######## block 1 ########
===== src/rtl/fp_pkg.sv =====
// Shared types and constants for the single-precision adder front end.
package fp_pkg;

  localparam logic [7:0]  EXP_MAX  = 8'hFF;
  localparam int unsigned EXP_BIAS = 127;
  localparam int unsigned GUARD_W  = 8;
  localparam int unsigned MANT_W   = 32;

  typedef struct packed {
    logic        sign;
    logic [7:0]  exp;
    logic [22:0] frac;
  } fp32_t;

  typedef struct packed {
    logic a_nan;
    logic b_nan;
    logic a_inf;
    logic b_inf;
    logic a_zero;
    logic b_zero;
  } fp_flags_t;

  // Classified and magnitude-ordered operands held between the two stages.
  typedef struct packed {
    fp32_t       a;
    fp32_t       b;
    fp_flags_t   flags;
    logic [23:0] big_mant;
    logic [23:0] small_mant;
    logic [7:0]  exp_big;
    logic [7:0]  diff;
    logic        eff_op;
    logic        sign_big;
  } s1_t;

endpackage


===== src/rtl/fp_align_shift.sv =====
// Sticky right shifter: bits shifted off the bottom are ORed into bit 0.
module fp_align_shift
  import fp_pkg::*;
(
  input  logic [MANT_W-1:0] i_mant,
  input  logic [7:0]        i_diff,
  output logic [MANT_W-1:0] o_mant
);

  logic [MANT_W-1:0] w_shifted;
  logic [MANT_W-1:0] w_lost_mask;
  logic              w_sticky;

  always_comb begin
    w_shifted   = i_mant >> i_diff[4:0];
    w_lost_mask = ~({MANT_W{1'b1}} << i_diff[4:0]);
    w_sticky    = |(i_mant & w_lost_mask);
    // Whole mantissa falls out of range: only its sticky survives.
    if (i_diff >= 8'(MANT_W)) begin
      o_mant = {{(MANT_W-1){1'b0}}, |i_mant};
    end else begin
      o_mant = w_shifted | {{(MANT_W-1){1'b0}}, w_sticky};
    end
  end

endmodule


===== src/rtl/fp_align_add.sv =====
// Two-stage FP add front end: classify/order operands, then align and add mantissas.
module fp_align_add
  import fp_pkg::*;
#(
  parameter int unsigned EXP_W   = 8,
  parameter int unsigned FRAC_W  = 23,
  parameter int unsigned GUARD_W = 8
) (
  input  logic                        clk,
  input  logic                        rst_n,
  input  logic                        in_valid,
  output logic                        in_ready,
  input  logic [31:0]                 opA,
  input  logic [31:0]                 opB,
  input  logic                        sub,
  output logic                        out_valid,
  input  logic                        out_ready,
  output logic [31:0]                 A,
  output logic [31:0]                 B,
  output logic                        signA,
  output logic                        signB,
  output logic                        ANaN,
  output logic                        BNaN,
  output logic                        Ainf,
  output logic                        Binf,
  output logic                        Azero,
  output logic                        Bzero,
  output logic                        alignedSign,
  output logic [FRAC_W+GUARD_W:0]     alignedResult,
  output logic                        carryOut,
  output logic [EXP_W-1:0]            exponentOut
);

  localparam int unsigned SUM_W = 1 + FRAC_W + GUARD_W;

  s1_t         r_s1;
  logic        r_s1_valid;
  logic        r_s2_valid;

  fp32_t       w_a;
  fp32_t       w_b;
  s1_t         w_s1_next;
  logic        w_s1_adv;
  logic        w_hid_a;
  logic        w_hid_b;
  logic [7:0]  w_exp_a;
  logic [7:0]  w_exp_b;
  logic        w_a_big;

  logic [MANT_W-1:0] w_big;
  logic [MANT_W-1:0] w_small;
  logic [MANT_W-1:0] w_aligned;
  logic [MANT_W:0]   w_sum;
  logic              w_zero_res;

  // Subtraction is folded in by flipping B's sign on entry.
  assign w_a = fp32_t'(opA);
  assign w_b = fp32_t'({opB[31] ^ sub, opB[30:0]});

  assign w_s1_adv  = !r_s2_valid || out_ready;
  assign in_ready  = !r_s1_valid || w_s1_adv;
  assign out_valid = r_s2_valid;

  // Stage 1: classify both operands and order them by magnitude (tie keeps A as big).
  always_comb begin
    w_s1_next = '0;
    w_hid_a   = (w_a.exp != 8'd0);
    w_hid_b   = (w_b.exp != 8'd0);
    w_exp_a   = w_hid_a ? w_a.exp : 8'd1;
    w_exp_b   = w_hid_b ? w_b.exp : 8'd1;
    w_a_big   = {w_a.exp, w_a.frac} >= {w_b.exp, w_b.frac};

    w_s1_next.a = w_a;
    w_s1_next.b = w_b;
    w_s1_next.flags.a_nan  = (w_a.exp == EXP_MAX) && (w_a.frac != 23'd0);
    w_s1_next.flags.b_nan  = (w_b.exp == EXP_MAX) && (w_b.frac != 23'd0);
    w_s1_next.flags.a_inf  = (w_a.exp == EXP_MAX) && (w_a.frac == 23'd0);
    w_s1_next.flags.b_inf  = (w_b.exp == EXP_MAX) && (w_b.frac == 23'd0);
    w_s1_next.flags.a_zero = (w_a.exp == 8'd0) && (w_a.frac == 23'd0);
    w_s1_next.flags.b_zero = (w_b.exp == 8'd0) && (w_b.frac == 23'd0);
    w_s1_next.eff_op       = w_a.sign ^ w_b.sign;

    if (w_a_big) begin
      w_s1_next.big_mant   = {w_hid_a, w_a.frac};
      w_s1_next.small_mant = {w_hid_b, w_b.frac};
      w_s1_next.exp_big    = w_exp_a;
      w_s1_next.diff       = w_exp_a - w_exp_b;
      w_s1_next.sign_big   = w_a.sign;
    end else begin
      w_s1_next.big_mant   = {w_hid_b, w_b.frac};
      w_s1_next.small_mant = {w_hid_a, w_a.frac};
      w_s1_next.exp_big    = w_exp_b;
      w_s1_next.diff       = w_exp_b - w_exp_a;
      w_s1_next.sign_big   = w_b.sign;
    end
  end

  assign w_big   = {r_s1.big_mant, 8'd0};
  assign w_small = {r_s1.small_mant, 8'd0};

  fp_align_shift u_align_shift (
    .i_mant (w_small),
    .i_diff (r_s1.diff),
    .o_mant (w_aligned)
  );

  // Stage 2: add or subtract; big >= aligned so the difference never goes negative.
  always_comb begin
    w_sum = '0;
    if (r_s1.eff_op) begin
      w_sum = {1'b0, w_big - w_aligned};
    end else begin
      w_sum = {1'b0, w_big} + {1'b0, w_aligned};
    end
    w_zero_res = (|r_s1.flags) || (r_s1.eff_op && (w_sum == '0));
  end

  always_ff @(posedge clk) begin
    if (!rst_n) begin
      r_s1_valid    <= 1'b0;
      r_s2_valid    <= 1'b0;
      r_s1          <= '0;
      A             <= '0;
      B             <= '0;
      signA         <= 1'b0;
      signB         <= 1'b0;
      ANaN          <= 1'b0;
      BNaN          <= 1'b0;
      Ainf          <= 1'b0;
      Binf          <= 1'b0;
      Azero         <= 1'b0;
      Bzero         <= 1'b0;
      alignedSign   <= 1'b0;
      alignedResult <= '0;
      carryOut      <= 1'b0;
      exponentOut   <= '0;
    end else begin
      if (in_ready) begin
        r_s1_valid <= in_valid;
      end
      if (in_valid && in_ready) begin
        r_s1 <= w_s1_next;
      end
      if (w_s1_adv) begin
        r_s2_valid <= r_s1_valid;
      end
      if (w_s1_adv && r_s1_valid) begin
        A     <= r_s1.a;
        B     <= r_s1.b;
        signA <= r_s1.a.sign;
        signB <= r_s1.b.sign;
        ANaN  <= r_s1.flags.a_nan;
        BNaN  <= r_s1.flags.b_nan;
        Ainf  <= r_s1.flags.a_inf;
        Binf  <= r_s1.flags.b_inf;
        Azero <= r_s1.flags.a_zero;
        Bzero <= r_s1.flags.b_zero;
        if (w_zero_res) begin
          alignedSign   <= 1'b0;
          alignedResult <= '0;
          carryOut      <= 1'b0;
          exponentOut   <= '0;
        end else begin
          alignedSign   <= r_s1.sign_big;
          alignedResult <= w_sum[SUM_W-1:0];
          carryOut      <= w_sum[SUM_W];
          exponentOut   <= EXP_W'(r_s1.exp_big);
        end
      end
    end
  end

endmodule


===== config.mk =====
export PLATFORM = sky130hd
export DESIGN_NAME = fp_align_add
export DESIGN_NICKNAME = d
export VERILOG_FILES = /design/src/rtl/fp_pkg.sv /design/src/rtl/fp_align_shift.sv /design/src/rtl/fp_align_add.sv
export SDC_FILE = /design/constraint.sdc
export NUM_CORES = 1
export LEC_CHECK = 0
export CORE_ASPECT_RATIO = 1.4
export CORE_UTILIZATION = 51
export CTS_BUF_LIST = sky130_fd_sc_hd__clkbuf_8
export CTS_CLUSTER_DIAMETER = 40
export CTS_CLUSTER_SIZE = 10
export DETAILED_ROUTE_END_ITERATION = 16
export GPL_TIMING_DRIVEN = 0
export HOLD_SLACK_MARGIN = 0.02
export PLACE_DENSITY = 0.73
export SLEW_MARGIN = 0
export SYNTH_ARGS = -nofsm -noshare
export SYNTH_HDL_FRONTEND = slang
export SYNTH_SLANG_ARGS = --single-unit
export TNS_END_PERCENT = 1

===== constraint.sdc =====
create_clock -name clk -period 5.9 [get_ports clk]
set_input_delay 1.77 -clock clk [delete_from_list [all_inputs] [get_ports clk]]
set_output_delay 1.77 -clock clk [all_outputs]
set_load 0.1 [all_outputs]

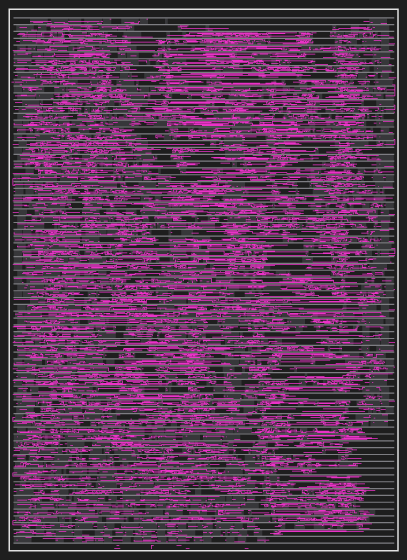
Block 1: signal wires on met1
Supply wires on this layer in gray.
wire length on this layer = 23.2 mm
longest straight run = 82.3 um
main direction = horizontal

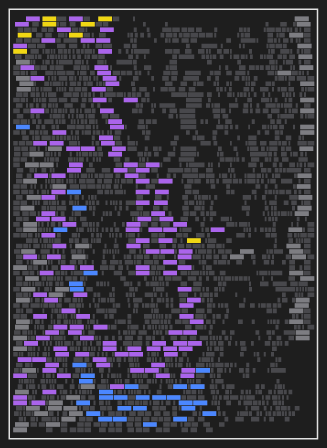
Block 1: where the registers sit
Other sequential cells in the stronger gray, the rest of the logic in the fainter gray.
yellow -> exponentOut  # sequential cells 8, where upper left
blue -> A  # sequential cells 32
purple -> r_s1  # sequential cells 136
not colored = 74
Seq group: 0.00187 W
Layout Utilization: 61.8%

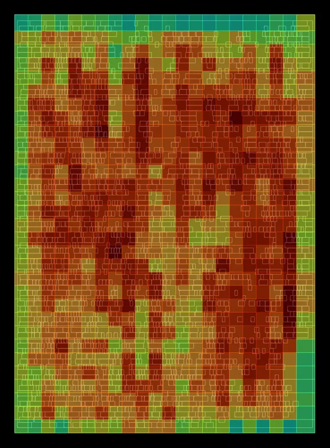
Block 1: routing congestion
met1 Usage GRT: 41.1%
drt wl/cell: 24.2 um
routing usage on met3: 6.03%
Most Used Layer, Global Route: met2
met2 Track Usage GR: 69.8%

==> reports/metrics.cfg <==
[route]
drc=0
first_iter_violations=1340
via_count=17100
first_pass_iters=6
drt-met1-wl_mm=23.2

[logic_synthesis]
yosys_warnings=0
synth-compound-area-share_pct=26.7
top_area_cell=dfxtp_1
numSynthFlops=250
syn_avg_cell_area_sq_um=7.85
yosys_area_sq_um=16600
synthTopLogicFamily=AND-OR/OR-AND gates
ys_cells=2111
simple_gate_area_share_pct=20.4
async_flop_share_pct=0

[layout]
nNetsFinal=2492
comb_cells=1586
nFillCells=2837
drive_gt1_share_pct=7.15
comb_share_pct=54.0
nonClockBufferCount=356
buf_share_pct=13.3
combGateArea_sq_um=10600
final_layout_top_logic_cells=440 x nand2_1, 250 x dfxtp_1, 183 x clkdlybuf4s50_1

[global_routing]
grt_max_degree=17
grt_pass1_vias=17000
grt_overflow=0
grt_pass1_wl_mm=99.2
antenna_found_initial=0

[pwr]
ir_drop_mv=0.214

[timing]
hold_violations=0
min_period_ns=5.95
finalSetupViolations=17
worst_hold_slack_ns=0.450
fin_ws_ns=-0.0546

[clocking]
cts_buffers=31
ctsHoldBuffers=0
cts_tree=built
postCtsResizedCells=37

[status]
outcome=finished, violations left
failed_checks=setup timing

[place]
gp_congestion=0.997
io_buffer_count=183

[die]
die_h_um=215
rows=77

[min_path]
holdCritStartpoint=alignedResult[8]
hp-class=reg2reg
min_to=alignedResult[8]

[setup_path]
r2r_cells=17
startpoint=opB[16]
path_depth=15
critical_path_class=in2reg
cp_cell_sequence=clkdlybuf4s50_1, inv_1, ha_1, a21o_1, a21o_1, a21o_1, a21o_1, a211o_1, a21oi_1, o211ai_1, nor2_2, clkbuf_1, clkbuf_1, o211ai_1, o211a_1
timing.rr.end=exponentOut[2]
slowest_delay_ns=0.67
cp_top_family=AND-OR/OR-AND gates
cp.arrival_ns=6.49
reg2reg_from=r_s1[40]

==> power breakdown <==
part / total [W] / internal [W] / switching [W] / leakage [nW]
logic: 0.00224 / 0.000728 / 0.00152 / 5.90
registers: 0.00187 / 0.00179 / 0.0000839 / 2.05
clock network: 0.00119 / 0.000547 / 0.000639 / 0.293
total: 0.00530 / 0.00306 / 0.00224 / 8.24
==> per-stage QoR <==
| stage | setup TNS, ns | instance area, sq um | utilization, % | instances | setup slack, ns |
|---|---|---|---|---|---|
| 3_3_place_gp | -62.67 | 18900 | 59.4 | 2689 | -1.93 |
| 5_1_grt | -3.49 | 19600 | 61.8 | 2732 | -0.287 |
| 6_report | -0.368 | 19600 | 61.8 | 2732 | -0.0546 |
| 4_1_cts | 0 | 19600 | 61.5 | 2732 | 0.00199 |
| 3_5_place_dp | -61.96 | 18900 | 59.4 | 2689 | -1.90 |
| 2_1_floorplan | 0 | 16600 | - | 2111 | 0.608 |
==> flip-flops by register name, indices dropped and copies added, names as in the netlist <==
register and count:
r_s1 136, A 32, B 32, alignedResult 32, exponentOut 8, ANaN 1
Ainf 1, Azero 1, BNaN 1, Binf 1, Bzero 1, alignedSign 1
carryOut 1, out_valid 1, r_s1_valid 1

######## block 2 ########
<file path="src/rtl/input_frame_loader_if.sv">
// input_frame_loader_if: pixel stream, memory write port and controller handshake of the frame loader
interface input_frame_loader_if #(
  parameter int PIX_W = 8,
  parameter int PIX_PER_WORD = 16,
  parameter int ADDR_W = 16
);
  logic pix_valid;
  logic [PIX_W-1:0] pix_data;
  logic pix_last;
  logic pix_ready;
  logic image_done_pulse;
  logic input_mem_WE;
  logic [ADDR_W-1:0] input_mem_waddr;
  logic [PIX_W*PIX_PER_WORD-1:0] input_mem_wdata;
  logic new_image_pulse;
  logic [ADDR_W:0] input_mem_depth;
  logic overflow_fault;
  logic busy;
  modport master (
    output pix_valid, pix_data, pix_last, image_done_pulse,
    input pix_ready, input_mem_WE, input_mem_waddr, input_mem_wdata,
    input new_image_pulse, input_mem_depth, overflow_fault, busy
  );
  modport slave (
    input pix_valid, pix_data, pix_last, image_done_pulse,
    output pix_ready, input_mem_WE, input_mem_waddr, input_mem_wdata,
    output new_image_pulse, input_mem_depth, overflow_fault, busy
  );
endinterface

</file>
<file path="src/rtl/input_frame_loader.sv">
// input_frame_loader: packs a pixel stream into wide input-memory words and hands each finished frame to the controller
module input_frame_loader #(
  parameter int PIX_W = 8,
  parameter int PIX_PER_WORD = 16,
  parameter int ADDR_W = 16,
  parameter int MAX_WORDS = 65536
) (
  input logic clock,
  input logic reset,
  input_frame_loader_if.slave bus
);
  localparam int WORD_W = PIX_W * PIX_PER_WORD;
  localparam int LANE_W = $clog2(PIX_PER_WORD);
  typedef logic [ADDR_W:0] cnt_t;
  typedef logic [LANE_W-1:0] lane_t;
  localparam lane_t TOP_LANE = lane_t'(PIX_PER_WORD - 1);
  localparam cnt_t CAP = cnt_t'(MAX_WORDS);
  typedef enum logic [2:0] {IDLE, FILL, HANDOFF, WAIT_DONE, FAULT} state_t;
  state_t state_q, state_d;
  lane_t lane_q, lane_d;
  cnt_t word_cnt_q, word_cnt_d, depth_q, depth_d;
  logic [WORD_W-1:0] buf_q, buf_d, wdata_q, wdata_d, word;
  logic [ADDR_W-1:0] waddr_q, waddr_d;
  logic we_q, we_d, pulse_q, pulse_d, fault_q, fault_d;
  logic pix_ready, accept, word_due;
  assign pix_ready = state_q == IDLE || state_q == FILL;
  always_comb begin
    accept = bus.pix_valid && pix_ready;
    word_due = accept && (bus.pix_last || lane_q == TOP_LANE);
    word = buf_q | (WORD_W'(bus.pix_data) << (PIX_W * lane_q));
    state_d = state_q;
    lane_d = accept ? (lane_q == TOP_LANE ? '0 : lane_q + 1'b1) : lane_q;
    buf_d = accept ? (word_due ? '0 : word) : buf_q;
    word_cnt_d = word_cnt_q;
    we_d = 1'b0;
    waddr_d = waddr_q;
    wdata_d = wdata_q;
    pulse_d = 1'b0;
    depth_d = depth_q;
    fault_d = fault_q;
    if (accept && state_q == IDLE) state_d = FILL;
    // a word due with memory already full is dropped and the frame is abandoned
    if (word_due && word_cnt_q == CAP) begin
      state_d = FAULT;
      fault_d = 1'b1;
    end else if (word_due) begin
      we_d = 1'b1;
      waddr_d = word_cnt_q[ADDR_W-1:0];
      wdata_d = word;
      word_cnt_d = word_cnt_q + 1'b1;
      if (bus.pix_last) state_d = HANDOFF;
    end
    if (state_q == HANDOFF) begin
      state_d = WAIT_DONE;
      pulse_d = 1'b1;
      depth_d = word_cnt_q;
    end
    if (state_q == WAIT_DONE && bus.image_done_pulse) begin
      state_d = IDLE;
      word_cnt_d = '0;
      lane_d = '0;
    end
  end
  always_ff @(posedge clock) begin
    if (reset) begin
      state_q <= IDLE;
      lane_q <= '0;
      word_cnt_q <= '0;
      buf_q <= '0;
      we_q <= 1'b0;
      waddr_q <= '0;
      wdata_q <= '0;
      pulse_q <= 1'b0;
      depth_q <= '0;
      fault_q <= 1'b0;
    end else begin
      state_q <= state_d;
      lane_q <= lane_d;
      word_cnt_q <= word_cnt_d;
      buf_q <= buf_d;
      we_q <= we_d;
      waddr_q <= waddr_d;
      wdata_q <= wdata_d;
      pulse_q <= pulse_d;
      depth_q <= depth_d;
      fault_q <= fault_d;
    end
  end
  assign bus.pix_ready = pix_ready;
  assign bus.input_mem_WE = we_q;
  assign bus.input_mem_waddr = waddr_q;
  assign bus.input_mem_wdata = wdata_q;
  assign bus.new_image_pulse = pulse_q;
  assign bus.input_mem_depth = depth_q;
  assign bus.overflow_fault = fault_q;
  assign bus.busy = state_q != IDLE;
endmodule

</file>
<file path="src/flat_wrapper.sv">
// flat-port wrapper written by rule: the top's interface ports become plain ports
module input_frame_loader_flat 
#(
  parameter int PIX_W = 8,
  parameter int PIX_PER_WORD = 16,
  parameter int ADDR_W = 16,
  parameter int MAX_WORDS = 65536
)
  (clock, reset, bus_pix_valid, bus_pix_data, bus_pix_last, bus_image_done_pulse, bus_pix_ready, bus_input_mem_WE, bus_input_mem_waddr, bus_input_mem_wdata, bus_new_image_pulse, bus_input_mem_depth, bus_overflow_fault, bus_busy);
  input_frame_loader_if #(.PIX_W(PIX_W), .PIX_PER_WORD(PIX_PER_WORD), .ADDR_W(ADDR_W)) bus_i ();
  input logic clock;
  input logic reset;
  input wire logic [$bits(bus_i.pix_valid)-1:0] bus_pix_valid;
  input wire logic [$bits(bus_i.pix_data)-1:0] bus_pix_data;
  input wire logic [$bits(bus_i.pix_last)-1:0] bus_pix_last;
  input wire logic [$bits(bus_i.image_done_pulse)-1:0] bus_image_done_pulse;
  output wire logic [$bits(bus_i.pix_ready)-1:0] bus_pix_ready;
  output wire logic [$bits(bus_i.input_mem_WE)-1:0] bus_input_mem_WE;
  output wire logic [$bits(bus_i.input_mem_waddr)-1:0] bus_input_mem_waddr;
  output wire logic [$bits(bus_i.input_mem_wdata)-1:0] bus_input_mem_wdata;
  output wire logic [$bits(bus_i.new_image_pulse)-1:0] bus_new_image_pulse;
  output wire logic [$bits(bus_i.input_mem_depth)-1:0] bus_input_mem_depth;
  output wire logic [$bits(bus_i.overflow_fault)-1:0] bus_overflow_fault;
  output wire logic [$bits(bus_i.busy)-1:0] bus_busy;
  assign bus_i.pix_valid = bus_pix_valid;
  assign bus_i.pix_data = bus_pix_data;
  assign bus_i.pix_last = bus_pix_last;
  assign bus_i.image_done_pulse = bus_image_done_pulse;
  assign bus_pix_ready = bus_i.pix_ready;
  assign bus_input_mem_WE = bus_i.input_mem_WE;
  assign bus_input_mem_waddr = bus_i.input_mem_waddr;
  assign bus_input_mem_wdata = bus_i.input_mem_wdata;
  assign bus_new_image_pulse = bus_i.new_image_pulse;
  assign bus_input_mem_depth = bus_i.input_mem_depth;
  assign bus_overflow_fault = bus_i.overflow_fault;
  assign bus_busy = bus_i.busy;
  input_frame_loader #(.PIX_W(PIX_W), .PIX_PER_WORD(PIX_PER_WORD), .ADDR_W(ADDR_W), .MAX_WORDS(MAX_WORDS)) u_core (.clock(clock), .reset(reset), .bus(bus_i));
endmodule
</file>
<file path="config.mk">
export PLATFORM = sky130hd
export DESIGN_NAME = input_frame_loader_flat
export DESIGN_NICKNAME = d
export VERILOG_FILES = /design/src/rtl/input_frame_loader_if.sv /design/src/rtl/input_frame_loader.sv /design/src/flat_wrapper.sv
export SDC_FILE = /design/constraint.sdc
export NUM_CORES = 1
export LEC_CHECK = 0
export CORE_ASPECT_RATIO = 0.6
export CORE_MARGIN = 2
export CORE_UTILIZATION = 50
export CTS_BUF_LIST = sky130_fd_sc_hd__clkbuf_2
export DETAILED_ROUTE_END_ITERATION = 16
export PLACE_DENSITY = 0.79
export SLEW_MARGIN = 20
export SYNTH_ARGS = -nofsm -noshare
export SYNTH_HDL_FRONTEND = slang
export SYNTH_SLANG_ARGS = --single-unit
</file>
<file path="constraint.sdc">
create_clock -name clock -period 2.4 [get_ports clock]
set_clock_uncertainty 0.15 [all_clocks]
set_input_delay 0.36 -clock clock [delete_from_list [all_inputs] [get_ports clock]]
set_output_delay 0.36 -clock clock [all_outputs]
set_load 0.1 [all_outputs]
</file>
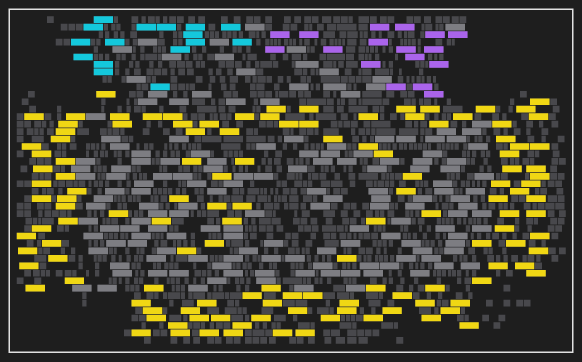
Block 2: where the registers sit
Other sequential cells in the stronger gray, the rest of the logic in the fainter gray.
purple -> u_core.bus.input_mem_depth  # sequential cells 17
yellow -> u_core.bus.input_mem_wdata  # sequential cells 128
cyan -> u_core.bus.input_mem_waddr  # sequential cells 16, where upper left
not colored = 155

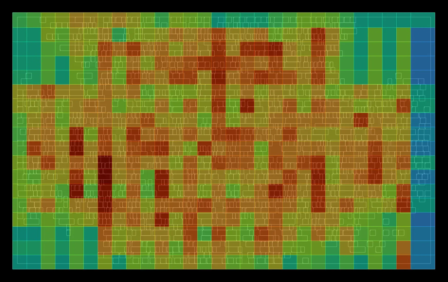
Block 2: routing congestion
routing usage on met3: 7.09%
Most Used Layer, Global Route: met1

==> reports/metrics.cfg <==
[logic_synthesis]
area_leaders=dfxtp_1 52%, a21oi_1 18%, a211oi_1 5.9%
numSynthFlops=316
async_flop_share_pct=0
top_cell_area_share_pct=52.2

[route]
via_count=11200
drc=0
viasPerCell=5.75
post_drt_wl_per_cell_um=18.4

[layout]
nNetsFinal=1581
flop_area_sq_um=6330
final_util_pct=61.7
final_area_sq_um=14800
final_layout_top_logic_cells=430 x a21oi_1, 314 x dfxtp_1, 246 x buf_4
drive_gt1_share_pct=27.3

[timing]
finalSetupViolations=0
fin_ws_ns=0.0805
finalCritPeriodShare_pct=96.6
drv_slew=0
worst_pin_slew_ns=0.658

[place]
gp_congestion=0.987
place_ws_ns=-0.0320

[setup_path]
slowest_delay_ns=0.59
reg2reg_from=u_core.word_cnt_q[12]
cp.arrival_ns=2.87
crit_path_end_kind=flip-flop

[die]
core_sq_um=24000
top_level_ports=179

[status]
outcome=completed

[global_routing]
grt_max_degree=69

[pwr]
ir_drop_mv=0.430
seqPwrFrac_pct=49.6
p_clk_share_pct=29.9
power-top-group=registers

[clocking]
cts_buffer_depth=3
clockRootBuffer=clkbuf_2

logic make-up after synthesis:
family                   share of synthesized area (%)
flip-flops                                        52.2
adder cells (fa/ha/maj)                          0.310
multiplexers                                     0.578
AND-OR/OR-AND                                     29.0
AND/OR/NAND/NOR                                   11.8
buffers and inverters                             6.01
XOR/XNOR                                         0.145
through the flow:
| step | cells | TNS (ns) | hold slack, ns |
|---|---|---|---|
| final | 1943 | 0 | 0.233 |
| after global routing | 1943 | -0.00741 | 0.166 |
| after CTS | 1939 | 0 | 0.176 |
| after detailed placement | 1808 | -1.47 | 0.297 |
| after global placement | 1808 | 0 | 0.297 |
| after floorplan | 1367 | 0 | 0.288 |
per-layer routing:
layer | vias up | track usage (%)
met4 | 0 | 7.24
met1 | 5303 | 42.5
li1 | 5329 | -
met2 | 495 | 38.5
met3 | 39 | 7.09
met5 | - | 0
registers in the layout, indices dropped and copies added, names as in the netlist, 3 cells and up:
register / flops
u_core.lane_q: 4
u_core.word_cnt_q: 17
u_core.buf_q: 128
u_core.bus.input_mem_waddr: 16
u_core.state_q: 3
u_core.bus.input_mem_wdata: 128
u_core.bus.input_mem_depth: 17

######## block 3 ########
Block 3, wires at chosen ports, followed through buffers:
Scale bar: 20 um.
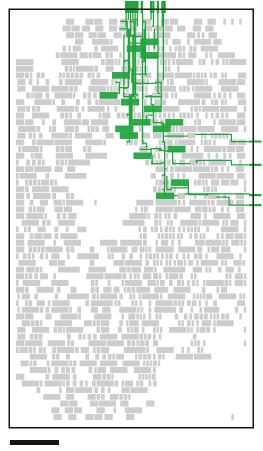
Block 3, M2 wires:
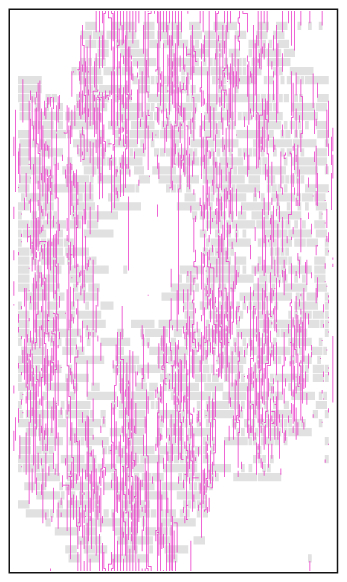
Block 3, signal wires on met1:
Supply wires on this layer in gray.
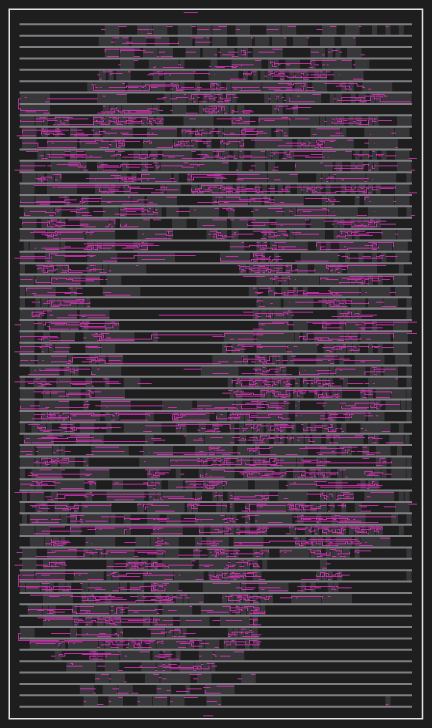
===== config.mk =====
export PLATFORM = sky130hd
export DESIGN_NAME = alt_trigout_reader_flat
export DESIGN_NICKNAME = d
export VERILOG_FILES = /design/src/rtl/alt_trigout_reader_pkg.sv /design/src/rtl/alt_trigout_reader_if.sv /design/src/rtl/alt_trigout_reader_wb_single_rd.sv /design/src/rtl/alt_trigout_reader.sv /design/src/flat_wrapper.sv
export SDC_FILE = /design/constraint.sdc
export NUM_CORES = 1
export LEC_CHECK = 0
export ABC_AREA = 1
export CORE_ASPECT_RATIO = 1.75
export CORE_MARGIN = 2
export CORE_UTILIZATION = 45
export CTS_CLUSTER_SIZE = 10
export DETAILED_ROUTE_END_ITERATION = 16
export HOLD_SLACK_MARGIN = 0.15
export PLACE_DENSITY = 0.76
export SLEW_MARGIN = 25
export SYNTH_ARGS = -nofsm -noshare
export SYNTH_HDL_FRONTEND = slang
export SYNTH_HIERARCHICAL = 1
export SYNTH_SLANG_ARGS = --single-unit

===== constraint.sdc =====
create_clock -name clk_i -period 5.2 [get_ports clk_i]
set_clock_uncertainty 0.05 [all_clocks]
set_input_delay 0.78 -clock clk_i [delete_from_list [all_inputs] [get_ports clk_i]]
set_output_delay 0.78 -clock clk_i [all_outputs]
set_load 0.01 [all_outputs]

===== src/rtl/alt_trigout_reader_pkg.sv =====
// Shared constants and types for the alternate trigger-out FIFO reader.
package alt_trigout_pkg;

    // Register offsets inside the trigout slave bank (byte addresses).
    localparam logic [31:0] OFF_STATUS    = 32'h0000_0000;
    localparam logic [31:0] OFF_TS_HI     = 32'h0000_0008;
    localparam logic [31:0] OFF_TS_LO     = 32'h0000_000C;
    localparam logic [31:0] OFF_TS_CYCLES = 32'h0000_0010;

    // Status word: an entry is waiting in the FIFO.
    localparam int unsigned TS_PRESENT = 8;

    // Trigger mask bit positions inside the hi word.
    localparam int unsigned MASK_CH1_BIT = 16;
    localparam int unsigned MASK_CH2_BIT = 17;
    localparam int unsigned MASK_CH3_BIT = 18;
    localparam int unsigned MASK_CH4_BIT = 19;
    localparam int unsigned MASK_EXT_BIT = 24;

    typedef enum logic [2:0] {
        ST_IDLE,
        ST_RD_STATUS,
        ST_WAIT_POLL,
        ST_RD_HI,
        ST_RD_LO,
        ST_RD_CYC,
        ST_DELIVER
    } state_t;

endpackage


===== src/rtl/alt_trigout_reader_if.sv =====
// Wishbone master bus plus timestamp output stream of the trigout reader.
interface alt_trigout_reader_if;

    logic        wb_cyc_o;
    logic        wb_stb_o;
    logic [31:0] wb_adr_o;
    logic [3:0]  wb_sel_o;
    logic        wb_we_o;
    logic [31:0] wb_dat_o;
    logic [31:0] wb_dat_i;
    logic        wb_ack_i;
    logic        wb_err_i;
    logic        wb_stall_i;

    logic        ts_valid_o;
    logic        ts_ready_i;
    logic [39:0] ts_sec_o;
    logic [27:0] ts_cycles_o;
    logic [4:0]  ts_mask_o;

    // Reader side: drives the bus request and the timestamp stream.
    modport master (
        output wb_cyc_o, wb_stb_o, wb_adr_o, wb_sel_o, wb_we_o, wb_dat_o,
        input  wb_dat_i, wb_ack_i, wb_err_i, wb_stall_i,
        output ts_valid_o, ts_sec_o, ts_cycles_o, ts_mask_o,
        input  ts_ready_i
    );

    // Register-bank slave and timestamp consumer side.
    modport slave (
        input  wb_cyc_o, wb_stb_o, wb_adr_o, wb_sel_o, wb_we_o, wb_dat_o,
        output wb_dat_i, wb_ack_i, wb_err_i, wb_stall_i,
        input  ts_valid_o, ts_sec_o, ts_cycles_o, ts_mask_o,
        output ts_ready_i
    );

endinterface


===== src/rtl/alt_trigout_reader_wb_single_rd.sv =====
// Single outstanding pipelined Wishbone read with stall, ack/err and timeout.
module wb_single_rd #(
    parameter int unsigned TIMEOUT = 1024
) (
    input  logic        clk_i,
    input  logic        rst_i,
    input  logic        req,
    input  logic [31:0] adr,
    output logic        done,
    output logic        err,
    output logic        tout,
    output logic [31:0] rdata,
    output logic        wb_cyc_o,
    output logic        wb_stb_o,
    output logic [31:0] wb_adr_o,
    input  logic [31:0] wb_dat_i,
    input  logic        wb_ack_i,
    input  logic        wb_err_i,
    input  logic        wb_stall_i
);

    localparam int unsigned TW = (TIMEOUT > 1) ? $clog2(TIMEOUT) : 1;

    logic [TW-1:0] wait_cnt;

    // Responses only count while a cycle is open; err wins over ack.
    assign err   = wb_cyc_o & wb_err_i;
    assign done  = wb_cyc_o & wb_ack_i & ~wb_err_i;
    assign tout  = wb_cyc_o & ~wb_stb_o & ~wb_ack_i & ~wb_err_i
                 & (wait_cnt == TW'(TIMEOUT - 1));
    assign rdata = wb_dat_i;

    // Request/acceptance/response sequencing and post-acceptance timer.
    always_ff @(posedge clk_i) begin
        if (rst_i) begin
            wb_cyc_o <= 1'b0;
            wb_stb_o <= 1'b0;
            wb_adr_o <= '0;
            wait_cnt <= '0;
        end else if (!wb_cyc_o) begin
            if (req) begin
                wb_cyc_o <= 1'b1;
                wb_stb_o <= 1'b1;
                wb_adr_o <= adr;
                wait_cnt <= '0;
            end
        end else if (wb_ack_i || wb_err_i || tout) begin
            wb_cyc_o <= 1'b0;
            wb_stb_o <= 1'b0;
        end else if (wb_stb_o) begin
            if (!wb_stall_i) begin
                wb_stb_o <= 1'b0;
            end
            wait_cnt <= '0;
        end else begin
            wait_cnt <= wait_cnt + 1'b1;
        end
    end

endmodule


===== src/rtl/alt_trigout_reader.sv =====
// Polls the trigout timestamp FIFO and streams out each assembled entry.
module alt_trigout_reader
    import alt_trigout_pkg::*;
#(
    parameter logic [31:0] BASE_ADDR     = 32'h0000_0000,
    parameter int unsigned POLL_INTERVAL = 256,
    parameter int unsigned TIMEOUT       = 1024
) (
    input  logic                  clk_i,
    input  logic                  rst_i,
    input  logic                  enable_i,
    alt_trigout_reader_if.master  bus,
    output logic [15:0]           ts_count_o,
    output logic                  bus_err_o,
    output logic                  timeout_o,
    output logic                  busy_o
);

    state_t      state_q, state_d;
    logic        rd_req;
    logic [31:0] rd_off;
    logic        rd_done, rd_err, rd_tout;
    logic [31:0] rd_data;
    logic [15:0] poll_cnt;
    logic [7:0]  sec_hi;
    logic [31:0] sec_lo;
    logic [27:0] cycles;
    logic [4:0]  mask;

    wb_single_rd #(.TIMEOUT(TIMEOUT)) u_rd (
        .clk_i      (clk_i),
        .rst_i      (rst_i),
        .req        (rd_req),
        .adr        (BASE_ADDR + rd_off),
        .done       (rd_done),
        .err        (rd_err),
        .tout       (rd_tout),
        .rdata      (rd_data),
        .wb_cyc_o   (bus.wb_cyc_o),
        .wb_stb_o   (bus.wb_stb_o),
        .wb_adr_o   (bus.wb_adr_o),
        .wb_dat_i   (bus.wb_dat_i),
        .wb_ack_i   (bus.wb_ack_i),
        .wb_err_i   (bus.wb_err_i),
        .wb_stall_i (bus.wb_stall_i)
    );

    assign bus.wb_sel_o    = '1;
    assign bus.wb_we_o     = 1'b0;
    assign bus.wb_dat_o    = '0;
    assign bus.ts_valid_o  = (state_q == ST_DELIVER);
    assign bus.ts_sec_o    = {sec_hi, sec_lo};
    assign bus.ts_cycles_o = cycles;
    assign bus.ts_mask_o   = mask;
    assign busy_o          = (state_q != ST_IDLE) && (state_q != ST_WAIT_POLL);

    // State register.
    always_ff @(posedge clk_i) begin
        if (rst_i) begin
            state_q <= ST_IDLE;
        end else begin
            state_q <= state_d;
        end
    end

    // Next state and bus request; reads before the pop stop at enable loss,
    // the cycles read always runs through to delivery.
    always_comb begin
        state_d = state_q;
        rd_req  = 1'b0;
        rd_off  = OFF_STATUS;
        case (state_q)
            ST_IDLE: begin
                if (enable_i) state_d = ST_RD_STATUS;
            end
            ST_RD_STATUS: begin
                rd_req = 1'b1;
                rd_off = OFF_STATUS;
                if (rd_err || rd_tout)            state_d = ST_WAIT_POLL;
                else if (rd_done && !enable_i)    state_d = ST_IDLE;
                else if (rd_done)                 state_d = rd_data[TS_PRESENT] ? ST_RD_HI : ST_WAIT_POLL;
            end
            ST_WAIT_POLL: begin
                if (!enable_i)                                   state_d = ST_IDLE;
                else if (poll_cnt == 16'(POLL_INTERVAL - 1))     state_d = ST_RD_STATUS;
            end
            ST_RD_HI: begin
                rd_req = 1'b1;
                rd_off = OFF_TS_HI;
                if (rd_err || rd_tout) state_d = ST_WAIT_POLL;
                else if (rd_done)      state_d = enable_i ? ST_RD_LO : ST_IDLE;
            end
            ST_RD_LO: begin
                rd_req = 1'b1;
                rd_off = OFF_TS_LO;
                if (rd_err || rd_tout) state_d = ST_WAIT_POLL;
                else if (rd_done)      state_d = enable_i ? ST_RD_CYC : ST_IDLE;
            end
            ST_RD_CYC: begin
                rd_req = 1'b1;
                rd_off = OFF_TS_CYCLES;
                if (rd_err || rd_tout) state_d = ST_WAIT_POLL;
                else if (rd_done)      state_d = ST_DELIVER;
            end
            ST_DELIVER: begin
                if (bus.ts_ready_i) state_d = enable_i ? ST_RD_STATUS : ST_IDLE;
            end
            default: state_d = ST_IDLE;
        endcase
    end

    // Idle-cycle counter for the poll interval.
    always_ff @(posedge clk_i) begin
        if (rst_i || state_q != ST_WAIT_POLL) begin
            poll_cnt <= '0;
        end else begin
            poll_cnt <= poll_cnt + 16'd1;
        end
    end

    // Timestamp fields, delivery counter and sticky fault flags.
    always_ff @(posedge clk_i) begin
        if (rst_i) begin
            sec_hi     <= '0;
            sec_lo     <= '0;
            cycles     <= '0;
            mask       <= '0;
            ts_count_o <= '0;
            bus_err_o  <= 1'b0;
            timeout_o  <= 1'b0;
        end else begin
            if (rd_done) begin
                case (state_q)
                    ST_RD_HI: begin
                        sec_hi <= rd_data[7:0];
                        mask   <= {rd_data[MASK_EXT_BIT], rd_data[MASK_CH4_BIT],
                                   rd_data[MASK_CH3_BIT], rd_data[MASK_CH2_BIT],
                                   rd_data[MASK_CH1_BIT]};
                    end
                    ST_RD_LO:  sec_lo <= rd_data;
                    ST_RD_CYC: cycles <= rd_data[27:0];
                    default: ;
                endcase
            end
            if (state_q == ST_DELIVER && bus.ts_ready_i) begin
                ts_count_o <= ts_count_o + 16'd1;
            end
            if (rd_err)  bus_err_o <= 1'b1;
            if (rd_tout) timeout_o <= 1'b1;
        end
    end

endmodule


===== src/flat_wrapper.sv =====
// flat-port wrapper written by rule: the top's interface ports become plain ports
module alt_trigout_reader_flat import alt_trigout_pkg::*;
#(
    parameter logic [31:0] BASE_ADDR     = 32'h0000_0000,
    parameter int unsigned POLL_INTERVAL = 256,
    parameter int unsigned TIMEOUT       = 1024
)
  (clk_i, rst_i, enable_i, ts_count_o, bus_err_o, timeout_o, busy_o, bus_wb_cyc_o, bus_wb_stb_o, bus_wb_adr_o, bus_wb_sel_o, bus_wb_we_o, bus_wb_dat_o, bus_wb_dat_i, bus_wb_ack_i, bus_wb_err_i, bus_wb_stall_i, bus_ts_valid_o, bus_ts_sec_o, bus_ts_cycles_o, bus_ts_mask_o, bus_ts_ready_i);
  alt_trigout_reader_if bus_i ();
  input  logic clk_i;
  input  logic rst_i;
  input  logic enable_i;
  output logic [15:0] ts_count_o;
  output logic bus_err_o;
  output logic timeout_o;
  output logic busy_o;
  output wire logic [$bits(bus_i.wb_cyc_o)-1:0] bus_wb_cyc_o;
  output wire logic [$bits(bus_i.wb_stb_o)-1:0] bus_wb_stb_o;
  output wire logic [$bits(bus_i.wb_adr_o)-1:0] bus_wb_adr_o;
  output wire logic [$bits(bus_i.wb_sel_o)-1:0] bus_wb_sel_o;
  output wire logic [$bits(bus_i.wb_we_o)-1:0] bus_wb_we_o;
  output wire logic [$bits(bus_i.wb_dat_o)-1:0] bus_wb_dat_o;
  input wire logic [$bits(bus_i.wb_dat_i)-1:0] bus_wb_dat_i;
  input wire logic [$bits(bus_i.wb_ack_i)-1:0] bus_wb_ack_i;
  input wire logic [$bits(bus_i.wb_err_i)-1:0] bus_wb_err_i;
  input wire logic [$bits(bus_i.wb_stall_i)-1:0] bus_wb_stall_i;
  output wire logic [$bits(bus_i.ts_valid_o)-1:0] bus_ts_valid_o;
  output wire logic [$bits(bus_i.ts_sec_o)-1:0] bus_ts_sec_o;
  output wire logic [$bits(bus_i.ts_cycles_o)-1:0] bus_ts_cycles_o;
  output wire logic [$bits(bus_i.ts_mask_o)-1:0] bus_ts_mask_o;
  input wire logic [$bits(bus_i.ts_ready_i)-1:0] bus_ts_ready_i;
  assign bus_wb_cyc_o = bus_i.wb_cyc_o;
  assign bus_wb_stb_o = bus_i.wb_stb_o;
  assign bus_wb_adr_o = bus_i.wb_adr_o;
  assign bus_wb_sel_o = bus_i.wb_sel_o;
  assign bus_wb_we_o = bus_i.wb_we_o;
  assign bus_wb_dat_o = bus_i.wb_dat_o;
  assign bus_i.wb_dat_i = bus_wb_dat_i;
  assign bus_i.wb_ack_i = bus_wb_ack_i;
  assign bus_i.wb_err_i = bus_wb_err_i;
  assign bus_i.wb_stall_i = bus_wb_stall_i;
  assign bus_ts_valid_o = bus_i.ts_valid_o;
  assign bus_ts_sec_o = bus_i.ts_sec_o;
  assign bus_ts_cycles_o = bus_i.ts_cycles_o;
  assign bus_ts_mask_o = bus_i.ts_mask_o;
  assign bus_i.ts_ready_i = bus_ts_ready_i;
  alt_trigout_reader #(.BASE_ADDR(BASE_ADDR), .POLL_INTERVAL(POLL_INTERVAL), .TIMEOUT(TIMEOUT)) u_core (.clk_i(clk_i), .rst_i(rst_i), .enable_i(enable_i), .bus(bus_i), .ts_count_o(ts_count_o), .bus_err_o(bus_err_o), .timeout_o(timeout_o), .busy_o(busy_o));
endmodule

==> reports/metrics.cfg <==
[status]
outcome=completed

[setup_path]
cp_cell_sequence=inv_2, nand2_1, clkdlybuf4s50_1
critical_path_class=reg2out
cp.arrival_ns=1.84
r2r_slack_ns=2.65
cp_top_family=buffers and inverters
crit_fanout=9
reg2reg_from=u_core/state_q[2]
worst_ep_required_time_ns=4.37
r2r_cells=5

[timing]
slew-limit-headroom_pct=35.7
fin_ws_ns=2.53
hold_violations=0
min_period_ns=2.67
rsz0062_at_grt=false
drv_slew=0
setup_tns_ns=0

[clocking]
htree_levels=4
clock_sinks=154
cts_buffers=17
ctsHoldBuffers=0
cts_tree=built

[layout]
ff_count=154
sh_seq_area_pct=34.4
clock_area_share_pct=6.44
final_util_pct=58.5
final_layout_top_logic_cells=164 x clkdlybuf4s50_1, 158 x nand2_1, 154 x dfxtp_1
combGateArea_sq_um=3100
inv_count=76
area_growth_pct=27.4
nFillCells=1417
buf_share_pct=18.7
antenna_cells=0

[logic_synthesis]
top_cell_area_share_pct=43.9
synthCells=948
top_area_cell=dfxtp_1
numSynthFlops=154
simple_gate_area_share_pct=26.8
ys_top_cells_by_count=158 x nand2_1, 154 x dfxtp_1, 135 x nor2_1
yosys_area_sq_um=7030
syn_area_sq_um=7030
ys_cells=948
edf_count=0
mux_share_pct=0
ys.flop_type=dfxtp_1

[place]
place_ws_ns=2.40
place_area_sq_um=8380
dp_hpwl_mm=12.1
gp_congestion=0.843

[route]
drc=0
wl_met3_um=988
via_count=6229
top_layer=met4
first_iter_violations=207
post_drt_wl_per_cell_um=13.5
first_pass_iters=7

[die]
fp_util_pct=45.9
die_h_um=169

[global_routing]
track_usage_pct=20.6
grt-busiest-layer=met2
antenna_found_initial=0
grt_max_degree=45
grt_pass1_wl_mm=28.1

[pwr]
ir_drop_mv=0.204
p_per_area_nw_per_um2=377

[min_path]
holdCritStartpoint=u_core/sec_hi[4]

About 'wires at chosen ports, followed through buffers' of block 3:
green -> ts_count_o  # direction output, edge 12 top, 4 right, end cells 16, buffers 16, wire 786 um
port bufs: 165
I/O pins: 203

About 'M2 wires' of block 3:
longest straight run = 61.9 um
nets with wire on the layer = 886
wire length on this layer = 9310 um
main direction = vertical

About 'signal wires on met1' of block 3:
nets with wire on the layer = 981
share of all routed wire = 38%
longest straight run = 53.4 um
main direction = horizontal
wire length on this layer = 6500 um

-- state kept, by name (all words and copies together) (netlist names), 3 cells and up --
name                    count
u_core/sec_lo              32
u_core/u_rd/wb_adr_o       32
u_core/bus.ts_cycles_o     28
u_core/poll_cnt            16
u_core/ts_count_o          16
u_core/u_rd/wait_cnt       10
u_core/sec_hi               8
u_core/bus.ts_mask_o        5
u_core/state_q              3
-- worst max path at each step --
| stage | startpoint | end | cells after the start |
|---|---|---|---|
| 2_1_floorplan | bus_wb_err_i | u_core/state_q[1] | 10 |
| 3_3_place_gp | rst_i | u_core/poll_cnt[6] | 5 |
| 3_5_place_dp | bus_wb_ack_i | u_core/sec_lo[19] | 6 |
| 4_1_cts | u_core/state_q[2] | busy_o | 3 |
| 5_1_grt | u_core/state_q[0] | busy_o | 3 |
| 6_report | u_core/state_q[2] | busy_o | 3 |
-- report_power, final --
part / leakage [nW] / total (W) / internal (W) / switching, W
Combinational: 1.86 / 0.000772 / 0.000343 / 0.000429
Clock: 0.277 / 0.00119 / 0.000641 / 0.000554
Sequential: 1.25 / 0.00141 / 0.00131 / 0.000107
Total: 3.38 / 0.00338 / 0.00229 / 0.00109

######## block 4 ########
Block 4, signal wires on met1:
Supply wires on this layer in gray.
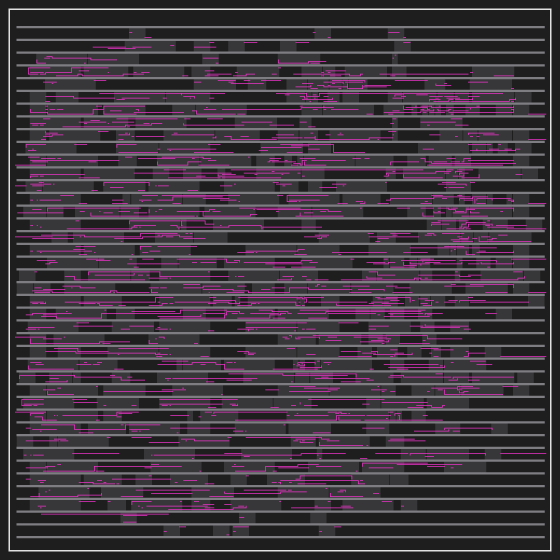
<file path="config.mk">
export PLATFORM = sky130hd
export DESIGN_NAME = pipe_issue_ctrl
export DESIGN_NICKNAME = d
export VERILOG_FILES = /design/src/rtl/pipe_ctrl_pkg.sv /design/src/rtl/pipe_instr_fifo.sv /design/src/rtl/pipe_issue_ctrl.sv
export SDC_FILE = /design/constraint.sdc
export NUM_CORES = 1
export LEC_CHECK = 0
export CAP_MARGIN = 40
export CORE_UTILIZATION = 45
export CTS_BUF_LIST = sky130_fd_sc_hd__clkbuf_8
export DETAILED_ROUTE_END_ITERATION = 6
export GPL_TIMING_DRIVEN = 0
export PLACE_DENSITY = 0.66
export SLEW_MARGIN = 40
export SYNTH_ARGS = -nofsm -noshare
export SYNTH_HDL_FRONTEND = slang
export SYNTH_HIERARCHICAL = 1
export SYNTH_SLANG_ARGS = --single-unit
</file>
<file path="constraint.sdc">
create_clock -name clk1 -period 4.5 [get_ports clk1]
set_input_delay 0.9 -clock clk1 [delete_from_list [all_inputs] [get_ports clk1]]
set_output_delay 0.9 -clock clk1 [all_outputs]
set_load 0.02 [all_outputs]
</file>
<file path="src/rtl/pipe_ctrl_pkg.sv">
// Shared field widths and instruction layout for the issue controller and pipeline datapath.
package pipe_ctrl_pkg;

    localparam int REG_W   = 4;
    localparam int FUNC_W  = 4;
    localparam int ADDR_W  = 8;
    localparam int INSTR_W = 3 * REG_W + FUNC_W + ADDR_W;

    // fifo_cnt is a fixed 3-bit port, so queue depth is limited to 7 entries
    localparam int CNT_W   = 3;

    typedef struct packed {
        logic [REG_W-1:0]  rs1;
        logic [REG_W-1:0]  rs2;
        logic [REG_W-1:0]  rd;
        logic [FUNC_W-1:0] func;
        logic [ADDR_W-1:0] addr;
    } instr_t;

    typedef struct packed {
        logic             valid;
        logic [REG_W-1:0] rd;
    } sb_slot_t;

    // True when the instruction reads the given register through either source
    function automatic logic reads_reg(input instr_t instr, input logic [REG_W-1:0] r);
        return (instr.rs1 == r) || (instr.rs2 == r);
    endfunction

endpackage

</file>
<file path="src/rtl/pipe_instr_fifo.sv">
// In-order instruction queue with occupancy count; head entry is visible combinationally.
module pipe_instr_fifo
    import pipe_ctrl_pkg::*;
#(
    parameter int DEPTH = 4,
    parameter int WIDTH = INSTR_W
) (
    input  logic             clk1,
    input  logic             rst,
    input  logic             push,
    input  logic             pop,
    input  logic [WIDTH-1:0] wdata,
    output logic [WIDTH-1:0] rdata,
    output logic [CNT_W-1:0] count,
    output logic             full,
    output logic             empty
);

    localparam int PTR_W = (DEPTH > 1) ? $clog2(DEPTH) : 1;
    localparam logic [PTR_W-1:0] LAST_IDX = PTR_W'(DEPTH - 1);

    logic [WIDTH-1:0] mem [DEPTH];
    logic [PTR_W-1:0] wr_ptr;
    logic [PTR_W-1:0] rd_ptr;
    logic             do_push;
    logic             do_pop;

    assign full    = (count == CNT_W'(DEPTH));
    assign empty   = (count == '0);
    assign do_push = push && !full;
    assign do_pop  = pop && !empty;
    assign rdata   = mem[rd_ptr];

    // Pointers wrap at DEPTH-1 so non-power-of-two depths stay in range
    always_ff @(posedge clk1 or posedge rst) begin
        if (rst) begin
            wr_ptr <= '0;
            rd_ptr <= '0;
            count  <= '0;
        end else begin
            if (do_push) begin
                wr_ptr <= (wr_ptr == LAST_IDX) ? '0 : wr_ptr + 1'b1;
            end
            if (do_pop) begin
                rd_ptr <= (rd_ptr == LAST_IDX) ? '0 : rd_ptr + 1'b1;
            end
            case ({do_push, do_pop})
                2'b10:   count <= count + 1'b1;
                2'b01:   count <= count - 1'b1;
                default: count <= count;
            endcase
        end
    end

    // Storage needs no reset; only slots between the pointers are ever read meaningfully
    always_ff @(posedge clk1) begin
        if (do_push) begin
            mem[wr_ptr] <= wdata;
        end
    end

endmodule

</file>
<file path="src/rtl/pipe_issue_ctrl.sv">
// Issue controller: queues instructions, blocks RAW hazards against recent issues, issues in order.
module pipe_issue_ctrl
    import pipe_ctrl_pkg::*;
#(
    parameter int DEPTH   = 4,
    parameter int HAZ_WIN = 2
) (
    input  logic              clk1,
    input  logic              rst,
    input  logic              in_valid,
    output logic              in_ready,
    input  logic [REG_W-1:0]  in_rs1,
    input  logic [REG_W-1:0]  in_rs2,
    input  logic [REG_W-1:0]  in_rd,
    input  logic [FUNC_W-1:0] in_func,
    input  logic [ADDR_W-1:0] in_addr,
    output logic              iss_valid,
    output logic [REG_W-1:0]  iss_rs1,
    output logic [REG_W-1:0]  iss_rs2,
    output logic [REG_W-1:0]  iss_rd,
    output logic [FUNC_W-1:0] iss_func,
    output logic [ADDR_W-1:0] iss_addr,
    output logic [CNT_W-1:0]  fifo_cnt,
    output logic [7:0]        stall_cnt,
    output logic              busy
);

    instr_t   in_instr;
    instr_t   head;
    logic     q_full;
    logic     q_empty;
    logic     hazard;
    logic     issue;
    logic     sb_any;
    sb_slot_t sb [HAZ_WIN];

    assign in_instr = '{rs1: in_rs1, rs2: in_rs2, rd: in_rd, func: in_func, addr: in_addr};

    // The queue refuses pushes when full even if the head pops on the same edge
    pipe_instr_fifo #(
        .DEPTH (DEPTH),
        .WIDTH (INSTR_W)
    ) u_fifo (
        .clk1  (clk1),
        .rst   (rst),
        .push  (in_valid),
        .pop   (issue),
        .wdata (in_instr),
        .rdata (head),
        .count (fifo_cnt),
        .full  (q_full),
        .empty (q_empty)
    );

    assign in_ready = !q_full;
    assign issue    = !q_empty && !hazard;
    assign busy     = !q_empty || sb_any;

    // Head is blocked while any in-flight destination matches one of its sources
    always_comb begin
        hazard = 1'b0;
        sb_any = 1'b0;
        for (int i = 0; i < HAZ_WIN; i++) begin
            if (sb[i].valid) begin
                sb_any = 1'b1;
                if (reads_reg(head, sb[i].rd)) begin
                    hazard = 1'b1;
                end
            end
        end
    end

    // Scoreboard ages every edge; a bubble enters whenever nothing issues
    always_ff @(posedge clk1 or posedge rst) begin
        if (rst) begin
            for (int i = 0; i < HAZ_WIN; i++) begin
                sb[i] <= '0;
            end
        end else begin
            sb[0] <= '{valid: issue, rd: (issue ? head.rd : '0)};
            for (int i = 1; i < HAZ_WIN; i++) begin
                sb[i] <= sb[i-1];
            end
        end
    end

    // Issue register pulses valid for one cycle and holds the last issued fields otherwise
    always_ff @(posedge clk1 or posedge rst) begin
        if (rst) begin
            iss_valid <= 1'b0;
            iss_rs1   <= '0;
            iss_rs2   <= '0;
            iss_rd    <= '0;
            iss_func  <= '0;
            iss_addr  <= '0;
        end else begin
            iss_valid <= issue;
            if (issue) begin
                iss_rs1  <= head.rs1;
                iss_rs2  <= head.rs2;
                iss_rd   <= head.rd;
                iss_func <= head.func;
                iss_addr <= head.addr;
            end
        end
    end

    // Stall cycles accumulate while a queued head waits on a hazard, saturating at 255
    always_ff @(posedge clk1 or posedge rst) begin
        if (rst) begin
            stall_cnt <= '0;
        end else if (!q_empty && hazard && (stall_cnt != 8'hFF)) begin
            stall_cnt <= stall_cnt + 1'b1;
        end
    end

endmodule
</file>
==> reports/metrics.cfg <==
[status]
outcome=completed

[logic_synthesis]
syn_area_sq_um=5760
ys.flop_type=edfxtp_1
top_cell=edfxtp_1
yosys_warnings=6
top_cell_area_share_pct=50.0
ys_top_cells_by_count=96 x edfxtp_1, 49 x dfrtp_1, 24 x mux2_2, 24 x xor2_1, 18 x mux4_2
syn_avg_cell_area_sq_um=19.3
synthTopLogicFamily=multiplexers
ys_cells=298
async_flop_share_pct=33.8
edf_count=96
top_area_cell=edfxtp_1
area_leaders=edfxtp_1 50%, dfrtp_1 21%, mux4_2 7.0%
ys_sh_xor_pct=3.95
ys_types=33
synthAdderAreaFrac_pct=1.87

[global_routing]
grt_overflow=0
grt_use_met3_pct=5.80
grt_max_degree=29
track_usage_pct=17.0
grt_pass1_vias=2982
gr-usage-met2_pct=26.2
grt_pass1_wl_mm=15.9

[layout]
lay_top_count=edfxtp_1
final_area_sq_um=7070
final_layout_top_logic_cells=96 x edfxtp_1, 64 x clkdlybuf4s50_1, 49 x dfrtp_1
final_cell_count_no_fill=563
area_growth_pct=22.7
top_regs=u_fifo/mem: 96 flops, sb: 9 flops
registers.top_by_ff_count=u_fifo/mem
largest_register_ffs=96
drive_gt1_share_pct=24.6

[timing]
slew-limit-headroom_pct=50.7
rsz0062_at_grt=false
drv_slew=0
min_period_ns=3.83
worst_pin_slew_ns=0.739
setup_tns_ns=0
finalSetupViolations=0
clock_skew_ns=0.0158

[clocking]
cts_buffer_depth=2
clock_sinks=145
cts_buffers=17
clock_latency_ns=0.45
cts_tree=built

[setup_path]
crit_path_end_kind=flip-flop
r2r_cells=18
cp.arrival_ns=4.19
startpoint=u_fifo/rd_ptr[0]
worst_ep_required_time_ns=4.87
timing.rr.end=u_fifo/count[2]
r2r_slack_ns=0.67

[die]
die_h_um=115
die_x_um=115

[min_path]
min_to=sb[1]

[place]
dp_hpwl_mm=6.30
place_ws_ns=0.657

[pwr]
ir_drop_mv=0.389
leakagePower_nw=2.65
p_comb_share_pct=43.7
p_per_area_nw_per_um2=795

[job]
warnings=29

[route]
final_antenna_net_count=0
post_drt_wl_per_cell_um=17.6
first_iter_violations=128

Notes on 'signal wires on met1' of block 4 above:
share of all routed wire = 45%
main direction = horizontal
nets with wire on the layer = 371
wire length on this layer = 4430 um
longest straight run = 40.9 um
final wirelength: 9.90 mm
met1 Usage GRT: 22.4%

[worst max-delay path, cell delays in order, from the launching register on]
cell	delay, ns
dfrtp_1	0.38
buf_6	0.18
buf_12	0.16
mux4_2	0.57
xor2_1	0.20
nor4_2	0.08
o21ai_2	0.33
nand3b_1	0.14
buf_4	0.22
buf_6	0.17
inv_1	0.08
nand2b_1	0.12
inv_1	0.08
ha_1	0.17
inv_1	0.06
fa_1	0.37
xor2_1	0.15
nor2_1	0.12
xor2_1	0.15
[area by class of cell]
type | instances | area, sq um
multi-input combinational | 127 | 1510
buffer | 9 | 90.1
fill | 953 | 5190
tap | 168 | 210
timing repair buffer | 65 | 661
clock inverter | 15 | 194
clock buffer | 17 | 234
inverter | 17 | 66.3
sequential | 145 | 4110
[power by group through the flow]
stage               Clock [W]  Sequential [W]  Combinational [W]
finish                0.00110         0.00207            0.00246
global route          0.00118         0.00211            0.00268
CTS                   0.00112         0.00207            0.00251
detailed placement          0         0.00210            0.00250
global placement            0         0.00209            0.00243
floorplan                   0         0.00223            0.00159
[metal layers]
layer	wire length, um	vias to the layer above
li1	-	1301
met1	4430	1464
met2	4790	81
met3	490	16
met4	183	0
met5	0	-

######## block 5 ########
$ cat src/rtl/spad_stream_reader.sv
// spad_stream_reader
//   Read-side master for a dual-port scratchpad. Accepts a (base, length)
//   command. Walks the scratchpad's combinational read port one word per
//   cycle. Streams the words out over valid/ready, marking the final beat
//   with out_last.
//
// Ports
//   clk, rst         : clock, synchronous active-high reset
//   cmd_valid/ready  : command handshake
//   cmd_base         : first word address
//   cmd_len          : number of words (0 allowed, may exceed DEPTH)
//   spad_raddr       : scratchpad read address (always the address register)
//   spad_rdata       : scratchpad read data, combinational on spad_raddr
//   out_valid/ready  : output beat handshake
//   out_data         : streamed word
//   out_last         : final beat of the command
//   busy             : command in progress
//   done             : one-cycle completion pulse
module spad_stream_reader #(
  parameter int ADDR_WIDTH = 8,
  parameter int DATA_WIDTH = 32
) (
  input  logic                  clk,
  input  logic                  rst,
  input  logic                  cmd_valid,
  output logic                  cmd_ready,
  input  logic [ADDR_WIDTH-1:0] cmd_base,
  input  logic [ADDR_WIDTH:0]   cmd_len,
  output logic [ADDR_WIDTH-1:0] spad_raddr,
  input  logic [DATA_WIDTH-1:0] spad_rdata,
  output logic                  out_valid,
  input  logic                  out_ready,
  output logic [DATA_WIDTH-1:0] out_data,
  output logic                  out_last,
  output logic                  busy,
  output logic                  done
);

  typedef enum logic {S_IDLE = 1'b0, S_RUN = 1'b1} state_t;

  state_t                r_state;
  state_t                w_state_next;
  logic [ADDR_WIDTH-1:0] r_addr;
  logic [ADDR_WIDTH:0]   r_rem;
  logic                  r_out_valid;
  logic [DATA_WIDTH-1:0] r_out_data;
  logic                  r_out_last;
  logic                  r_done;

  logic w_cmd_fire;
  logic w_slot_free;
  logic w_load;
  logic w_last_fire;

  assign w_cmd_fire  = cmd_valid && cmd_ready;
  // The single output register can take a new word when it is empty or
  // its current word is being consumed at this edge.
  assign w_slot_free = !r_out_valid || out_ready;
  // r_rem is zero whenever the FSM is idle, so this only fires in RUN.
  assign w_load      = w_slot_free && (r_rem != '0);
  assign w_last_fire = r_out_valid && out_ready && r_out_last;

  // State register
  always_ff @(posedge clk) begin
    if (rst) begin
      r_state <= S_IDLE;
    end else begin
      r_state <= w_state_next;
    end
  end

  // Next-state logic. A zero-length command never leaves IDLE.
  always_comb begin
    w_state_next = r_state;
    case (r_state)
      S_IDLE: if (w_cmd_fire && (cmd_len != '0)) w_state_next = S_RUN;
      S_RUN:  if (w_last_fire)                   w_state_next = S_IDLE;
      default: w_state_next = S_IDLE;
    endcase
  end

  // Output logic
  always_comb begin
    cmd_ready = 1'b0;
    busy      = 1'b0;
    case (r_state)
      S_IDLE:  cmd_ready = 1'b1;
      S_RUN:   busy      = 1'b1;
      default: cmd_ready = 1'b0;
    endcase
  end

  // Address walker and output stage
  always_ff @(posedge clk) begin
    if (rst) begin
      r_addr      <= '0;
      r_rem       <= '0;
      r_out_valid <= 1'b0;
      r_out_data  <= '0;
      r_out_last  <= 1'b0;
      r_done      <= 1'b0;
    end else begin
      r_done <= (w_cmd_fire && (cmd_len == '0)) || w_last_fire;

      if (w_cmd_fire) begin
        r_addr <= cmd_base;
        r_rem  <= cmd_len;
      end else if (w_load) begin
        // Natural wrap at DEPTH-1 -> 0 from the fixed register width.
        r_addr <= r_addr + ADDR_WIDTH'(1);
        r_rem  <= r_rem - (ADDR_WIDTH + 1)'(1);
      end

      if (w_load) begin
        r_out_valid <= 1'b1;
        r_out_data  <= spad_rdata;
        r_out_last  <= (r_rem == (ADDR_WIDTH + 1)'(1));
      end else if (w_slot_free) begin
        r_out_valid <= 1'b0;
      end
    end
  end

  assign spad_raddr = r_addr;
  assign out_valid  = r_out_valid;
  assign out_data   = r_out_data;
  assign out_last   = r_out_last;
  assign done       = r_done;

endmodule

$ cat config.mk
export PLATFORM = sky130hd
export DESIGN_NAME = spad_stream_reader
export DESIGN_NICKNAME = d
export VERILOG_FILES = /design/src/rtl/spad_stream_reader.sv
export SDC_FILE = /design/constraint.sdc
export NUM_CORES = 1
export LEC_CHECK = 0
export CORE_ASPECT_RATIO = 1.1
export CORE_MARGIN = 2
export CORE_UTILIZATION = 45
export CTS_CLUSTER_SIZE = 8
export DETAILED_ROUTE_END_ITERATION = 7
export PLACE_DENSITY = 0.85
export SLEW_MARGIN = 10
export SYNTH_ARGS = -nofsm -noshare
export SYNTH_HDL_FRONTEND = slang
export SYNTH_SLANG_ARGS = --single-unit
export TNS_END_PERCENT = 50
$ cat constraint.sdc
create_clock -name clk -period 3.7 [get_ports clk]
set_clock_uncertainty 0.2 [all_clocks]
set_input_delay 0.925 -clock clk [delete_from_list [all_inputs] [get_ports clk]]
set_output_delay 0.925 -clock clk [all_outputs]
set_load 0.005 [all_outputs]
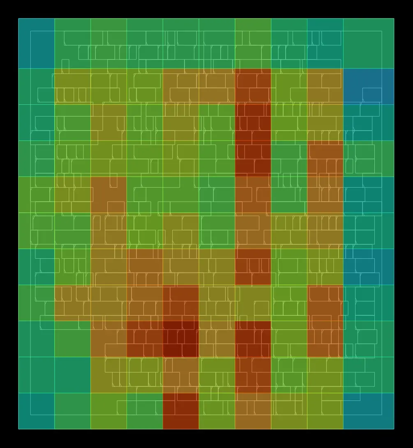
Block 5: routing congestion
drt wl/cell: 13.9 um
met1 Usage GRT: 24.5%
met2 Track Usage GR: 37.7%
Most Used Layer, Global Route: met2

==> reports/metrics.cfg <==
[setup_path]
slowest_delay_ns=0.56
crit_end=spad_raddr[6]
reg2reg_from=r_rem[0]
critical_path_class=in2reg

[logic_synthesis]
edf_count=0
yosys_warnings=0
async_flop_share_pct=0
ys_cells=280
area_leaders=dfxtp_1 47%, nand2_1 12%, a21oi_1 7.9%

[timing]
hold_violations=0
min_period_ns=2.73
finalCritPeriodShare_pct=73.8

[die]
fp_util_pct=46.1
rows=27
dieArea_sq_um=5640

[layout]
lay_top_count=clkdlybuf4s50_1
antenna_cells=0
comb_cells=205
final_layout_top_logic_cells=96 x clkdlybuf4s50_1, 71 x nand2_1, 53 x dfxtp_1
inv_count=4
area_growth_pct=49.0
nNetsFinal=427

[status]
outcome=completed

[place]
io_buffer_count=97

[route]
dr_wl_met2_mm=3.06
routed_wl_mm=5.97
wl_met3_um=310
viasPerCell=5.34

[clocking]
cts_tree=built
clockRootBuffer=clkbuf_8

[pwr]
p_clk_share_pct=26.9
power_switching_w=0.000423
ir_drop_mv=0.226

[global_routing]
grt_overflow=0
grt_use_met3_pct=4.36
track_usage_pct=21.0
antenna_found_initial=0

[job]
max_cap_violations=0

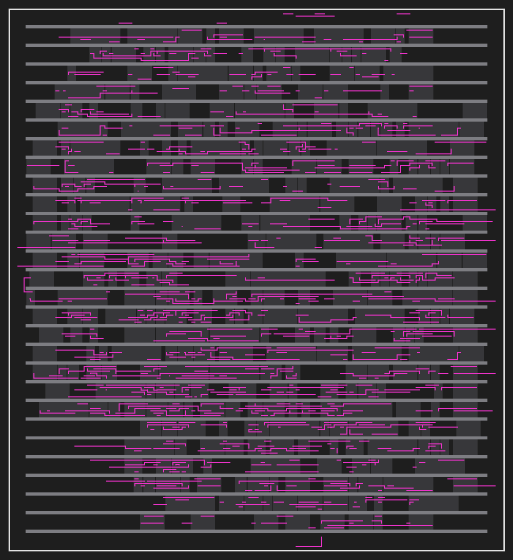
Block 5: signal wires on met1
Supply wires on this layer in gray.
wire length on this layer = 2520 um
nets with wire on the layer = 381
share of all routed wire = 42%

## registers in the layout (all words and copies together) (netlist names)
| name | flops |
|---|---|
| done | 1 |
| out_data | 32 |
| out_last | 1 |
| out_valid | 1 |
| r_rem | 9 |
| r_state | 1 |
| spad_raddr | 8 |
## metrics by stage
stage | total power, W | worst slack, ns | hold slack [ns] | std cells | instance area [sq um]
after CTS | 0.00151 | 0.982 | 0.259 | 429 | 3390
after global placement | 0.00109 | 0.701 | 0.241 | 421 | 3270
after floorplan | 0.000900 | 1.45 | 0.253 | 280 | 2270
after global routing | 0.00158 | 0.803 | 0.274 | 429 | 3390
after detailed placement | 0.00110 | 0.648 | 0.246 | 421 | 3270
final | 0.00150 | 0.970 | 0.256 | 429 | 3390
## cells in the mapped netlist (3+ instances only)
master    instances
nor3_1            5
nor2_1           21
o21ai_0           5
nor2b_1           3
ha_1              4
a21oi_1          36
a31oi_1           3
or3_1             4
a211oi_1          6
buf_4             4
nand3_1           3
inv_1             4
o31ai_1           3
or4_1             3
nand2_1          71
nor4_1            5
dfxtp_1          53
a311oi_1          9
nand2b_1          4
clkbuf_1         12
## critical path: cells and delay by family
family	cells	cell delay [ns]
buf+inv	1	0.51
compound gates	2	0.50
simple gates	2	0.80

######## block 6 ########
Block 6, signal wires on met1:
Supply wires on this layer in gray.
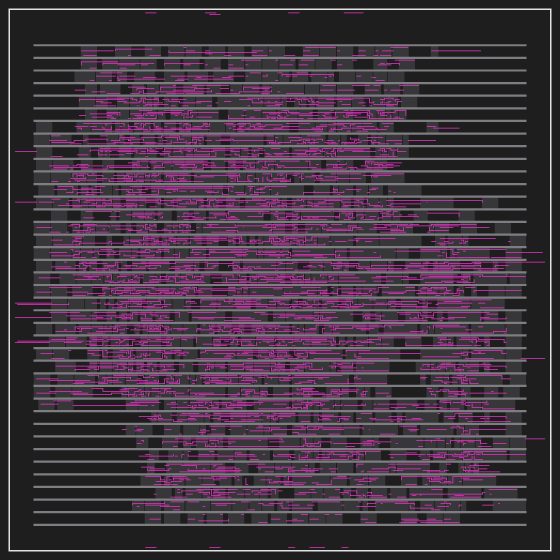
Block 6, M2 wires:
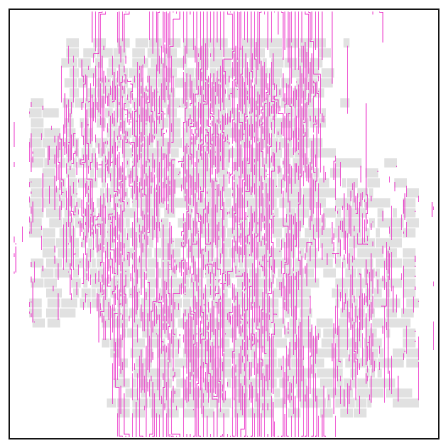
`src/rtl/pc_gen_if.sv`:
```
// Fetch-side handshake between the PC generator (master) and instruction memory (slave).
interface pc_gen_if #(
    parameter int unsigned XLEN = 32
);
    logic            fetch_ready_i;
    logic [XLEN-1:0] pc_o;
    logic [XLEN-1:0] pc_plus_o;
    logic            pc_valid_o;

    modport master (
        input  fetch_ready_i,
        output pc_o,
        output pc_plus_o,
        output pc_valid_o
    );

    modport slave (
        output fetch_ready_i,
        input  pc_o,
        input  pc_plus_o,
        input  pc_valid_o
    );
endinterface

```
`src/rtl/pc_gen_unit.sv`:
```
// Fetch PC generator: boot delay, stall/handshake hold, prioritised trap/redirect, flush pulse.
// Optional PC_GEN_MISALIGN_TRAP_EN: misaligned redirect targets are reported instead of loaded.
module pc_gen_unit #(
    parameter int unsigned     XLEN        = 32,
    parameter int unsigned     INC         = 4,
    parameter logic [XLEN-1:0] RESET_VEC   = '0,
    parameter int unsigned     BOOT_CYCLES = 1
) (
    input  logic            clk,
    input  logic            rst,
    pc_gen_if.master        fetch,
    input  logic            stall_i,
    input  logic            redirect_valid_i,
    input  logic [XLEN-1:0] redirect_base_i,
    input  logic [XLEN-1:0] redirect_offset_i,
    input  logic            redirect_jalr_i,
    input  logic            trap_valid_i,
    input  logic [XLEN-1:0] trap_vector_i,
`ifdef PC_GEN_MISALIGN_TRAP_EN
    output logic            misalign_o,
`endif
    output logic            flush_o,
    output logic [15:0]     redirect_cnt_o
);

    typedef enum logic [1:0] {StBoot, StRun, StHold} state_e;

    state_e          state_q;
    logic [3:0]      boot_cnt_q;
    logic [XLEN-1:0] pc_q;
    logic            valid_q;
    logic            flush_q;
    logic [15:0]     cnt_q;
    logic [XLEN-1:0] target;
    logic            target_bad;
    logic            applied;

    always_comb begin
        target = redirect_base_i + redirect_offset_i;
        if (redirect_jalr_i) begin
            target[0] = 1'b0;
        end
    end

`ifdef PC_GEN_MISALIGN_TRAP_EN
    // A trap in the same cycle wins, so the target is irrelevant then.
    assign target_bad = redirect_valid_i && !trap_valid_i && (target[1:0] != 2'b00);
`else
    assign target_bad = 1'b0;
`endif

    assign applied = trap_valid_i || redirect_valid_i;

    always_ff @(posedge clk) begin
        if (rst) begin
            state_q    <= StBoot;
            boot_cnt_q <= '0;
            pc_q       <= RESET_VEC;
            valid_q    <= 1'b0;
            flush_q    <= 1'b0;
            cnt_q      <= '0;
        end else begin
            case (state_q)
                StBoot: begin
                    flush_q <= 1'b0;
                    if (boot_cnt_q == 4'(BOOT_CYCLES - 1)) begin
                        state_q <= StRun;
                        valid_q <= 1'b1;
                    end else begin
                        boot_cnt_q <= boot_cnt_q + 4'd1;
                    end
                end
                default: begin
                    valid_q <= 1'b1;
                    flush_q <= applied;
                    if (applied) begin
                        // The outstanding request is dropped, not replayed.
                        state_q <= StRun;
                        if (!target_bad) begin
                            pc_q <= trap_valid_i ? trap_vector_i : target;
                            if (cnt_q != 16'hFFFF) begin
                                cnt_q <= cnt_q + 16'd1;
                            end
                        end
                    end else if (stall_i) begin
                        state_q <= StHold;
                    end else if (fetch.fetch_ready_i) begin
                        state_q <= StRun;
                        pc_q    <= pc_q + XLEN'(INC);
                    end else begin
                        state_q <= StHold;
                    end
                end
            endcase
        end
    end

`ifdef PC_GEN_MISALIGN_TRAP_EN
    logic misalign_q;

    always_ff @(posedge clk) begin
        if (rst) begin
            misalign_q <= 1'b0;
        end else begin
            misalign_q <= (state_q != StBoot) && target_bad;
        end
    end

    assign misalign_o = misalign_q;
`endif

    assign fetch.pc_o       = pc_q;
    assign fetch.pc_plus_o  = pc_q + XLEN'(INC);
    assign fetch.pc_valid_o = valid_q;
    assign flush_o          = flush_q;
    assign redirect_cnt_o   = cnt_q;

endmodule

```
`src/flat_wrapper.sv`:
```
// flat-port wrapper written by rule: the top's interface ports become plain ports
module pc_gen_unit_flat 
#(
    parameter int unsigned     XLEN        = 32,
    parameter int unsigned     INC         = 4,
    parameter logic [XLEN-1:0] RESET_VEC   = '0,
    parameter int unsigned     BOOT_CYCLES = 1
)
  (clk, rst, stall_i, redirect_valid_i, redirect_base_i, redirect_offset_i, redirect_jalr_i, trap_valid_i, trap_vector_i, flush_o, redirect_cnt_o, fetch_fetch_ready_i, fetch_pc_o, fetch_pc_plus_o, fetch_pc_valid_o);
  pc_gen_if #(.XLEN(XLEN)) fetch_i ();
  input  logic clk;
  input  logic rst;
  input  logic stall_i;
  input  logic redirect_valid_i;
  input  logic [XLEN-1:0] redirect_base_i;
  input  logic [XLEN-1:0] redirect_offset_i;
  input  logic redirect_jalr_i;
  input  logic trap_valid_i;
  input  logic [XLEN-1:0] trap_vector_i;
  output logic flush_o;
  output logic [15:0] redirect_cnt_o;
  input wire logic [$bits(fetch_i.fetch_ready_i)-1:0] fetch_fetch_ready_i;
  output wire logic [$bits(fetch_i.pc_o)-1:0] fetch_pc_o;
  output wire logic [$bits(fetch_i.pc_plus_o)-1:0] fetch_pc_plus_o;
  output wire logic [$bits(fetch_i.pc_valid_o)-1:0] fetch_pc_valid_o;
  assign fetch_i.fetch_ready_i = fetch_fetch_ready_i;
  assign fetch_pc_o = fetch_i.pc_o;
  assign fetch_pc_plus_o = fetch_i.pc_plus_o;
  assign fetch_pc_valid_o = fetch_i.pc_valid_o;
  pc_gen_unit #(.XLEN(XLEN), .INC(INC), .RESET_VEC(RESET_VEC), .BOOT_CYCLES(BOOT_CYCLES)) u_core (.clk(clk), .rst(rst), .fetch(fetch_i), .stall_i(stall_i), .redirect_valid_i(redirect_valid_i), .redirect_base_i(redirect_base_i), .redirect_offset_i(redirect_offset_i), .redirect_jalr_i(redirect_jalr_i), .trap_valid_i(trap_valid_i), .trap_vector_i(trap_vector_i), .flush_o(flush_o), .redirect_cnt_o(redirect_cnt_o));
endmodule
```
`config.mk`:
```
export PLATFORM = sky130hd
export DESIGN_NAME = pc_gen_unit_flat
export DESIGN_NICKNAME = d
export VERILOG_FILES = /design/src/rtl/pc_gen_if.sv /design/src/rtl/pc_gen_unit.sv /design/src/flat_wrapper.sv
export SDC_FILE = /design/constraint.sdc
export NUM_CORES = 1
export LEC_CHECK = 0
export CORE_MARGIN = 5
export CORE_UTILIZATION = 46
export DETAILED_ROUTE_END_ITERATION = 16
export GPL_ROUTABILITY_DRIVEN = 0
export PLACE_DENSITY = 0.91
export REMOVE_ABC_BUFFERS = 1
export SLEW_MARGIN = 10
export SYNTH_ARGS = -nofsm -noshare
export SYNTH_HDL_FRONTEND = slang
export SYNTH_SLANG_ARGS = --single-unit
export TNS_END_PERCENT = 50
```
`constraint.sdc`:
```
create_clock -name clk -period 2.8 [get_ports clk]
set_input_delay 0.28 -clock clk [delete_from_list [all_inputs] [get_ports clk]]
set_output_delay 0.28 -clock clk [all_outputs]
set_load 0.005 [all_outputs]
```
==> reports/metrics.cfg <==
[logic_synthesis]
ys_sh_xor_pct=12.0
yosys_area_sq_um=5210
yosys_warnings=0
ys_seq_share_pct=21.5
top_cell=nor2_1
edf_count=0
top_area_cell=dfxtp_1
syn_avg_cell_area_sq_um=7.47
synthAdderAreaFrac_pct=8.79
top_cell_area_share_pct=21.5
ys_top_cells_by_count=92 x nor2_1, 59 x nand2_1, 57 x a21oi_1
synthTopLogicFamily=AND-OR/OR-AND gates
mux_share_pct=2.14
numSynthFlops=56

[setup_path]
worst_ep_required_time_ns=2.52
cp.arrival_ns=2.48
worstSetupStartpointType=flip-flop

[route]
first_iter_violations=624
viasPerCell=5.97
final_antenna_net_count=0
first_pass_iters=6

[layout]
lay_top_count=clkdlybuf4s50_1
drive_gt1_share_pct=13.1
comb_share_pct=50.1
sh_seq_area_pct=14.5
flop_area_sq_um=1130
combGateArea_sq_um=3930
final_util_pct=71.3
comb_cells=583
final_area_sq_um=7830
nNetsFinal=1059
nonClockBufferCount=256
ff_count=56
num-clock-buffers=5
final_layout_top_logic_cells=183 x clkdlybuf4s50_1, 91 x nor2_1, 72 x buf_4

[timing]
clock_skew_ns=0.00759
fmax_mhz=363
fin_ws_ns=0.0426
worst_pin_slew_ns=0.756
finalCritPeriodShare_pct=98.5
finalSetupViolations=0
hold_violations=0

[clocking]
htree_levels=2
clock_latency_ns=0.29
cts_tree=built
postCtsResizedCells=5
path_clk_slew_ns=0.08
ctsHoldBuffers=0
post-cts-setup-buffers=0

[pwr]
ir_drop_mv=0.405
seqPwrFrac_pct=32.5
p_clk_w=0.000662
power_w=0.00290
power_switching_w=0.00102
leakagePower_nw=3.11
p_clk_share_pct=22.9

[status]
outcome=completed

[place]
dpl.cell_count=1046
place_area_sq_um=7530
io_buffer_count=184
place_ws_ns=-0.341

[job]
max_cap_violations=0

[global_routing]
antenna_found_initial=0
track_usage_pct=26.2

[die]
rows=38
dieArea_sq_um=13500
die_h_um=116

[min_path]
hp-class=in2reg

About 'signal wires on met1' of block 6:
nets with wire on the layer = 964
share of all routed wire = 37%
main direction = horizontal
wire length on this layer = 7130 um

About 'M2 wires' of block 6:
longest straight run = 34.3 um
share of all routed wire = 49%
nets with wire on the layer = 919
wire length on this layer = 9350 um
main direction = vertical

## routing by layer
layer  GRT usage [%]  share of wire [%]  vias to the layer above
met2            45.1                 49                      397
met4            12.0                4.8                        0
met1            32.0                 37                     2886
met3            4.15                9.2                       80
li1                -                  -                     2967
met5               0                  0                        -
## registers in the layout (all words and copies together) (netlist names)
| name | count |
|---|---|
| u_core.boot_cnt_q | 4 |
| u_core.fetch.pc_o | 32 |
| u_core.fetch.pc_valid_o | 1 |
| u_core.flush_o | 1 |
| u_core.redirect_cnt_o | 16 |
| u_core.state_q | 2 |
## worst paths after layout
path / from / to / slack, ns / depth (start not counted)
worst max register to register: u_core.fetch.pc_o[4] / u_core.fetch.pc_o[17] / 0.59 / 9
worst min-delay path: rst / u_core.fetch.pc_o[29] / 0.45 / 5
worst max-delay path: u_core.fetch.pc_o[8] / fetch_pc_plus_o[23] / 0.04 / 7
worst min register to register: u_core.fetch.pc_valid_o / u_core.fetch.pc_valid_o / 0.46 / 2
## worst max-delay path, stage by stage (launching register included)
cell             delay, ns
dfxtp_2               0.39
and4_4                0.29
nand4_1               0.20
nor3_2                0.18
buf_4                 0.17
and4_1                0.26
xor2_1                0.17
clkdlybuf4s50_1       0.53

######## block 7 ########
**src/rtl/alu_serial_pkg.sv**
```systemverilog
// alu_serial_pkg: shared definitions for the bit-serial ALU.
//   - ALU_control operation codes
//   - FSM state encoding and bit-slice operation encoding
//   - default operand width and the control decoder used by the top level
package alu_serial_pkg;

    localparam int unsigned DefaultWidth = 32;

    localparam logic [3:0] CtrlAnd = 4'b0000;
    localparam logic [3:0] CtrlOr  = 4'b0001;
    localparam logic [3:0] CtrlAdd = 4'b0010;
    localparam logic [3:0] CtrlSub = 4'b0110;
    localparam logic [3:0] CtrlSlt = 4'b0111;
    localparam logic [3:0] CtrlNor = 4'b1100;

    typedef enum logic [1:0] {
        StIdle,
        StRun,
        StDone
    } state_e;

    typedef enum logic [1:0] {
        SliceAnd,
        SliceOr,
        SliceSum,
        SliceLess
    } slice_op_e;

    typedef struct packed {
        logic      supported;  // code is one of the six defined operations
        logic      a_invert;
        logic      b_invert;
        logic      arith;      // ADD/SUB/SLT: carry/overflow flags are meaningful
        logic      slt;
        slice_op_e op;
    } ctrl_dec_t;

    function automatic ctrl_dec_t decode_ctrl(logic [3:0] ctrl);
        ctrl_dec_t dec;
        dec = '{supported: 1'b0, a_invert: 1'b0, b_invert: 1'b0,
                arith: 1'b0, slt: 1'b0, op: SliceAnd};
        case (ctrl)
            CtrlAnd: begin
                dec.supported = 1'b1;
                dec.op        = SliceAnd;
            end
            CtrlOr: begin
                dec.supported = 1'b1;
                dec.op        = SliceOr;
            end
            CtrlAdd: begin
                dec.supported = 1'b1;
                dec.arith     = 1'b1;
                dec.op        = SliceSum;
            end
            CtrlSub: begin
                dec.supported = 1'b1;
                dec.b_invert  = 1'b1;
                dec.arith     = 1'b1;
                dec.op        = SliceSum;
            end
            CtrlSlt: begin
                dec.supported = 1'b1;
                dec.b_invert  = 1'b1;
                dec.arith     = 1'b1;
                dec.slt       = 1'b1;
                dec.op        = SliceSum;
            end
            CtrlNor: begin
                // De Morgan: ~(a | b) == ~a & ~b
                dec.supported = 1'b1;
                dec.a_invert  = 1'b1;
                dec.b_invert  = 1'b1;
                dec.op        = SliceAnd;
            end
            default: ;
        endcase
        return dec;
    endfunction

endpackage

```
**src/rtl/alu_bit_slice.sv**
```systemverilog
// alu_bit_slice: one-bit ALU slice, reused every cycle by the serial ALU.
// Ports:
//   a_i, b_i            operand bits
//   a_invert_i,
//   b_invert_i          invert operand bit before use
//   carry_i             carry in
//   less_i              value routed out for the SliceLess select
//   op_i                AND / OR / SUM / LESS select
//   result_o            selected result bit
//   sum_o               full-adder sum (available regardless of op_i)
//   carry_o             full-adder carry out
module alu_bit_slice
    import alu_serial_pkg::*;
(
    input  logic      a_i,
    input  logic      b_i,
    input  logic      a_invert_i,
    input  logic      b_invert_i,
    input  logic      carry_i,
    input  logic      less_i,
    input  slice_op_e op_i,
    output logic      result_o,
    output logic      sum_o,
    output logic      carry_o
);

    logic a_eff;
    logic b_eff;

    always_comb begin
        a_eff    = a_i ^ a_invert_i;
        b_eff    = b_i ^ b_invert_i;
        sum_o    = a_eff ^ b_eff ^ carry_i;
        carry_o  = (a_eff & b_eff) | (carry_i & (a_eff ^ b_eff));
        result_o = 1'b0;
        unique case (op_i)
            SliceAnd:  result_o = a_eff & b_eff;
            SliceOr:   result_o = a_eff | b_eff;
            SliceSum:  result_o = sum_o;
            SliceLess: result_o = less_i;
            default:   result_o = 1'b0;
        endcase
    end

endmodule

```
**src/rtl/alu_serial.sv**
```systemverilog
// alu_serial: bit-serial ALU, one bit per clock through a single alu_bit_slice.
// Accepts a request in IDLE, spends WIDTH cycles in RUN (LSB first), then
// holds the result in DONE until out_ready.
// Ports:
//   clk, rst_n          clock, asynchronous active-low reset
//   in_valid/in_ready   request handshake (in_ready only in IDLE)
//   src1, src2          operands A and B
//   ALU_control         operation code (see alu_serial_pkg)
//   out_valid/out_ready result handshake
//   result, zero        result and result==0 flag
//   cout, overflow      MSB carry out / signed overflow (ADD, SUB, SLT only)
module alu_serial
    import alu_serial_pkg::*;
#(
    parameter int unsigned WIDTH = DefaultWidth
) (
    input  logic             clk,
    input  logic             rst_n,
    input  logic             in_valid,
    output logic             in_ready,
    input  logic [WIDTH-1:0] src1,
    input  logic [WIDTH-1:0] src2,
    input  logic [3:0]       ALU_control,
    output logic             out_valid,
    input  logic             out_ready,
    output logic [WIDTH-1:0] result,
    output logic             zero,
    output logic             cout,
    output logic             overflow
);

    localparam int unsigned CntW = (WIDTH > 1) ? $clog2(WIDTH) : 1;

    state_e           state_q, state_d;
    logic [CntW-1:0]  cnt_q, cnt_d;
    logic             carry_q, carry_d;
    logic [WIDTH-1:0] a_q, a_d;
    logic [WIDTH-1:0] b_q, b_d;
    logic [3:0]       ctrl_q, ctrl_d;
    logic [WIDTH-1:0] res_q, res_d;
    logic             zero_q, zero_d;
    logic             cout_q, cout_d;
    logic             ovf_q, ovf_d;

    ctrl_dec_t        dec;
    ctrl_dec_t        in_dec;
    logic             slice_res;
    logic             slice_sum;
    logic             slice_carry;
    logic             last_bit;
    logic             msb_ovf;
    logic [WIDTH-1:0] shifted;
    logic [WIDTH-1:0] final_res;

    alu_bit_slice u_slice (
        .a_i        (a_q[cnt_q]),
        .b_i        (b_q[cnt_q]),
        .a_invert_i (dec.a_invert),
        .b_invert_i (dec.b_invert),
        .carry_i    (carry_q),
        .less_i     (1'b0),
        .op_i       (dec.op),
        .result_o   (slice_res),
        .sum_o      (slice_sum),
        .carry_o    (slice_carry)
    );

    always_comb begin
        dec      = decode_ctrl(ctrl_q);
        in_dec   = decode_ctrl(ALU_control);
        last_bit = (cnt_q == CntW'(WIDTH - 1));
        // On the MSB cycle carry_q is the carry into the MSB.
        msb_ovf  = carry_q ^ slice_carry;
        // Results enter at the MSB and move down; after WIDTH shifts bit i sits at i.
        shifted  = {slice_res, res_q[WIDTH-1:1]};

        if (!dec.supported) begin
            final_res = '0;
        end else if (dec.slt) begin
            final_res    = '0;
            final_res[0] = slice_sum ^ msb_ovf;
        end else begin
            final_res = shifted;
        end
    end

    always_comb begin
        state_d = state_q;
        cnt_d   = cnt_q;
        carry_d = carry_q;
        a_d     = a_q;
        b_d     = b_q;
        ctrl_d  = ctrl_q;
        res_d   = res_q;
        zero_d  = zero_q;
        cout_d  = cout_q;
        ovf_d   = ovf_q;

        unique case (state_q)
            StIdle: begin
                if (in_valid) begin
                    a_d     = src1;
                    b_d     = src2;
                    ctrl_d  = ALU_control;
                    cnt_d   = '0;
                    // B_invert doubles as the +1 of two's-complement subtraction.
                    carry_d = in_dec.b_invert;
                    state_d = StRun;
                end
            end
            StRun: begin
                carry_d = slice_carry;
                res_d   = shifted;
                if (last_bit) begin
                    res_d   = final_res;
                    zero_d  = (final_res == '0);
                    cout_d  = dec.arith & dec.supported & slice_carry;
                    ovf_d   = dec.arith & dec.supported & msb_ovf;
                    state_d = StDone;
                end else begin
                    cnt_d = cnt_q + 1'b1;
                end
            end
            StDone: begin
                if (out_ready) begin
                    state_d = StIdle;
                end
            end
            default: state_d = StIdle;
        endcase
    end

    always_ff @(posedge clk or negedge rst_n) begin
        if (!rst_n) begin
            state_q <= StIdle;
            cnt_q   <= '0;
            carry_q <= 1'b0;
            a_q     <= '0;
            b_q     <= '0;
            ctrl_q  <= '0;
            res_q   <= '0;
            zero_q  <= 1'b0;
            cout_q  <= 1'b0;
            ovf_q   <= 1'b0;
        end else begin
            state_q <= state_d;
            cnt_q   <= cnt_d;
            carry_q <= carry_d;
            a_q     <= a_d;
            b_q     <= b_d;
            ctrl_q  <= ctrl_d;
            res_q   <= res_d;
            zero_q  <= zero_d;
            cout_q  <= cout_d;
            ovf_q   <= ovf_d;
        end
    end

    assign in_ready  = (state_q == StIdle);
    assign out_valid = (state_q == StDone);
    assign result    = res_q;
    assign zero      = zero_q;
    assign cout      = cout_q;
    assign overflow  = ovf_q;

endmodule
```
**config.mk**
```make
export PLATFORM = sky130hd
export DESIGN_NAME = alu_serial
export DESIGN_NICKNAME = d
export VERILOG_FILES = /design/src/rtl/alu_serial_pkg.sv /design/src/rtl/alu_bit_slice.sv /design/src/rtl/alu_serial.sv
export SDC_FILE = /design/constraint.sdc
export NUM_CORES = 1
export LEC_CHECK = 0
export ABC_AREA = 1
export ABC_CLOCK_PERIOD_IN_PS = 3700
export CAP_MARGIN = 25
export CORE_MARGIN = 2
export CORE_UTILIZATION = 45
export CTS_CLUSTER_SIZE = 10
export DETAILED_ROUTE_END_ITERATION = 12
export PLACE_DENSITY = 0.71
export SETUP_SLACK_MARGIN = 0.02
export SLEW_MARGIN = 20
export SYNTH_ARGS = -nofsm -noshare
export SYNTH_HDL_FRONTEND = slang
export SYNTH_HIERARCHICAL = 1
export SYNTH_SLANG_ARGS = --single-unit
export TNS_END_PERCENT = 50
```
**constraint.sdc**
```tcl
create_clock -name clk -period 3.7 [get_ports clk]
set_input_delay 0.37 -clock clk [delete_from_list [all_inputs] [get_ports clk]]
set_output_delay 0.37 -clock clk [all_outputs]
set_load 0.005 [all_outputs]
```
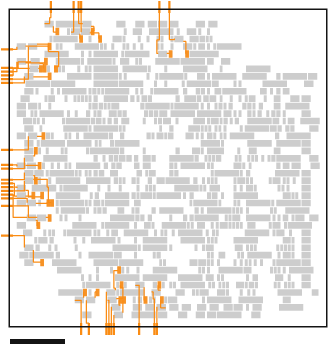
Block 7: wires at chosen ports, followed through buffers
Scale bar: 20 um.
orange -> src1  # direction input, edge 17 left, 9 bottom, 6 top, end cells 32, buffers 32, wire 446 um

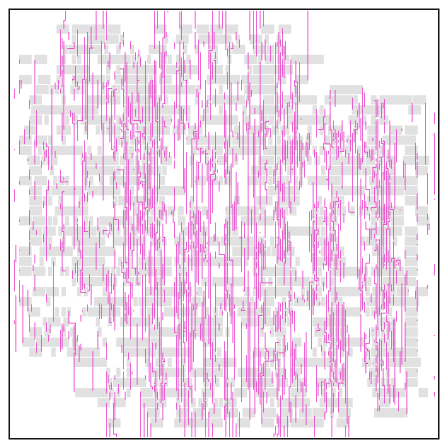
Block 7: M2 wires
longest straight run = 45.6 um
nets with wire on the layer = 702

-- logic make-up (layout without fill, tap and decap cells) --
logic type,count (synthesis),count (layout),synth area share (%)
buffers and inverters,102,193,7.81
other,1,1,0.0672
adders and majority gates,5,5,1.26
xor gates and xnor gates,4,4,0.628
AOI/OAI and AO/OA,115,115,13.3
and+or+nand+nor,380,380,27.1
DFF,111,111,49.8
-- cells in the final DEF (no fill, tap or decap), drive strengths merged --
cell,netlist,layout
o31ai,2,2
clkdlybuf4s50,0,107
xnor2,2,2
o211ai,9,9
nor2,55,55
o221ai,30,30
nor4,1,1
inv,62,63
nand3,21,21
a22oi,5,5
clkbuf,15,10
nand3b,1,1
nor3,5,5
xor2,2,2
o22ai,4,4
bufinv,0,2
a211oi,1,1
fa,1,1
o21ai,42,42
a31oi,1,1
clkinvlp,0,2
nand2,294,294
dfrtp,111,111
buf,25,8
clkinv,0,1
or2,3,3
o2111ai,2,2
conb,1,1
a21oi,19,19
ha,4,4
-- sequential cells by signal, indices dropped and copies added, names as in the netlist --
name	count
a_q	32
b_q	32
result	32
cnt_q	5
ctrl_q	4
state_q	2
carry_q	1
cout	1
overflow	1
zero	1
==> reports/metrics.cfg <==
[route]
first_pass_iters=4
first_iter_violations=300
wl_met3_um=527
drt-met1-wl_mm=6.01

[clocking]
clock_latency_ns=0.36
cts_buffers=9

[global_routing]
grt_pass1_vias=5018
grt_overflow=0
gr-usage-met2_pct=38.6

[layout]
comb_cells=505
area_growth_pct=26.5
final_area_sq_um=7050
final_cell_count_no_fill=977

[pwr]
p_comb_w=0.00317
seqPwrFrac_pct=34.7
ir_drop_mv=0.357
power_switching_w=0.00273

[setup_path]
worst_ep_required_time_ns=3.99

[timing]
fin_ws_ns=0.386

[die]
dieArea_sq_um=13300

[status]
outcome=completed

[logic_synthesis]
edf_count=0
top_cell_area_share_pct=49.8


######## block 8 ########
`src/rtl/pc_fetch_controller.sv`:
```
// pc_fetch_controller
//   Computes PC_next for an enable-less Program_Counter every cycle:
//   sequential advance, branch/jump redirects (live or pending), and hold
//   while the I-cache misses or the pipeline is stalled.
//
// Ports
//   clk_i            system clock, rising edge
//   rst_ni           asynchronous active-low reset
//   pc_i             current PC (fed back from Program_Counter)
//   icache_hit_i     I-cache has a valid instruction for pc_i this cycle
//   stall_ext_i      downstream stall, fetch must not advance
//   branch_taken_i   resolved taken branch, target on branch_target_i
//   branch_target_i  branch target address
//   jump_i           resolved JAL/JALR, target on jump_target_i
//   jump_target_i    jump target address
//   pc_next_o        next PC -> Program_Counter.PC_next
//   icache_req_o     fetch request for pc_i
//   fetch_valid_o    instruction at pc_i accepted into decode this cycle
//   misalign_err_o   pulse: applied target had bits[1:0] != 0
//   miss_cnt_o       saturating count of I-cache misses since reset
module pc_fetch_controller #(
    parameter int unsigned            N_Bits       = 32,
    parameter logic [N_Bits-1:0]      RESET_VECTOR = '0,
    parameter int unsigned            CNT_W        = 16
) (
    input  logic              clk_i,
    input  logic              rst_ni,
    input  logic [N_Bits-1:0] pc_i,
    input  logic              icache_hit_i,
    input  logic              stall_ext_i,
    input  logic              branch_taken_i,
    input  logic [N_Bits-1:0] branch_target_i,
    input  logic              jump_i,
    input  logic [N_Bits-1:0] jump_target_i,
    output logic [N_Bits-1:0] pc_next_o,
    output logic              icache_req_o,
    output logic              fetch_valid_o,
    output logic              misalign_err_o,
    output logic [CNT_W-1:0]  miss_cnt_o
);

    typedef enum logic [1:0] {BOOT = 2'd0, RUN = 2'd1, MISS = 2'd2} state_e;

    state_e              state_q, state_d;
    logic                pend_valid_q, pend_valid_d;
    logic [N_Bits-1:0]   pend_target_q, pend_target_d;
    logic [CNT_W-1:0]    miss_cnt_q, miss_cnt_d;

    logic                advance;
    logic                live_redir;
    logic [N_Bits-1:0]   live_target;
    logic                apply_redir;
    logic [N_Bits-1:0]   apply_target;

    // Jump beats branch whenever both resolve together.
    assign live_redir  = jump_i | branch_taken_i;
    assign live_target = jump_i ? jump_target_i : branch_target_target_sel();

    function automatic logic [N_Bits-1:0] branch_target_target_sel();
        return branch_target_i;
    endfunction

    // Live redirect wins over an older pending one.
    assign apply_redir  = live_redir | pend_valid_q;
    assign apply_target = live_redir ? live_target : pend_target_q;

    assign advance = icache_hit_i & ~stall_ext_i;

    always_comb begin
        state_d        = state_q;
        pend_valid_d   = pend_valid_q;
        pend_target_d  = pend_target_q;
        miss_cnt_d     = miss_cnt_q;
        pc_next_o      = pc_i;
        icache_req_o   = 1'b0;
        fetch_valid_o  = 1'b0;
        misalign_err_o = 1'b0;

        case (state_q)
            RUN, MISS: begin
                icache_req_o = 1'b1;
                if (advance) begin
                    fetch_valid_o = 1'b1;
                    pend_valid_d  = 1'b0;
                    state_d       = RUN;
                    if (apply_redir) begin
                        pc_next_o      = {apply_target[N_Bits-1:2], 2'b00};
                        misalign_err_o = |apply_target[1:0];
                    end else begin
                        // modulo 2^N_Bits, wrap is silent
                        pc_next_o = pc_i + N_Bits'(4);
                    end
                end else begin
                    // Hold pc; remember the newest redirect for later.
                    if (live_redir) begin
                        pend_valid_d  = 1'b1;
                        pend_target_d = live_target;
                    end
                    if (!icache_hit_i) begin
                        state_d = MISS;
                        // Count a miss once, on entry from RUN.
                        if (state_q == RUN && miss_cnt_q != '1)
                            miss_cnt_d = miss_cnt_q + CNT_W'(1);
                    end else begin
                        state_d = RUN;
                    end
                end
            end
            default: begin
                // BOOT: one cycle, redirects ignored
                pc_next_o = RESET_VECTOR;
                state_d   = RUN;
            end
        endcase
    end

    always_ff @(posedge clk_i or negedge rst_ni) begin
        if (!rst_ni) begin
            state_q       <= BOOT;
            pend_valid_q  <= 1'b0;
            pend_target_q <= '0;
            miss_cnt_q    <= '0;
        end else begin
            state_q       <= state_d;
            pend_valid_q  <= pend_valid_d;
            pend_target_q <= pend_target_d;
            miss_cnt_q    <= miss_cnt_d;
        end
    end

    assign miss_cnt_o = miss_cnt_q;

endmodule

```
`config.mk`:
```
export PLATFORM = sky130hd
export DESIGN_NAME = pc_fetch_controller
export DESIGN_NICKNAME = d
export VERILOG_FILES = /design/src/rtl/pc_fetch_controller.sv
export SDC_FILE = /design/constraint.sdc
export NUM_CORES = 1
export LEC_CHECK = 0
export CAP_MARGIN = 20
export CORE_MARGIN = 2
export CORE_UTILIZATION = 46
export DETAILED_ROUTE_END_ITERATION = 8
export PLACE_DENSITY = 0.82
export REMOVE_ABC_BUFFERS = 1
export SLEW_MARGIN = 10
export SYNTH_ARGS = -nofsm -noshare
export SYNTH_HDL_FRONTEND = slang
export SYNTH_SLANG_ARGS = --single-unit
```
`constraint.sdc`:
```
create_clock -name clk_i -period 2.6 [get_ports clk_i]
set_input_delay 0.39 -clock clk_i [delete_from_list [all_inputs] [get_ports clk_i]]
set_output_delay 0.39 -clock clk_i [all_outputs]
set_load 0.01 [all_outputs]
```
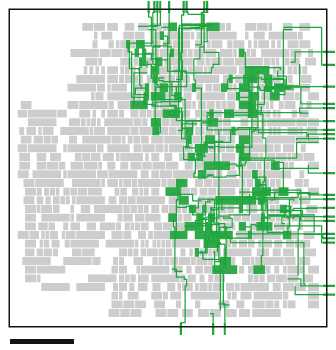
Block 8: wires at chosen ports, followed through buffers
Scale bar: 20 um.
green -> pc_i  # direction input, edge 20 right, 9 top, 3 bottom, end cells 99, buffers 58, wire 2280 um

==> reports/metrics.cfg <==
[die]
n_tap_cell=108
die_x_um=99.2
die_h_um=99.2
top_level_ports=153
dieArea_sq_um=9830

[layout]
comb_cells=431
inv_count=13
combGateArea_sq_um=2820
area_growth_pct=59.6
num-clock-buffers=5
nonClockBufferCount=259
clock_area_share_pct=1.43
nFillCells=568
final_cell_count_no_fill=870
antenna_cells=0
flop_area_sq_um=1280
final_layout_top_logic_cells=102 x clkdlybuf4s50_1, 93 x buf_4, 86 x nand2_1

[clocking]
htree_levels=2
cts_buffer_depth=2
cts_tree=built
clockRootBuffer=clkbuf_8
path_clk_slew_ns=0.11

[pwr]
leakagePower_nw=2.97
ir_drop_mv=0.505
seqPwrFrac_pct=27.6
switching_share_pct=43.7
p_per_area_nw_per_um2=712
p_clk_w=0.000509
sequentialPower_w=0.00131
p_clk_share_pct=10.7

[logic_synthesis]
ys_sh_xor_pct=3.78
edf_count=0
top_cell=nand2_1
synthAdderAreaFrac_pct=0.901
syn_area_sq_um=4170
ys_seq_share_pct=30.6
area_leaders=dfrtp_1 31%, o21ai_0 8.2%, nand2_1 7.8%
ys_types=63
top_area_cell=dfrtp_1

[status]
outcome=finished, violations left
failed_checks=setup timing

[place]
gp_congestion=0.899
dpl.cell_count=842

[setup_path]
worst_ep_required_time_ns=2.21
crit_end=pc_next_o[25]
slowest_delay_ns=0.43
cp_top_family=simple AND/OR/NAND/NOR gates
reg2reg_from=state_q[1]
crit_fanout=4

[route]
routed_wl_mm=16.7
first_pass_iters=7
first_iter_violations=481

[job]
max_cap_violations=0

[timing]
finalSetupViolations=16
finalCritPeriodShare_pct=107
hold_violations=0
clock_skew_ns=0.0103
fin_ws_ns=-0.179
fmax_mhz=360
min_period_ns=2.78
drv_slew=0

[global_routing]
grt_overflow=0
grt_max_degree=52
grt_pass1_vias=5370

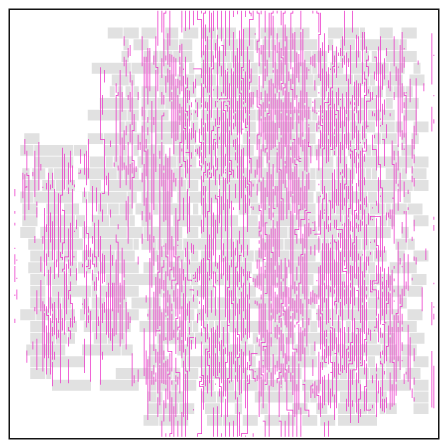
Block 8: M2 wires
main direction = vertical
wire length on this layer = 7860 um
met2 Track Usage GR: 53.4%
vias: 5423

stage by stage:
stage                     worst slack, ns  hold slack [ns]  power (W)  utilization (%)  instance area, sq um
after floorplan                   0.00794           0.0944    0.00264                -                  3950
after global routing               -0.279            0.219    0.00504             75.9                  6650
after CTS                          -0.139            0.190    0.00455             74.2                  6500
after detailed placement           -0.669            0.460    0.00416             72.0                  6310
final                              -0.179            0.173    0.00473             75.9                  6650
after global placement             -0.576            0.452    0.00404             72.0                  6310
repair_timing:
action / in CTS / in global routing
setup endpoints to repair: 34 / 31
hold buffers: 0 / 0
setup buffers: 15 / 4
pin swaps: 18 / 17
gates resized: 165 / 50
gates cloned: 1 / 0
sequential cells by signal, summed over array words and instances (netlist names):
signal	cells
miss_cnt_o	16
pend_target_q	32
pend_valid_q	1
state_q	2
layer usage:
layer | part of all wire (%) | wire length (um) | track usage (%) | vias up
met5 | 0.066 | 11 | 0 | -
met4 | 4.4 | 740 | 13.9 | 2
met3 | 12 | 2090 | 8.22 | 84
met2 | 47 | 7860 | 53.4 | 418
met1 | 36 | 5990 | 38.2 | 2492
li1 | - | - | - | 2427

######## block 9 ########
**config.mk**
```make
export PLATFORM = sky130hd
export DESIGN_NAME = lcd_init_sequencer
export DESIGN_NICKNAME = d
export VERILOG_FILES = /design/src/rtl/lcd_init_pkg.sv /design/src/rtl/lcd_init_sequencer_ms_timer.sv /design/src/rtl/lcd_init_sequencer.sv
export SDC_FILE = /design/constraint.sdc
export NUM_CORES = 1
export LEC_CHECK = 0
export ABC_CLOCK_PERIOD_IN_PS = 2910
export CAP_MARGIN = 40
export CORE_MARGIN = 10
export CORE_UTILIZATION = 45
export DETAILED_ROUTE_END_ITERATION = 16
export PLACE_DENSITY_LB_ADDON = 0.05
export SLEW_MARGIN = 20
export SYNTH_ARGS = -nofsm -noshare
export SYNTH_HDL_FRONTEND = slang
export SYNTH_SLANG_ARGS = --single-unit
```
**constraint.sdc**
```tcl
create_clock -name clk -period 2.91 [get_ports clk]
set_clock_uncertainty 0.05 [all_clocks]
set_input_delay 0.582 -clock clk [delete_from_list [all_inputs] [get_ports clk]]
set_output_delay 0.582 -clock clk [all_outputs]
set_load 0.03 [all_outputs]
```
**src/rtl/lcd_init_pkg.sv**
```systemverilog
// Shared encodings for the LCD init-ROM sequencer: word tags, field positions and FSM states.
package lcd_init_pkg;

    localparam int TAG_HI  = 15;
    localparam int TAG_LO  = 14;
    localparam int MS_HI   = 13;
    localparam int BYTE_HI = 7;
    localparam int MS_W    = MS_HI + 1;

    localparam logic [1:0] TAG_CMD   = 2'b00;
    localparam logic [1:0] TAG_DATA  = 2'b01;
    localparam logic [1:0] TAG_DELAY = 2'b10;
    localparam logic [1:0] TAG_END   = 2'b11;

    typedef enum logic [2:0] {
        ST_IDLE,
        ST_HWRST,
        ST_HWWAIT,
        ST_FETCH,
        ST_ISSUE,
        ST_DELAY,
        ST_DONE
    } state_e;

    function automatic logic [1:0] word_tag(input logic [15:0] word);
        return word[TAG_HI:TAG_LO];
    endfunction

endpackage

```
**src/rtl/lcd_init_sequencer_ms_timer.sv**
```systemverilog
// Millisecond timer: prescaler of CLKS_PER_MS cycles feeding a ms down-counter.
// expired_o is high during the last cycle of the programmed interval.
module lcd_ms_timer
    import lcd_init_pkg::*;
#(
    parameter int CLKS_PER_MS = 50000
) (
    input  logic            clk,
    input  logic            rst_n,
    input  logic            load_i,
    input  logic [MS_W-1:0] ms_i,
    output logic            expired_o
);

    localparam int PW = (CLKS_PER_MS > 1) ? $clog2(CLKS_PER_MS) : 1;
    localparam logic [PW-1:0] PRESC_TOP = PW'(CLKS_PER_MS - 1);

    logic [PW-1:0]   presc_q;
    logic [MS_W-1:0] ms_q;
    logic            active_q;

    // Combinational so the owner can leave its wait state on the final tick itself.
    assign expired_o = active_q && (presc_q == '0) && (ms_q == MS_W'(1));

    always_ff @(posedge clk or negedge rst_n) begin
        if (!rst_n) begin
            presc_q  <= '0;
            ms_q     <= '0;
            active_q <= 1'b0;
        end else if (load_i) begin
            presc_q  <= PRESC_TOP;
            ms_q     <= ms_i;
            active_q <= (ms_i != '0);
        end else if (active_q) begin
            if (presc_q == '0) begin
                presc_q <= PRESC_TOP;
                ms_q    <= ms_q - MS_W'(1);
                if (ms_q == MS_W'(1))
                    active_q <= 1'b0;
            end else begin
                presc_q <= presc_q - PW'(1);
            end
        end
    end

endmodule

```
**src/rtl/lcd_init_sequencer.sv**
```systemverilog
// Walks the LCD init ROM, issuing command/data bytes, delays and the end marker.
// Optional panel hardware-reset phase is built when LCD_HW_RESET_EN is defined.
module lcd_init_sequencer
    import lcd_init_pkg::*;
#(
    parameter int ADDR_WIDTH  = 7,
    parameter int DATA_WIDTH  = 16,
    parameter int CLKS_PER_MS = 50000,
    parameter int HWRST_MS    = 10
) (
    input  logic                  clk,
    input  logic                  rst_n,
    input  logic                  start,
    output logic [ADDR_WIDTH-1:0] rom_addr,
    input  logic [DATA_WIDTH-1:0] rom_data,
    output logic                  wr_valid,
    input  logic                  wr_ready,
    output logic                  wr_dc,
    output logic [7:0]            wr_data,
    output logic                  busy,
    output logic                  done,
    output logic                  err,
    output logic                  lcd_rst_n
);

    localparam logic [ADDR_WIDTH-1:0] ADDR_LAST = {ADDR_WIDTH{1'b1}};

    state_e                state_q;
    logic [ADDR_WIDTH-1:0] rom_addr_q;
    logic                  wr_valid_q;
    logic                  wr_dc_q;
    logic [7:0]            wr_data_q;
    logic                  busy_q;
    logic                  done_q;
    logic                  err_q;

    logic [1:0]      tag;
    logic [MS_W-1:0] word_ms;
    logic            tmr_load;
    logic [MS_W-1:0] tmr_ms;
    logic            tmr_expired;
    logic            at_last;

    assign tag     = word_tag(rom_data[15:0]);
    assign word_ms = rom_data[MS_HI:0];
    assign at_last = (rom_addr_q == ADDR_LAST);

    always_comb begin
        tmr_load = 1'b0;
        tmr_ms   = word_ms;
        case (state_q)
            ST_FETCH: tmr_load = (tag == TAG_DELAY) && (word_ms != '0);
`ifdef LCD_HW_RESET_EN
            ST_IDLE, ST_DONE: begin
                tmr_load = start;
                tmr_ms   = MS_W'(HWRST_MS);
            end
            ST_HWRST: begin
                tmr_load = tmr_expired;
                tmr_ms   = MS_W'(HWRST_MS);
            end
`endif
            default: ;
        endcase
    end

    lcd_ms_timer #(.CLKS_PER_MS(CLKS_PER_MS)) u_timer (
        .clk       (clk),
        .rst_n     (rst_n),
        .load_i    (tmr_load),
        .ms_i      (tmr_ms),
        .expired_o (tmr_expired)
    );

`ifdef LCD_HW_RESET_EN
    logic lcd_rst_q;
    assign lcd_rst_n = lcd_rst_q;
`else
    assign lcd_rst_n = 1'b1;
`endif

    always_ff @(posedge clk or negedge rst_n) begin
        if (!rst_n) begin
            state_q    <= ST_IDLE;
            rom_addr_q <= '0;
            wr_valid_q <= 1'b0;
            wr_dc_q    <= 1'b0;
            wr_data_q  <= 8'h00;
            busy_q     <= 1'b0;
            done_q     <= 1'b0;
            err_q      <= 1'b0;
`ifdef LCD_HW_RESET_EN
            lcd_rst_q  <= 1'b1;
`endif
        end else begin
            case (state_q)
                ST_IDLE, ST_DONE: begin
                    if (start) begin
                        rom_addr_q <= '0;
                        done_q     <= 1'b0;
                        err_q      <= 1'b0;
                        busy_q     <= 1'b1;
`ifdef LCD_HW_RESET_EN
                        lcd_rst_q  <= 1'b0;
                        state_q    <= ST_HWRST;
`else
                        state_q    <= ST_FETCH;
`endif
                    end
                end
`ifdef LCD_HW_RESET_EN
                ST_HWRST: begin
                    if (tmr_expired) begin
                        lcd_rst_q <= 1'b1;
                        state_q   <= ST_HWWAIT;
                    end
                end
                ST_HWWAIT: begin
                    if (tmr_expired)
                        state_q <= ST_FETCH;
                end
`endif
                ST_FETCH: begin
                    case (tag)
                        TAG_CMD, TAG_DATA: begin
                            wr_data_q  <= rom_data[BYTE_HI:0];
                            wr_dc_q    <= (tag == TAG_DATA);
                            wr_valid_q <= 1'b1;
                            state_q    <= ST_ISSUE;
                        end
                        TAG_DELAY: begin
                            if (word_ms != '0) begin
                                state_q <= ST_DELAY;
                            end else if (at_last) begin
                                state_q <= ST_DONE;
                                done_q  <= 1'b1;
                                err_q   <= 1'b1;
                                busy_q  <= 1'b0;
                            end else begin
                                rom_addr_q <= rom_addr_q + 1'b1;
                            end
                        end
                        default: begin
                            state_q <= ST_DONE;
                            done_q  <= 1'b1;
                            busy_q  <= 1'b0;
                        end
                    endcase
                end
                ST_ISSUE: begin
                    if (wr_ready) begin
                        wr_valid_q <= 1'b0;
                        if (at_last) begin
                            state_q <= ST_DONE;
                            done_q  <= 1'b1;
                            err_q   <= 1'b1;
                            busy_q  <= 1'b0;
                        end else begin
                            rom_addr_q <= rom_addr_q + 1'b1;
                            state_q    <= ST_FETCH;
                        end
                    end
                end
                ST_DELAY: begin
                    if (tmr_expired) begin
                        if (at_last) begin
                            state_q <= ST_DONE;
                            done_q  <= 1'b1;
                            err_q   <= 1'b1;
                            busy_q  <= 1'b0;
                        end else begin
                            rom_addr_q <= rom_addr_q + 1'b1;
                            state_q    <= ST_FETCH;
                        end
                    end
                end
                default: state_q <= ST_IDLE;
            endcase
        end
    end

    assign rom_addr = rom_addr_q;
    assign wr_valid = wr_valid_q;
    assign wr_dc    = wr_dc_q;
    assign wr_data  = wr_data_q;
    assign busy     = busy_q;
    assign done     = done_q;
    assign err      = err_q;

endmodule

```
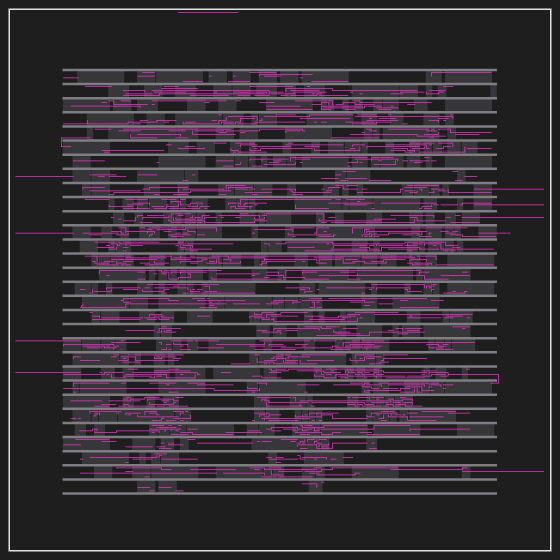
Block 9: signal wires on met1
Supply wires on this layer in gray.
share of all routed wire = 50%
nets with wire on the layer = 391
longest straight run = 35.0 um
met1 Usage GRT: 19.6%
final wirelength: 7.93 mm
vias: 2766

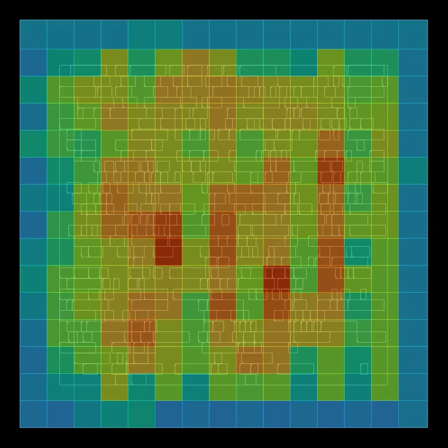
Block 9: routing congestion
GRT Overall Usage: 14.6%
routing usage on met3: 3.84%
Layout Utilization: 56.6%

==> reports/metrics.cfg <==
[timing]
fin_ws_ns=0.443
rsz0062_at_grt=false
min_period_ns=2.47
finalCritPeriodShare_pct=84.8
drv_slew=0

[logic_synthesis]
ys_top_cells_by_count=54 x dfrtp_1, 35 x nand2_1, 27 x nor2_1
yosys_warnings=0
top_cell=dfrtp_1
ys_types=55
numSynthFlops=54
async_flop_share_pct=100
ys_cells=342
top_cell_area_share_pct=42.5

[setup_path]
timing.rr.end=rom_addr[2]
reg2reg_from=u_timer.ms_q[1]
crit_fanout=11
cp.arrival_ns=2.66
r2r_cells=7
critical_path_class=reg2reg

[layout]
final_area_sq_um=3870
inv_count=10
sh_seq_area_pct=34.9
combGateArea_sq_um=1730
antenna_cells=0
comb_cells=266
comb_share_pct=44.7
nFillCells=640

[place]
io_buffer_count=39
gp_congestion=0.827

[route]
drc=0
first_iter_violations=104

[die]
core_sq_um=6830
top_level_ports=41
die_h_um=104
dieArea_sq_um=10800

[pwr]
p_clk_share_pct=15.3
seqPwrFrac_pct=40.7
power_w=0.00339
power_switching_w=0.00145
power-top-group=combinational logic

[job]
max_cap_violations=0

[status]
outcome=completed

[min_path]
hp-class=in2async

[clocking]
postCtsResizedCells=0
htree_levels=2

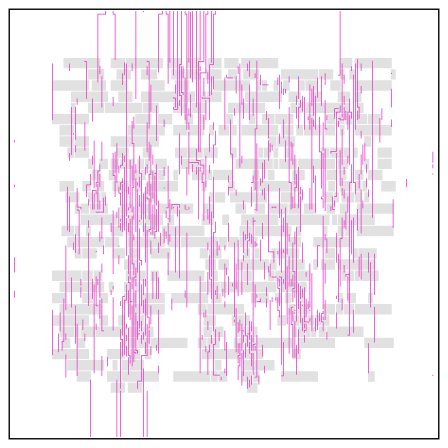
Block 9: M2 wires
nets with wire on the layer = 338
wire length on this layer = 3590 um
longest straight run = 38.1 um
main direction = vertical
met2 Track Usage GR: 23.6%

-- critical path, cell delays in order (launching register included) --
cell and delay, ns:
dfrtp_1 0.42, inv_1 0.08, ha_1 0.14, nor4b_1 0.37, nand4_1 0.27, o211a_1 0.45, nor4_1 0.40, mux2i_1 0.22
-- worst max-delay path by stage --
stage                          startpoint  slack, ns                  to
after floorplan               rom_data[4]       0.78  u_timer.presc_q[6]
after global placement        rom_data[4]       0.27         rom_addr[2]
after detailed placement      rom_data[5]       0.20         rom_addr[2]
after CTS                 u_timer.ms_q[1]       0.48         rom_addr[2]
after global routing      u_timer.ms_q[1]       0.08         rom_addr[2]
final                     u_timer.ms_q[1]       0.44         rom_addr[2]
-- cells by family (layout without fill, tap and decap cells) --
logic type | Yosys count | after routing | synth area share [%]
AND/OR/NAND/NOR | 152 | 152 | 27.8
AND-OR/OR-AND | 80 | 80 | 16.0
flip-flops | 54 | 54 | 42.5
buffers and inverters | 22 | 73 | 3.07
XOR/XNOR | 15 | 15 | 4.13
multiplexers | 13 | 13 | 4.45
adder cells (fa/ha/maj) | 5 | 5 | 1.97
other | 1 | 1 | 0.118

######## block 10 ########
## src/rtl/keypad_emulator.sv

```systemverilog
// Emulated 4x4 matrix keypad: replays key-press commands onto the column
// lines of a row-driven scanner, with LFSR-generated contact bounce.
module keypad_emulator #(
  parameter int unsigned BOUNCE_CYCLES = 8,
  parameter int unsigned GAP_CYCLES    = 16,
  parameter logic [7:0]  LFSR_SEED     = 8'hA5
) (
  input  logic       clk,
  input  logic       inv_reset,
  input  logic       cmd_valid,
  output logic       cmd_ready,
  input  logic [3:0] cmd_key,
  input  logic [7:0] cmd_hold,
  input  logic       R0,
  input  logic       R1,
  input  logic       R2,
  input  logic       R3,
  output logic       C0,
  output logic       C1,
  output logic       C2,
  output logic       C3,
  output logic       contact,
  output logic       busy,
  output logic       done
);

  localparam int unsigned MAX_BG  = (BOUNCE_CYCLES > GAP_CYCLES) ? BOUNCE_CYCLES : GAP_CYCLES;
  localparam int unsigned CNT_MAX = (MAX_BG > 255) ? MAX_BG : 255;
  localparam int unsigned CNT_W   = $clog2(CNT_MAX + 1);

  localparam logic [7:0]       SEED        = (LFSR_SEED == 8'h00) ? 8'h01 : LFSR_SEED;
  localparam logic [CNT_W-1:0] BOUNCE_LOAD = CNT_W'((BOUNCE_CYCLES == 0) ? 0 : BOUNCE_CYCLES - 1);
  localparam logic [CNT_W-1:0] GAP_LOAD    = CNT_W'(GAP_CYCLES - 1);

  typedef enum logic [2:0] {
    IDLE,
    PRESS_BOUNCE,
    HELD,
    RELEASE_BOUNCE,
    GAP
  } state_e;

  state_e           state_q, state_d;
  logic [CNT_W-1:0] cnt_q, cnt_d;
  logic [CNT_W-1:0] hold_q, hold_d;
  logic [7:0]       lfsr_q, lfsr_d;
  logic [3:0]       key_q, key_d;
  logic             done_q, done_d;

  logic [CNT_W-1:0] hold_load;
  logic [3:0]       rows;
  logic [3:0]       cols;
  logic [1:0]       row_sel;
  logic [1:0]       col_sel;

  // Returns {row, col} of a key code on the fixed keypad layout.
  function automatic logic [3:0] key_pos(input logic [3:0] key);
    logic [3:0] pos;
    case (key)
      4'h1:    pos = {2'd0, 2'd0};
      4'h2:    pos = {2'd0, 2'd1};
      4'h3:    pos = {2'd0, 2'd2};
      4'hA:    pos = {2'd0, 2'd3};
      4'h4:    pos = {2'd1, 2'd0};
      4'h5:    pos = {2'd1, 2'd1};
      4'h6:    pos = {2'd1, 2'd2};
      4'hB:    pos = {2'd1, 2'd3};
      4'h7:    pos = {2'd2, 2'd0};
      4'h8:    pos = {2'd2, 2'd1};
      4'h9:    pos = {2'd2, 2'd2};
      4'hC:    pos = {2'd2, 2'd3};
      4'hE:    pos = {2'd3, 2'd0};
      4'h0:    pos = {2'd3, 2'd1};
      4'hF:    pos = {2'd3, 2'd2};
      default: pos = {2'd3, 2'd3};
    endcase
    return pos;
  endfunction

  assign hold_load = (cmd_hold == 8'd0) ? '0 : CNT_W'(cmd_hold - 8'd1);

  assign lfsr_d = {lfsr_q[6:0], lfsr_q[7] ^ lfsr_q[5] ^ lfsr_q[4] ^ lfsr_q[3]};

  always_ff @(posedge clk or negedge inv_reset) begin
    if (!inv_reset) begin
      state_q <= IDLE;
      cnt_q   <= '0;
      hold_q  <= '0;
      lfsr_q  <= SEED;
      key_q   <= '0;
      done_q  <= 1'b0;
    end else begin
      state_q <= state_d;
      cnt_q   <= cnt_d;
      hold_q  <= hold_d;
      lfsr_q  <= lfsr_d;
      key_q   <= key_d;
      done_q  <= done_d;
    end
  end

  // Each timed state preloads its duration minus one and leaves on zero.
  always_comb begin
    state_d = state_q;
    cnt_d   = cnt_q;
    hold_d  = hold_q;
    key_d   = key_q;
    done_d  = 1'b0;
    case (state_q)
      IDLE: begin
        if (cmd_valid) begin
          key_d  = cmd_key;
          hold_d = hold_load;
          if (BOUNCE_CYCLES == 0) begin
            state_d = HELD;
            cnt_d   = hold_load;
          end else begin
            state_d = PRESS_BOUNCE;
            cnt_d   = BOUNCE_LOAD;
          end
        end
      end
      PRESS_BOUNCE: begin
        if (cnt_q == '0) begin
          state_d = HELD;
          cnt_d   = hold_q;
        end else begin
          cnt_d = cnt_q - CNT_W'(1);
        end
      end
      HELD: begin
        if (cnt_q == '0) begin
          if (BOUNCE_CYCLES == 0) begin
            state_d = GAP;
            cnt_d   = GAP_LOAD;
          end else begin
            state_d = RELEASE_BOUNCE;
            cnt_d   = BOUNCE_LOAD;
          end
        end else begin
          cnt_d = cnt_q - CNT_W'(1);
        end
      end
      RELEASE_BOUNCE: begin
        if (cnt_q == '0) begin
          state_d = GAP;
          cnt_d   = GAP_LOAD;
        end else begin
          cnt_d = cnt_q - CNT_W'(1);
        end
      end
      GAP: begin
        if (cnt_q == '0) begin
          state_d = IDLE;
          done_d  = 1'b1;
        end else begin
          cnt_d = cnt_q - CNT_W'(1);
        end
      end
      default: begin
        state_d = IDLE;
      end
    endcase
  end

  always_comb begin
    contact = 1'b0;
    case (state_q)
      PRESS_BOUNCE, RELEASE_BOUNCE: contact = lfsr_q[0];
      HELD:                         contact = 1'b1;
      default:                      contact = 1'b0;
    endcase
  end

  assign cmd_ready = (state_q == IDLE);
  assign busy      = (state_q != IDLE);
  assign done      = done_q;

  // AND with contact first so undriven rows never reach the columns while idle.
  assign rows             = {R3, R2, R1, R0};
  assign {row_sel, col_sel} = key_pos(key_q);

  always_comb begin
    cols = '0;
    if (contact && rows[row_sel]) begin
      cols[col_sel] = 1'b1;
    end
  end

  assign C0 = cols[0];
  assign C1 = cols[1];
  assign C2 = cols[2];
  assign C3 = cols[3];

endmodule

```

## config.mk

```make
export PLATFORM = sky130hd
export DESIGN_NAME = keypad_emulator
export DESIGN_NICKNAME = d
export VERILOG_FILES = /design/src/rtl/keypad_emulator.sv
export SDC_FILE = /design/constraint.sdc
export NUM_CORES = 1
export LEC_CHECK = 0
export ABC_AREA = 0
export CAP_MARGIN = 40
export CELL_PAD_IN_SITES_DETAIL_PLACEMENT = 2
export CELL_PAD_IN_SITES_GLOBAL_PLACEMENT = 2
export CORE_MARGIN = 3
export CORE_UTILIZATION = 33
export DETAILED_ROUTE_END_ITERATION = 6
export GPL_TIMING_DRIVEN = 0
export PLACE_DENSITY_LB_ADDON = 0.1
export SLEW_MARGIN = 5
export SYNTH_ARGS = -nofsm -noshare
export SYNTH_HDL_FRONTEND = slang
export SYNTH_SLANG_ARGS = --single-unit
```

## constraint.sdc

```tcl
create_clock -name clk -period 2.25 [get_ports clk]
set_input_delay 0.45 -clock clk [delete_from_list [all_inputs] [get_ports clk]]
set_output_delay 0.45 -clock clk [all_outputs]
set_load 0.1 [all_outputs]
```

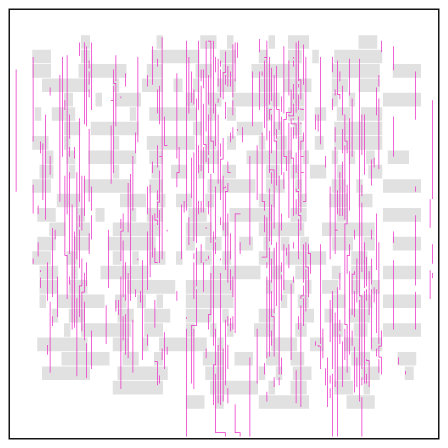
Block 10: M2 wires
share of all routed wire = 52%
longest straight run = 44.7 um
wire length on this layer = 3060 um
final wirelength: 5.84 mm
vias: 1749
met2 Track Usage GR: 36.9%

==> reports/metrics.cfg <==
[timing]
fin_ws_ns=-0.224
finalSetupViolations=4
setup_tns_ns=-0.670
worst_pin_slew_ns=0.769
rsz0062_at_grt=true

[place]
place_ws_ns=-1.19
dpl.cell_count=306
io_buffer_count=26
dp_hpwl_mm=4.39
gp_congestion=0.829

[route]
viasPerCell=5.62
first_iter_violations=67
drc=0
dr_wl_met2_mm=3.06
top_layer=met4

[pwr]
leakagePower_nw=1.03
power_w=0.00121
p_comb_share_pct=12.7
p_comb_w=0.000154
sequentialPower_w=0.000600
power_switching_w=0.000298
p_int_w=0.000907
switching_share_pct=24.8
p_clk_share_pct=37.5

[layout]
clock_area_share_pct=3.63
nNetsFinal=261
final_util_pct=48.4
final_cell_count_no_fill=311
comb_share_pct=41.2
drive_gt1_share_pct=23.2
ff_count=32
nFillCells=574
antenna_cells=0

[global_routing]
grt_pass1_vias=1909
grt_pass1_wl_mm=9.79
grt_max_degree=33
grt_use_met3_pct=3.33
grt-busiest-layer=met2

[clocking]
clock_sinks=32
cts_buffer_depth=2
ctsHoldBuffers=0
clockRootBuffer=clkbuf_8
postCtsResizedCells=16

[setup_path]
cp.arrival_ns=2.02
worst_ep_required_time_ns=1.80
r2r_slack_ns=0.16
crit_fanout=10
reg2reg_from=cnt_q[1]

[die]
rows=26
n_tap_cell=70
top_level_ports=27
fp_util_pct=35.1

[logic_synthesis]
ys_seq_share_pct=43.6
syn_avg_cell_area_sq_um=9.20
top_area_cell=dfrtp_1
ys_sh_xor_pct=5.21
fp_nets=222
ys_cells=201
ys.flop_type=dfrtp_1
async_flop_share_pct=100
yosys_area_sq_um=1850
syn_area_sq_um=1850
top_cell_area_share_pct=37.9

[status]
failed_checks=setup timing
outcome=finished, violations left

-- critical path, cell delays in order (launching register included) --
cell       delay, ns
dfrtp_1         0.37
buf_6           0.14
nor3_2          0.21
a32o_1          0.16
a222oi_1        0.09
buf_4           0.16
buf_4           0.14
a2111oi_4       0.23
buf_8           0.24
-- cell families after synthesis --
group | count (synthesis)
multiplexers | 5
AND-OR/OR-AND | 48
buffers and inverters | 20
XOR/XNOR | 11
flip-flops | 32
AND/OR/NAND/NOR | 83
adder cells (fa/ha/maj) | 2
-- synth_stat cells (2+ instances only) --
library cell and number:
dfrtp_1 28, nand2_1 25, nor2_1 17, o21ai_0 17, inv_1 8, xnor2_1 8
clkbuf_1 6, nand3_1 6, nand3b_1 5, a32oi_1 4, dfstp_2 4, mux2i_1 4
a21oi_1 3, buf_2 3, nand2b_1 3, nand4_1 3, nor3_1 3, nor3b_1 3
nor4_1 3, o21ai_1 3, xor2_1 3, a221oi_1 2, a31oi_1 2, buf_6 2
ha_1 2, nand4b_1 2, nor4b_1 2, o211ai_1 2, or3_1 2, or4_1 2


==> notes/layouts.md <==
Pictures saved along the way, in no particular order.

Wires at chosen ports, followed through buffers.
picture 1
Scale bar: 50 um.
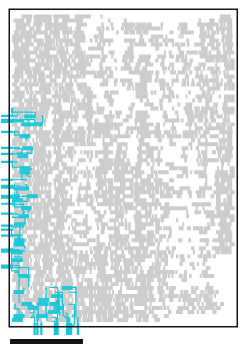
picture 2
Scale bar: 20 um.
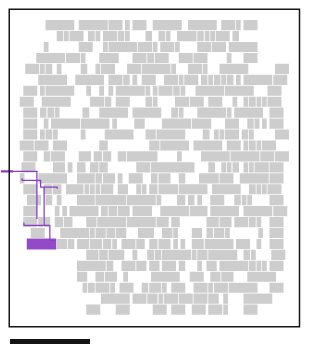
picture 3
Scale bar: 50 um.
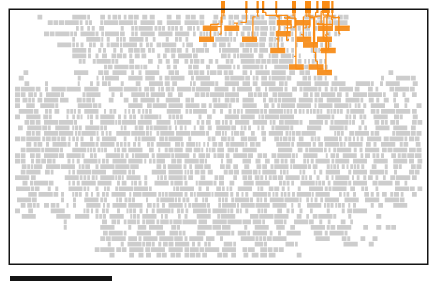
picture 4
Scale bar: 20 um.
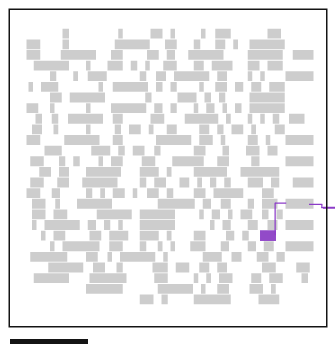
picture 5
Scale bar: 20 um.
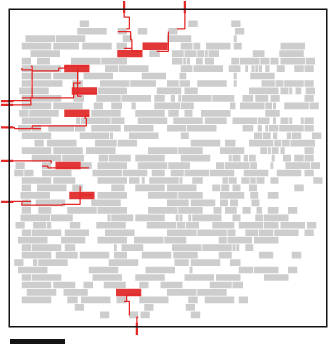
picture 6
Scale bar: 20 um.
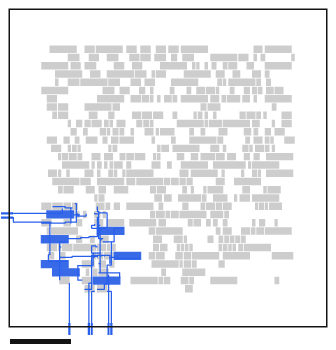
- most cells: picture 1
Picture 1 is block 1.
Picture 6 is block 9.
Picture 5 is block 4.
Picture 4 is block 10.
Picture 2 is block 5.
Picture 3 is block 2.


==> layout pictures side by side <==
Routing congestion.
(a)
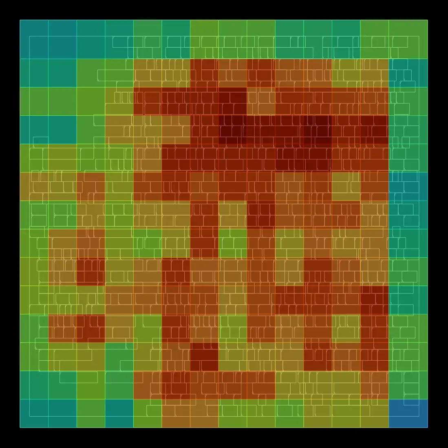
(b)
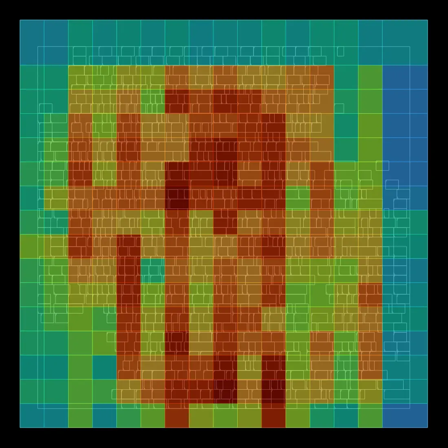
(c)
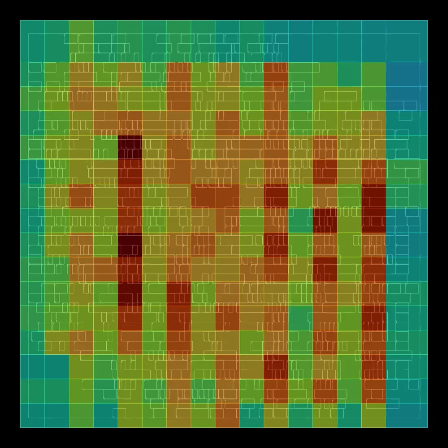
(d)
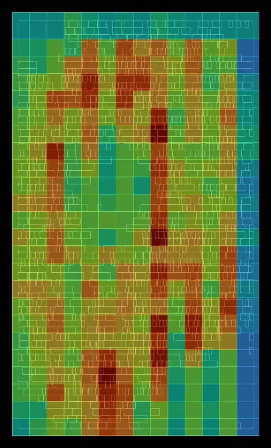
(e)
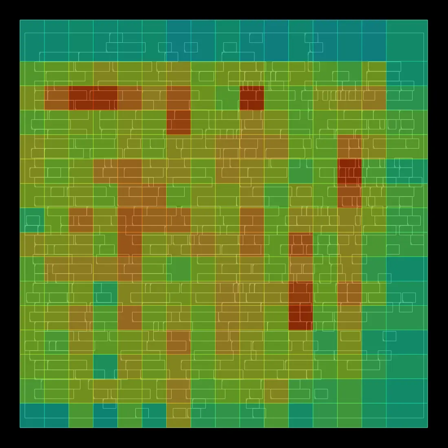
(a) -> block 8
(e) -> block 4
(b) -> block 6
(d) -> block 3
(c) -> block 7

Power figures rest on the tool's default switching activity, not on a simulated workload.
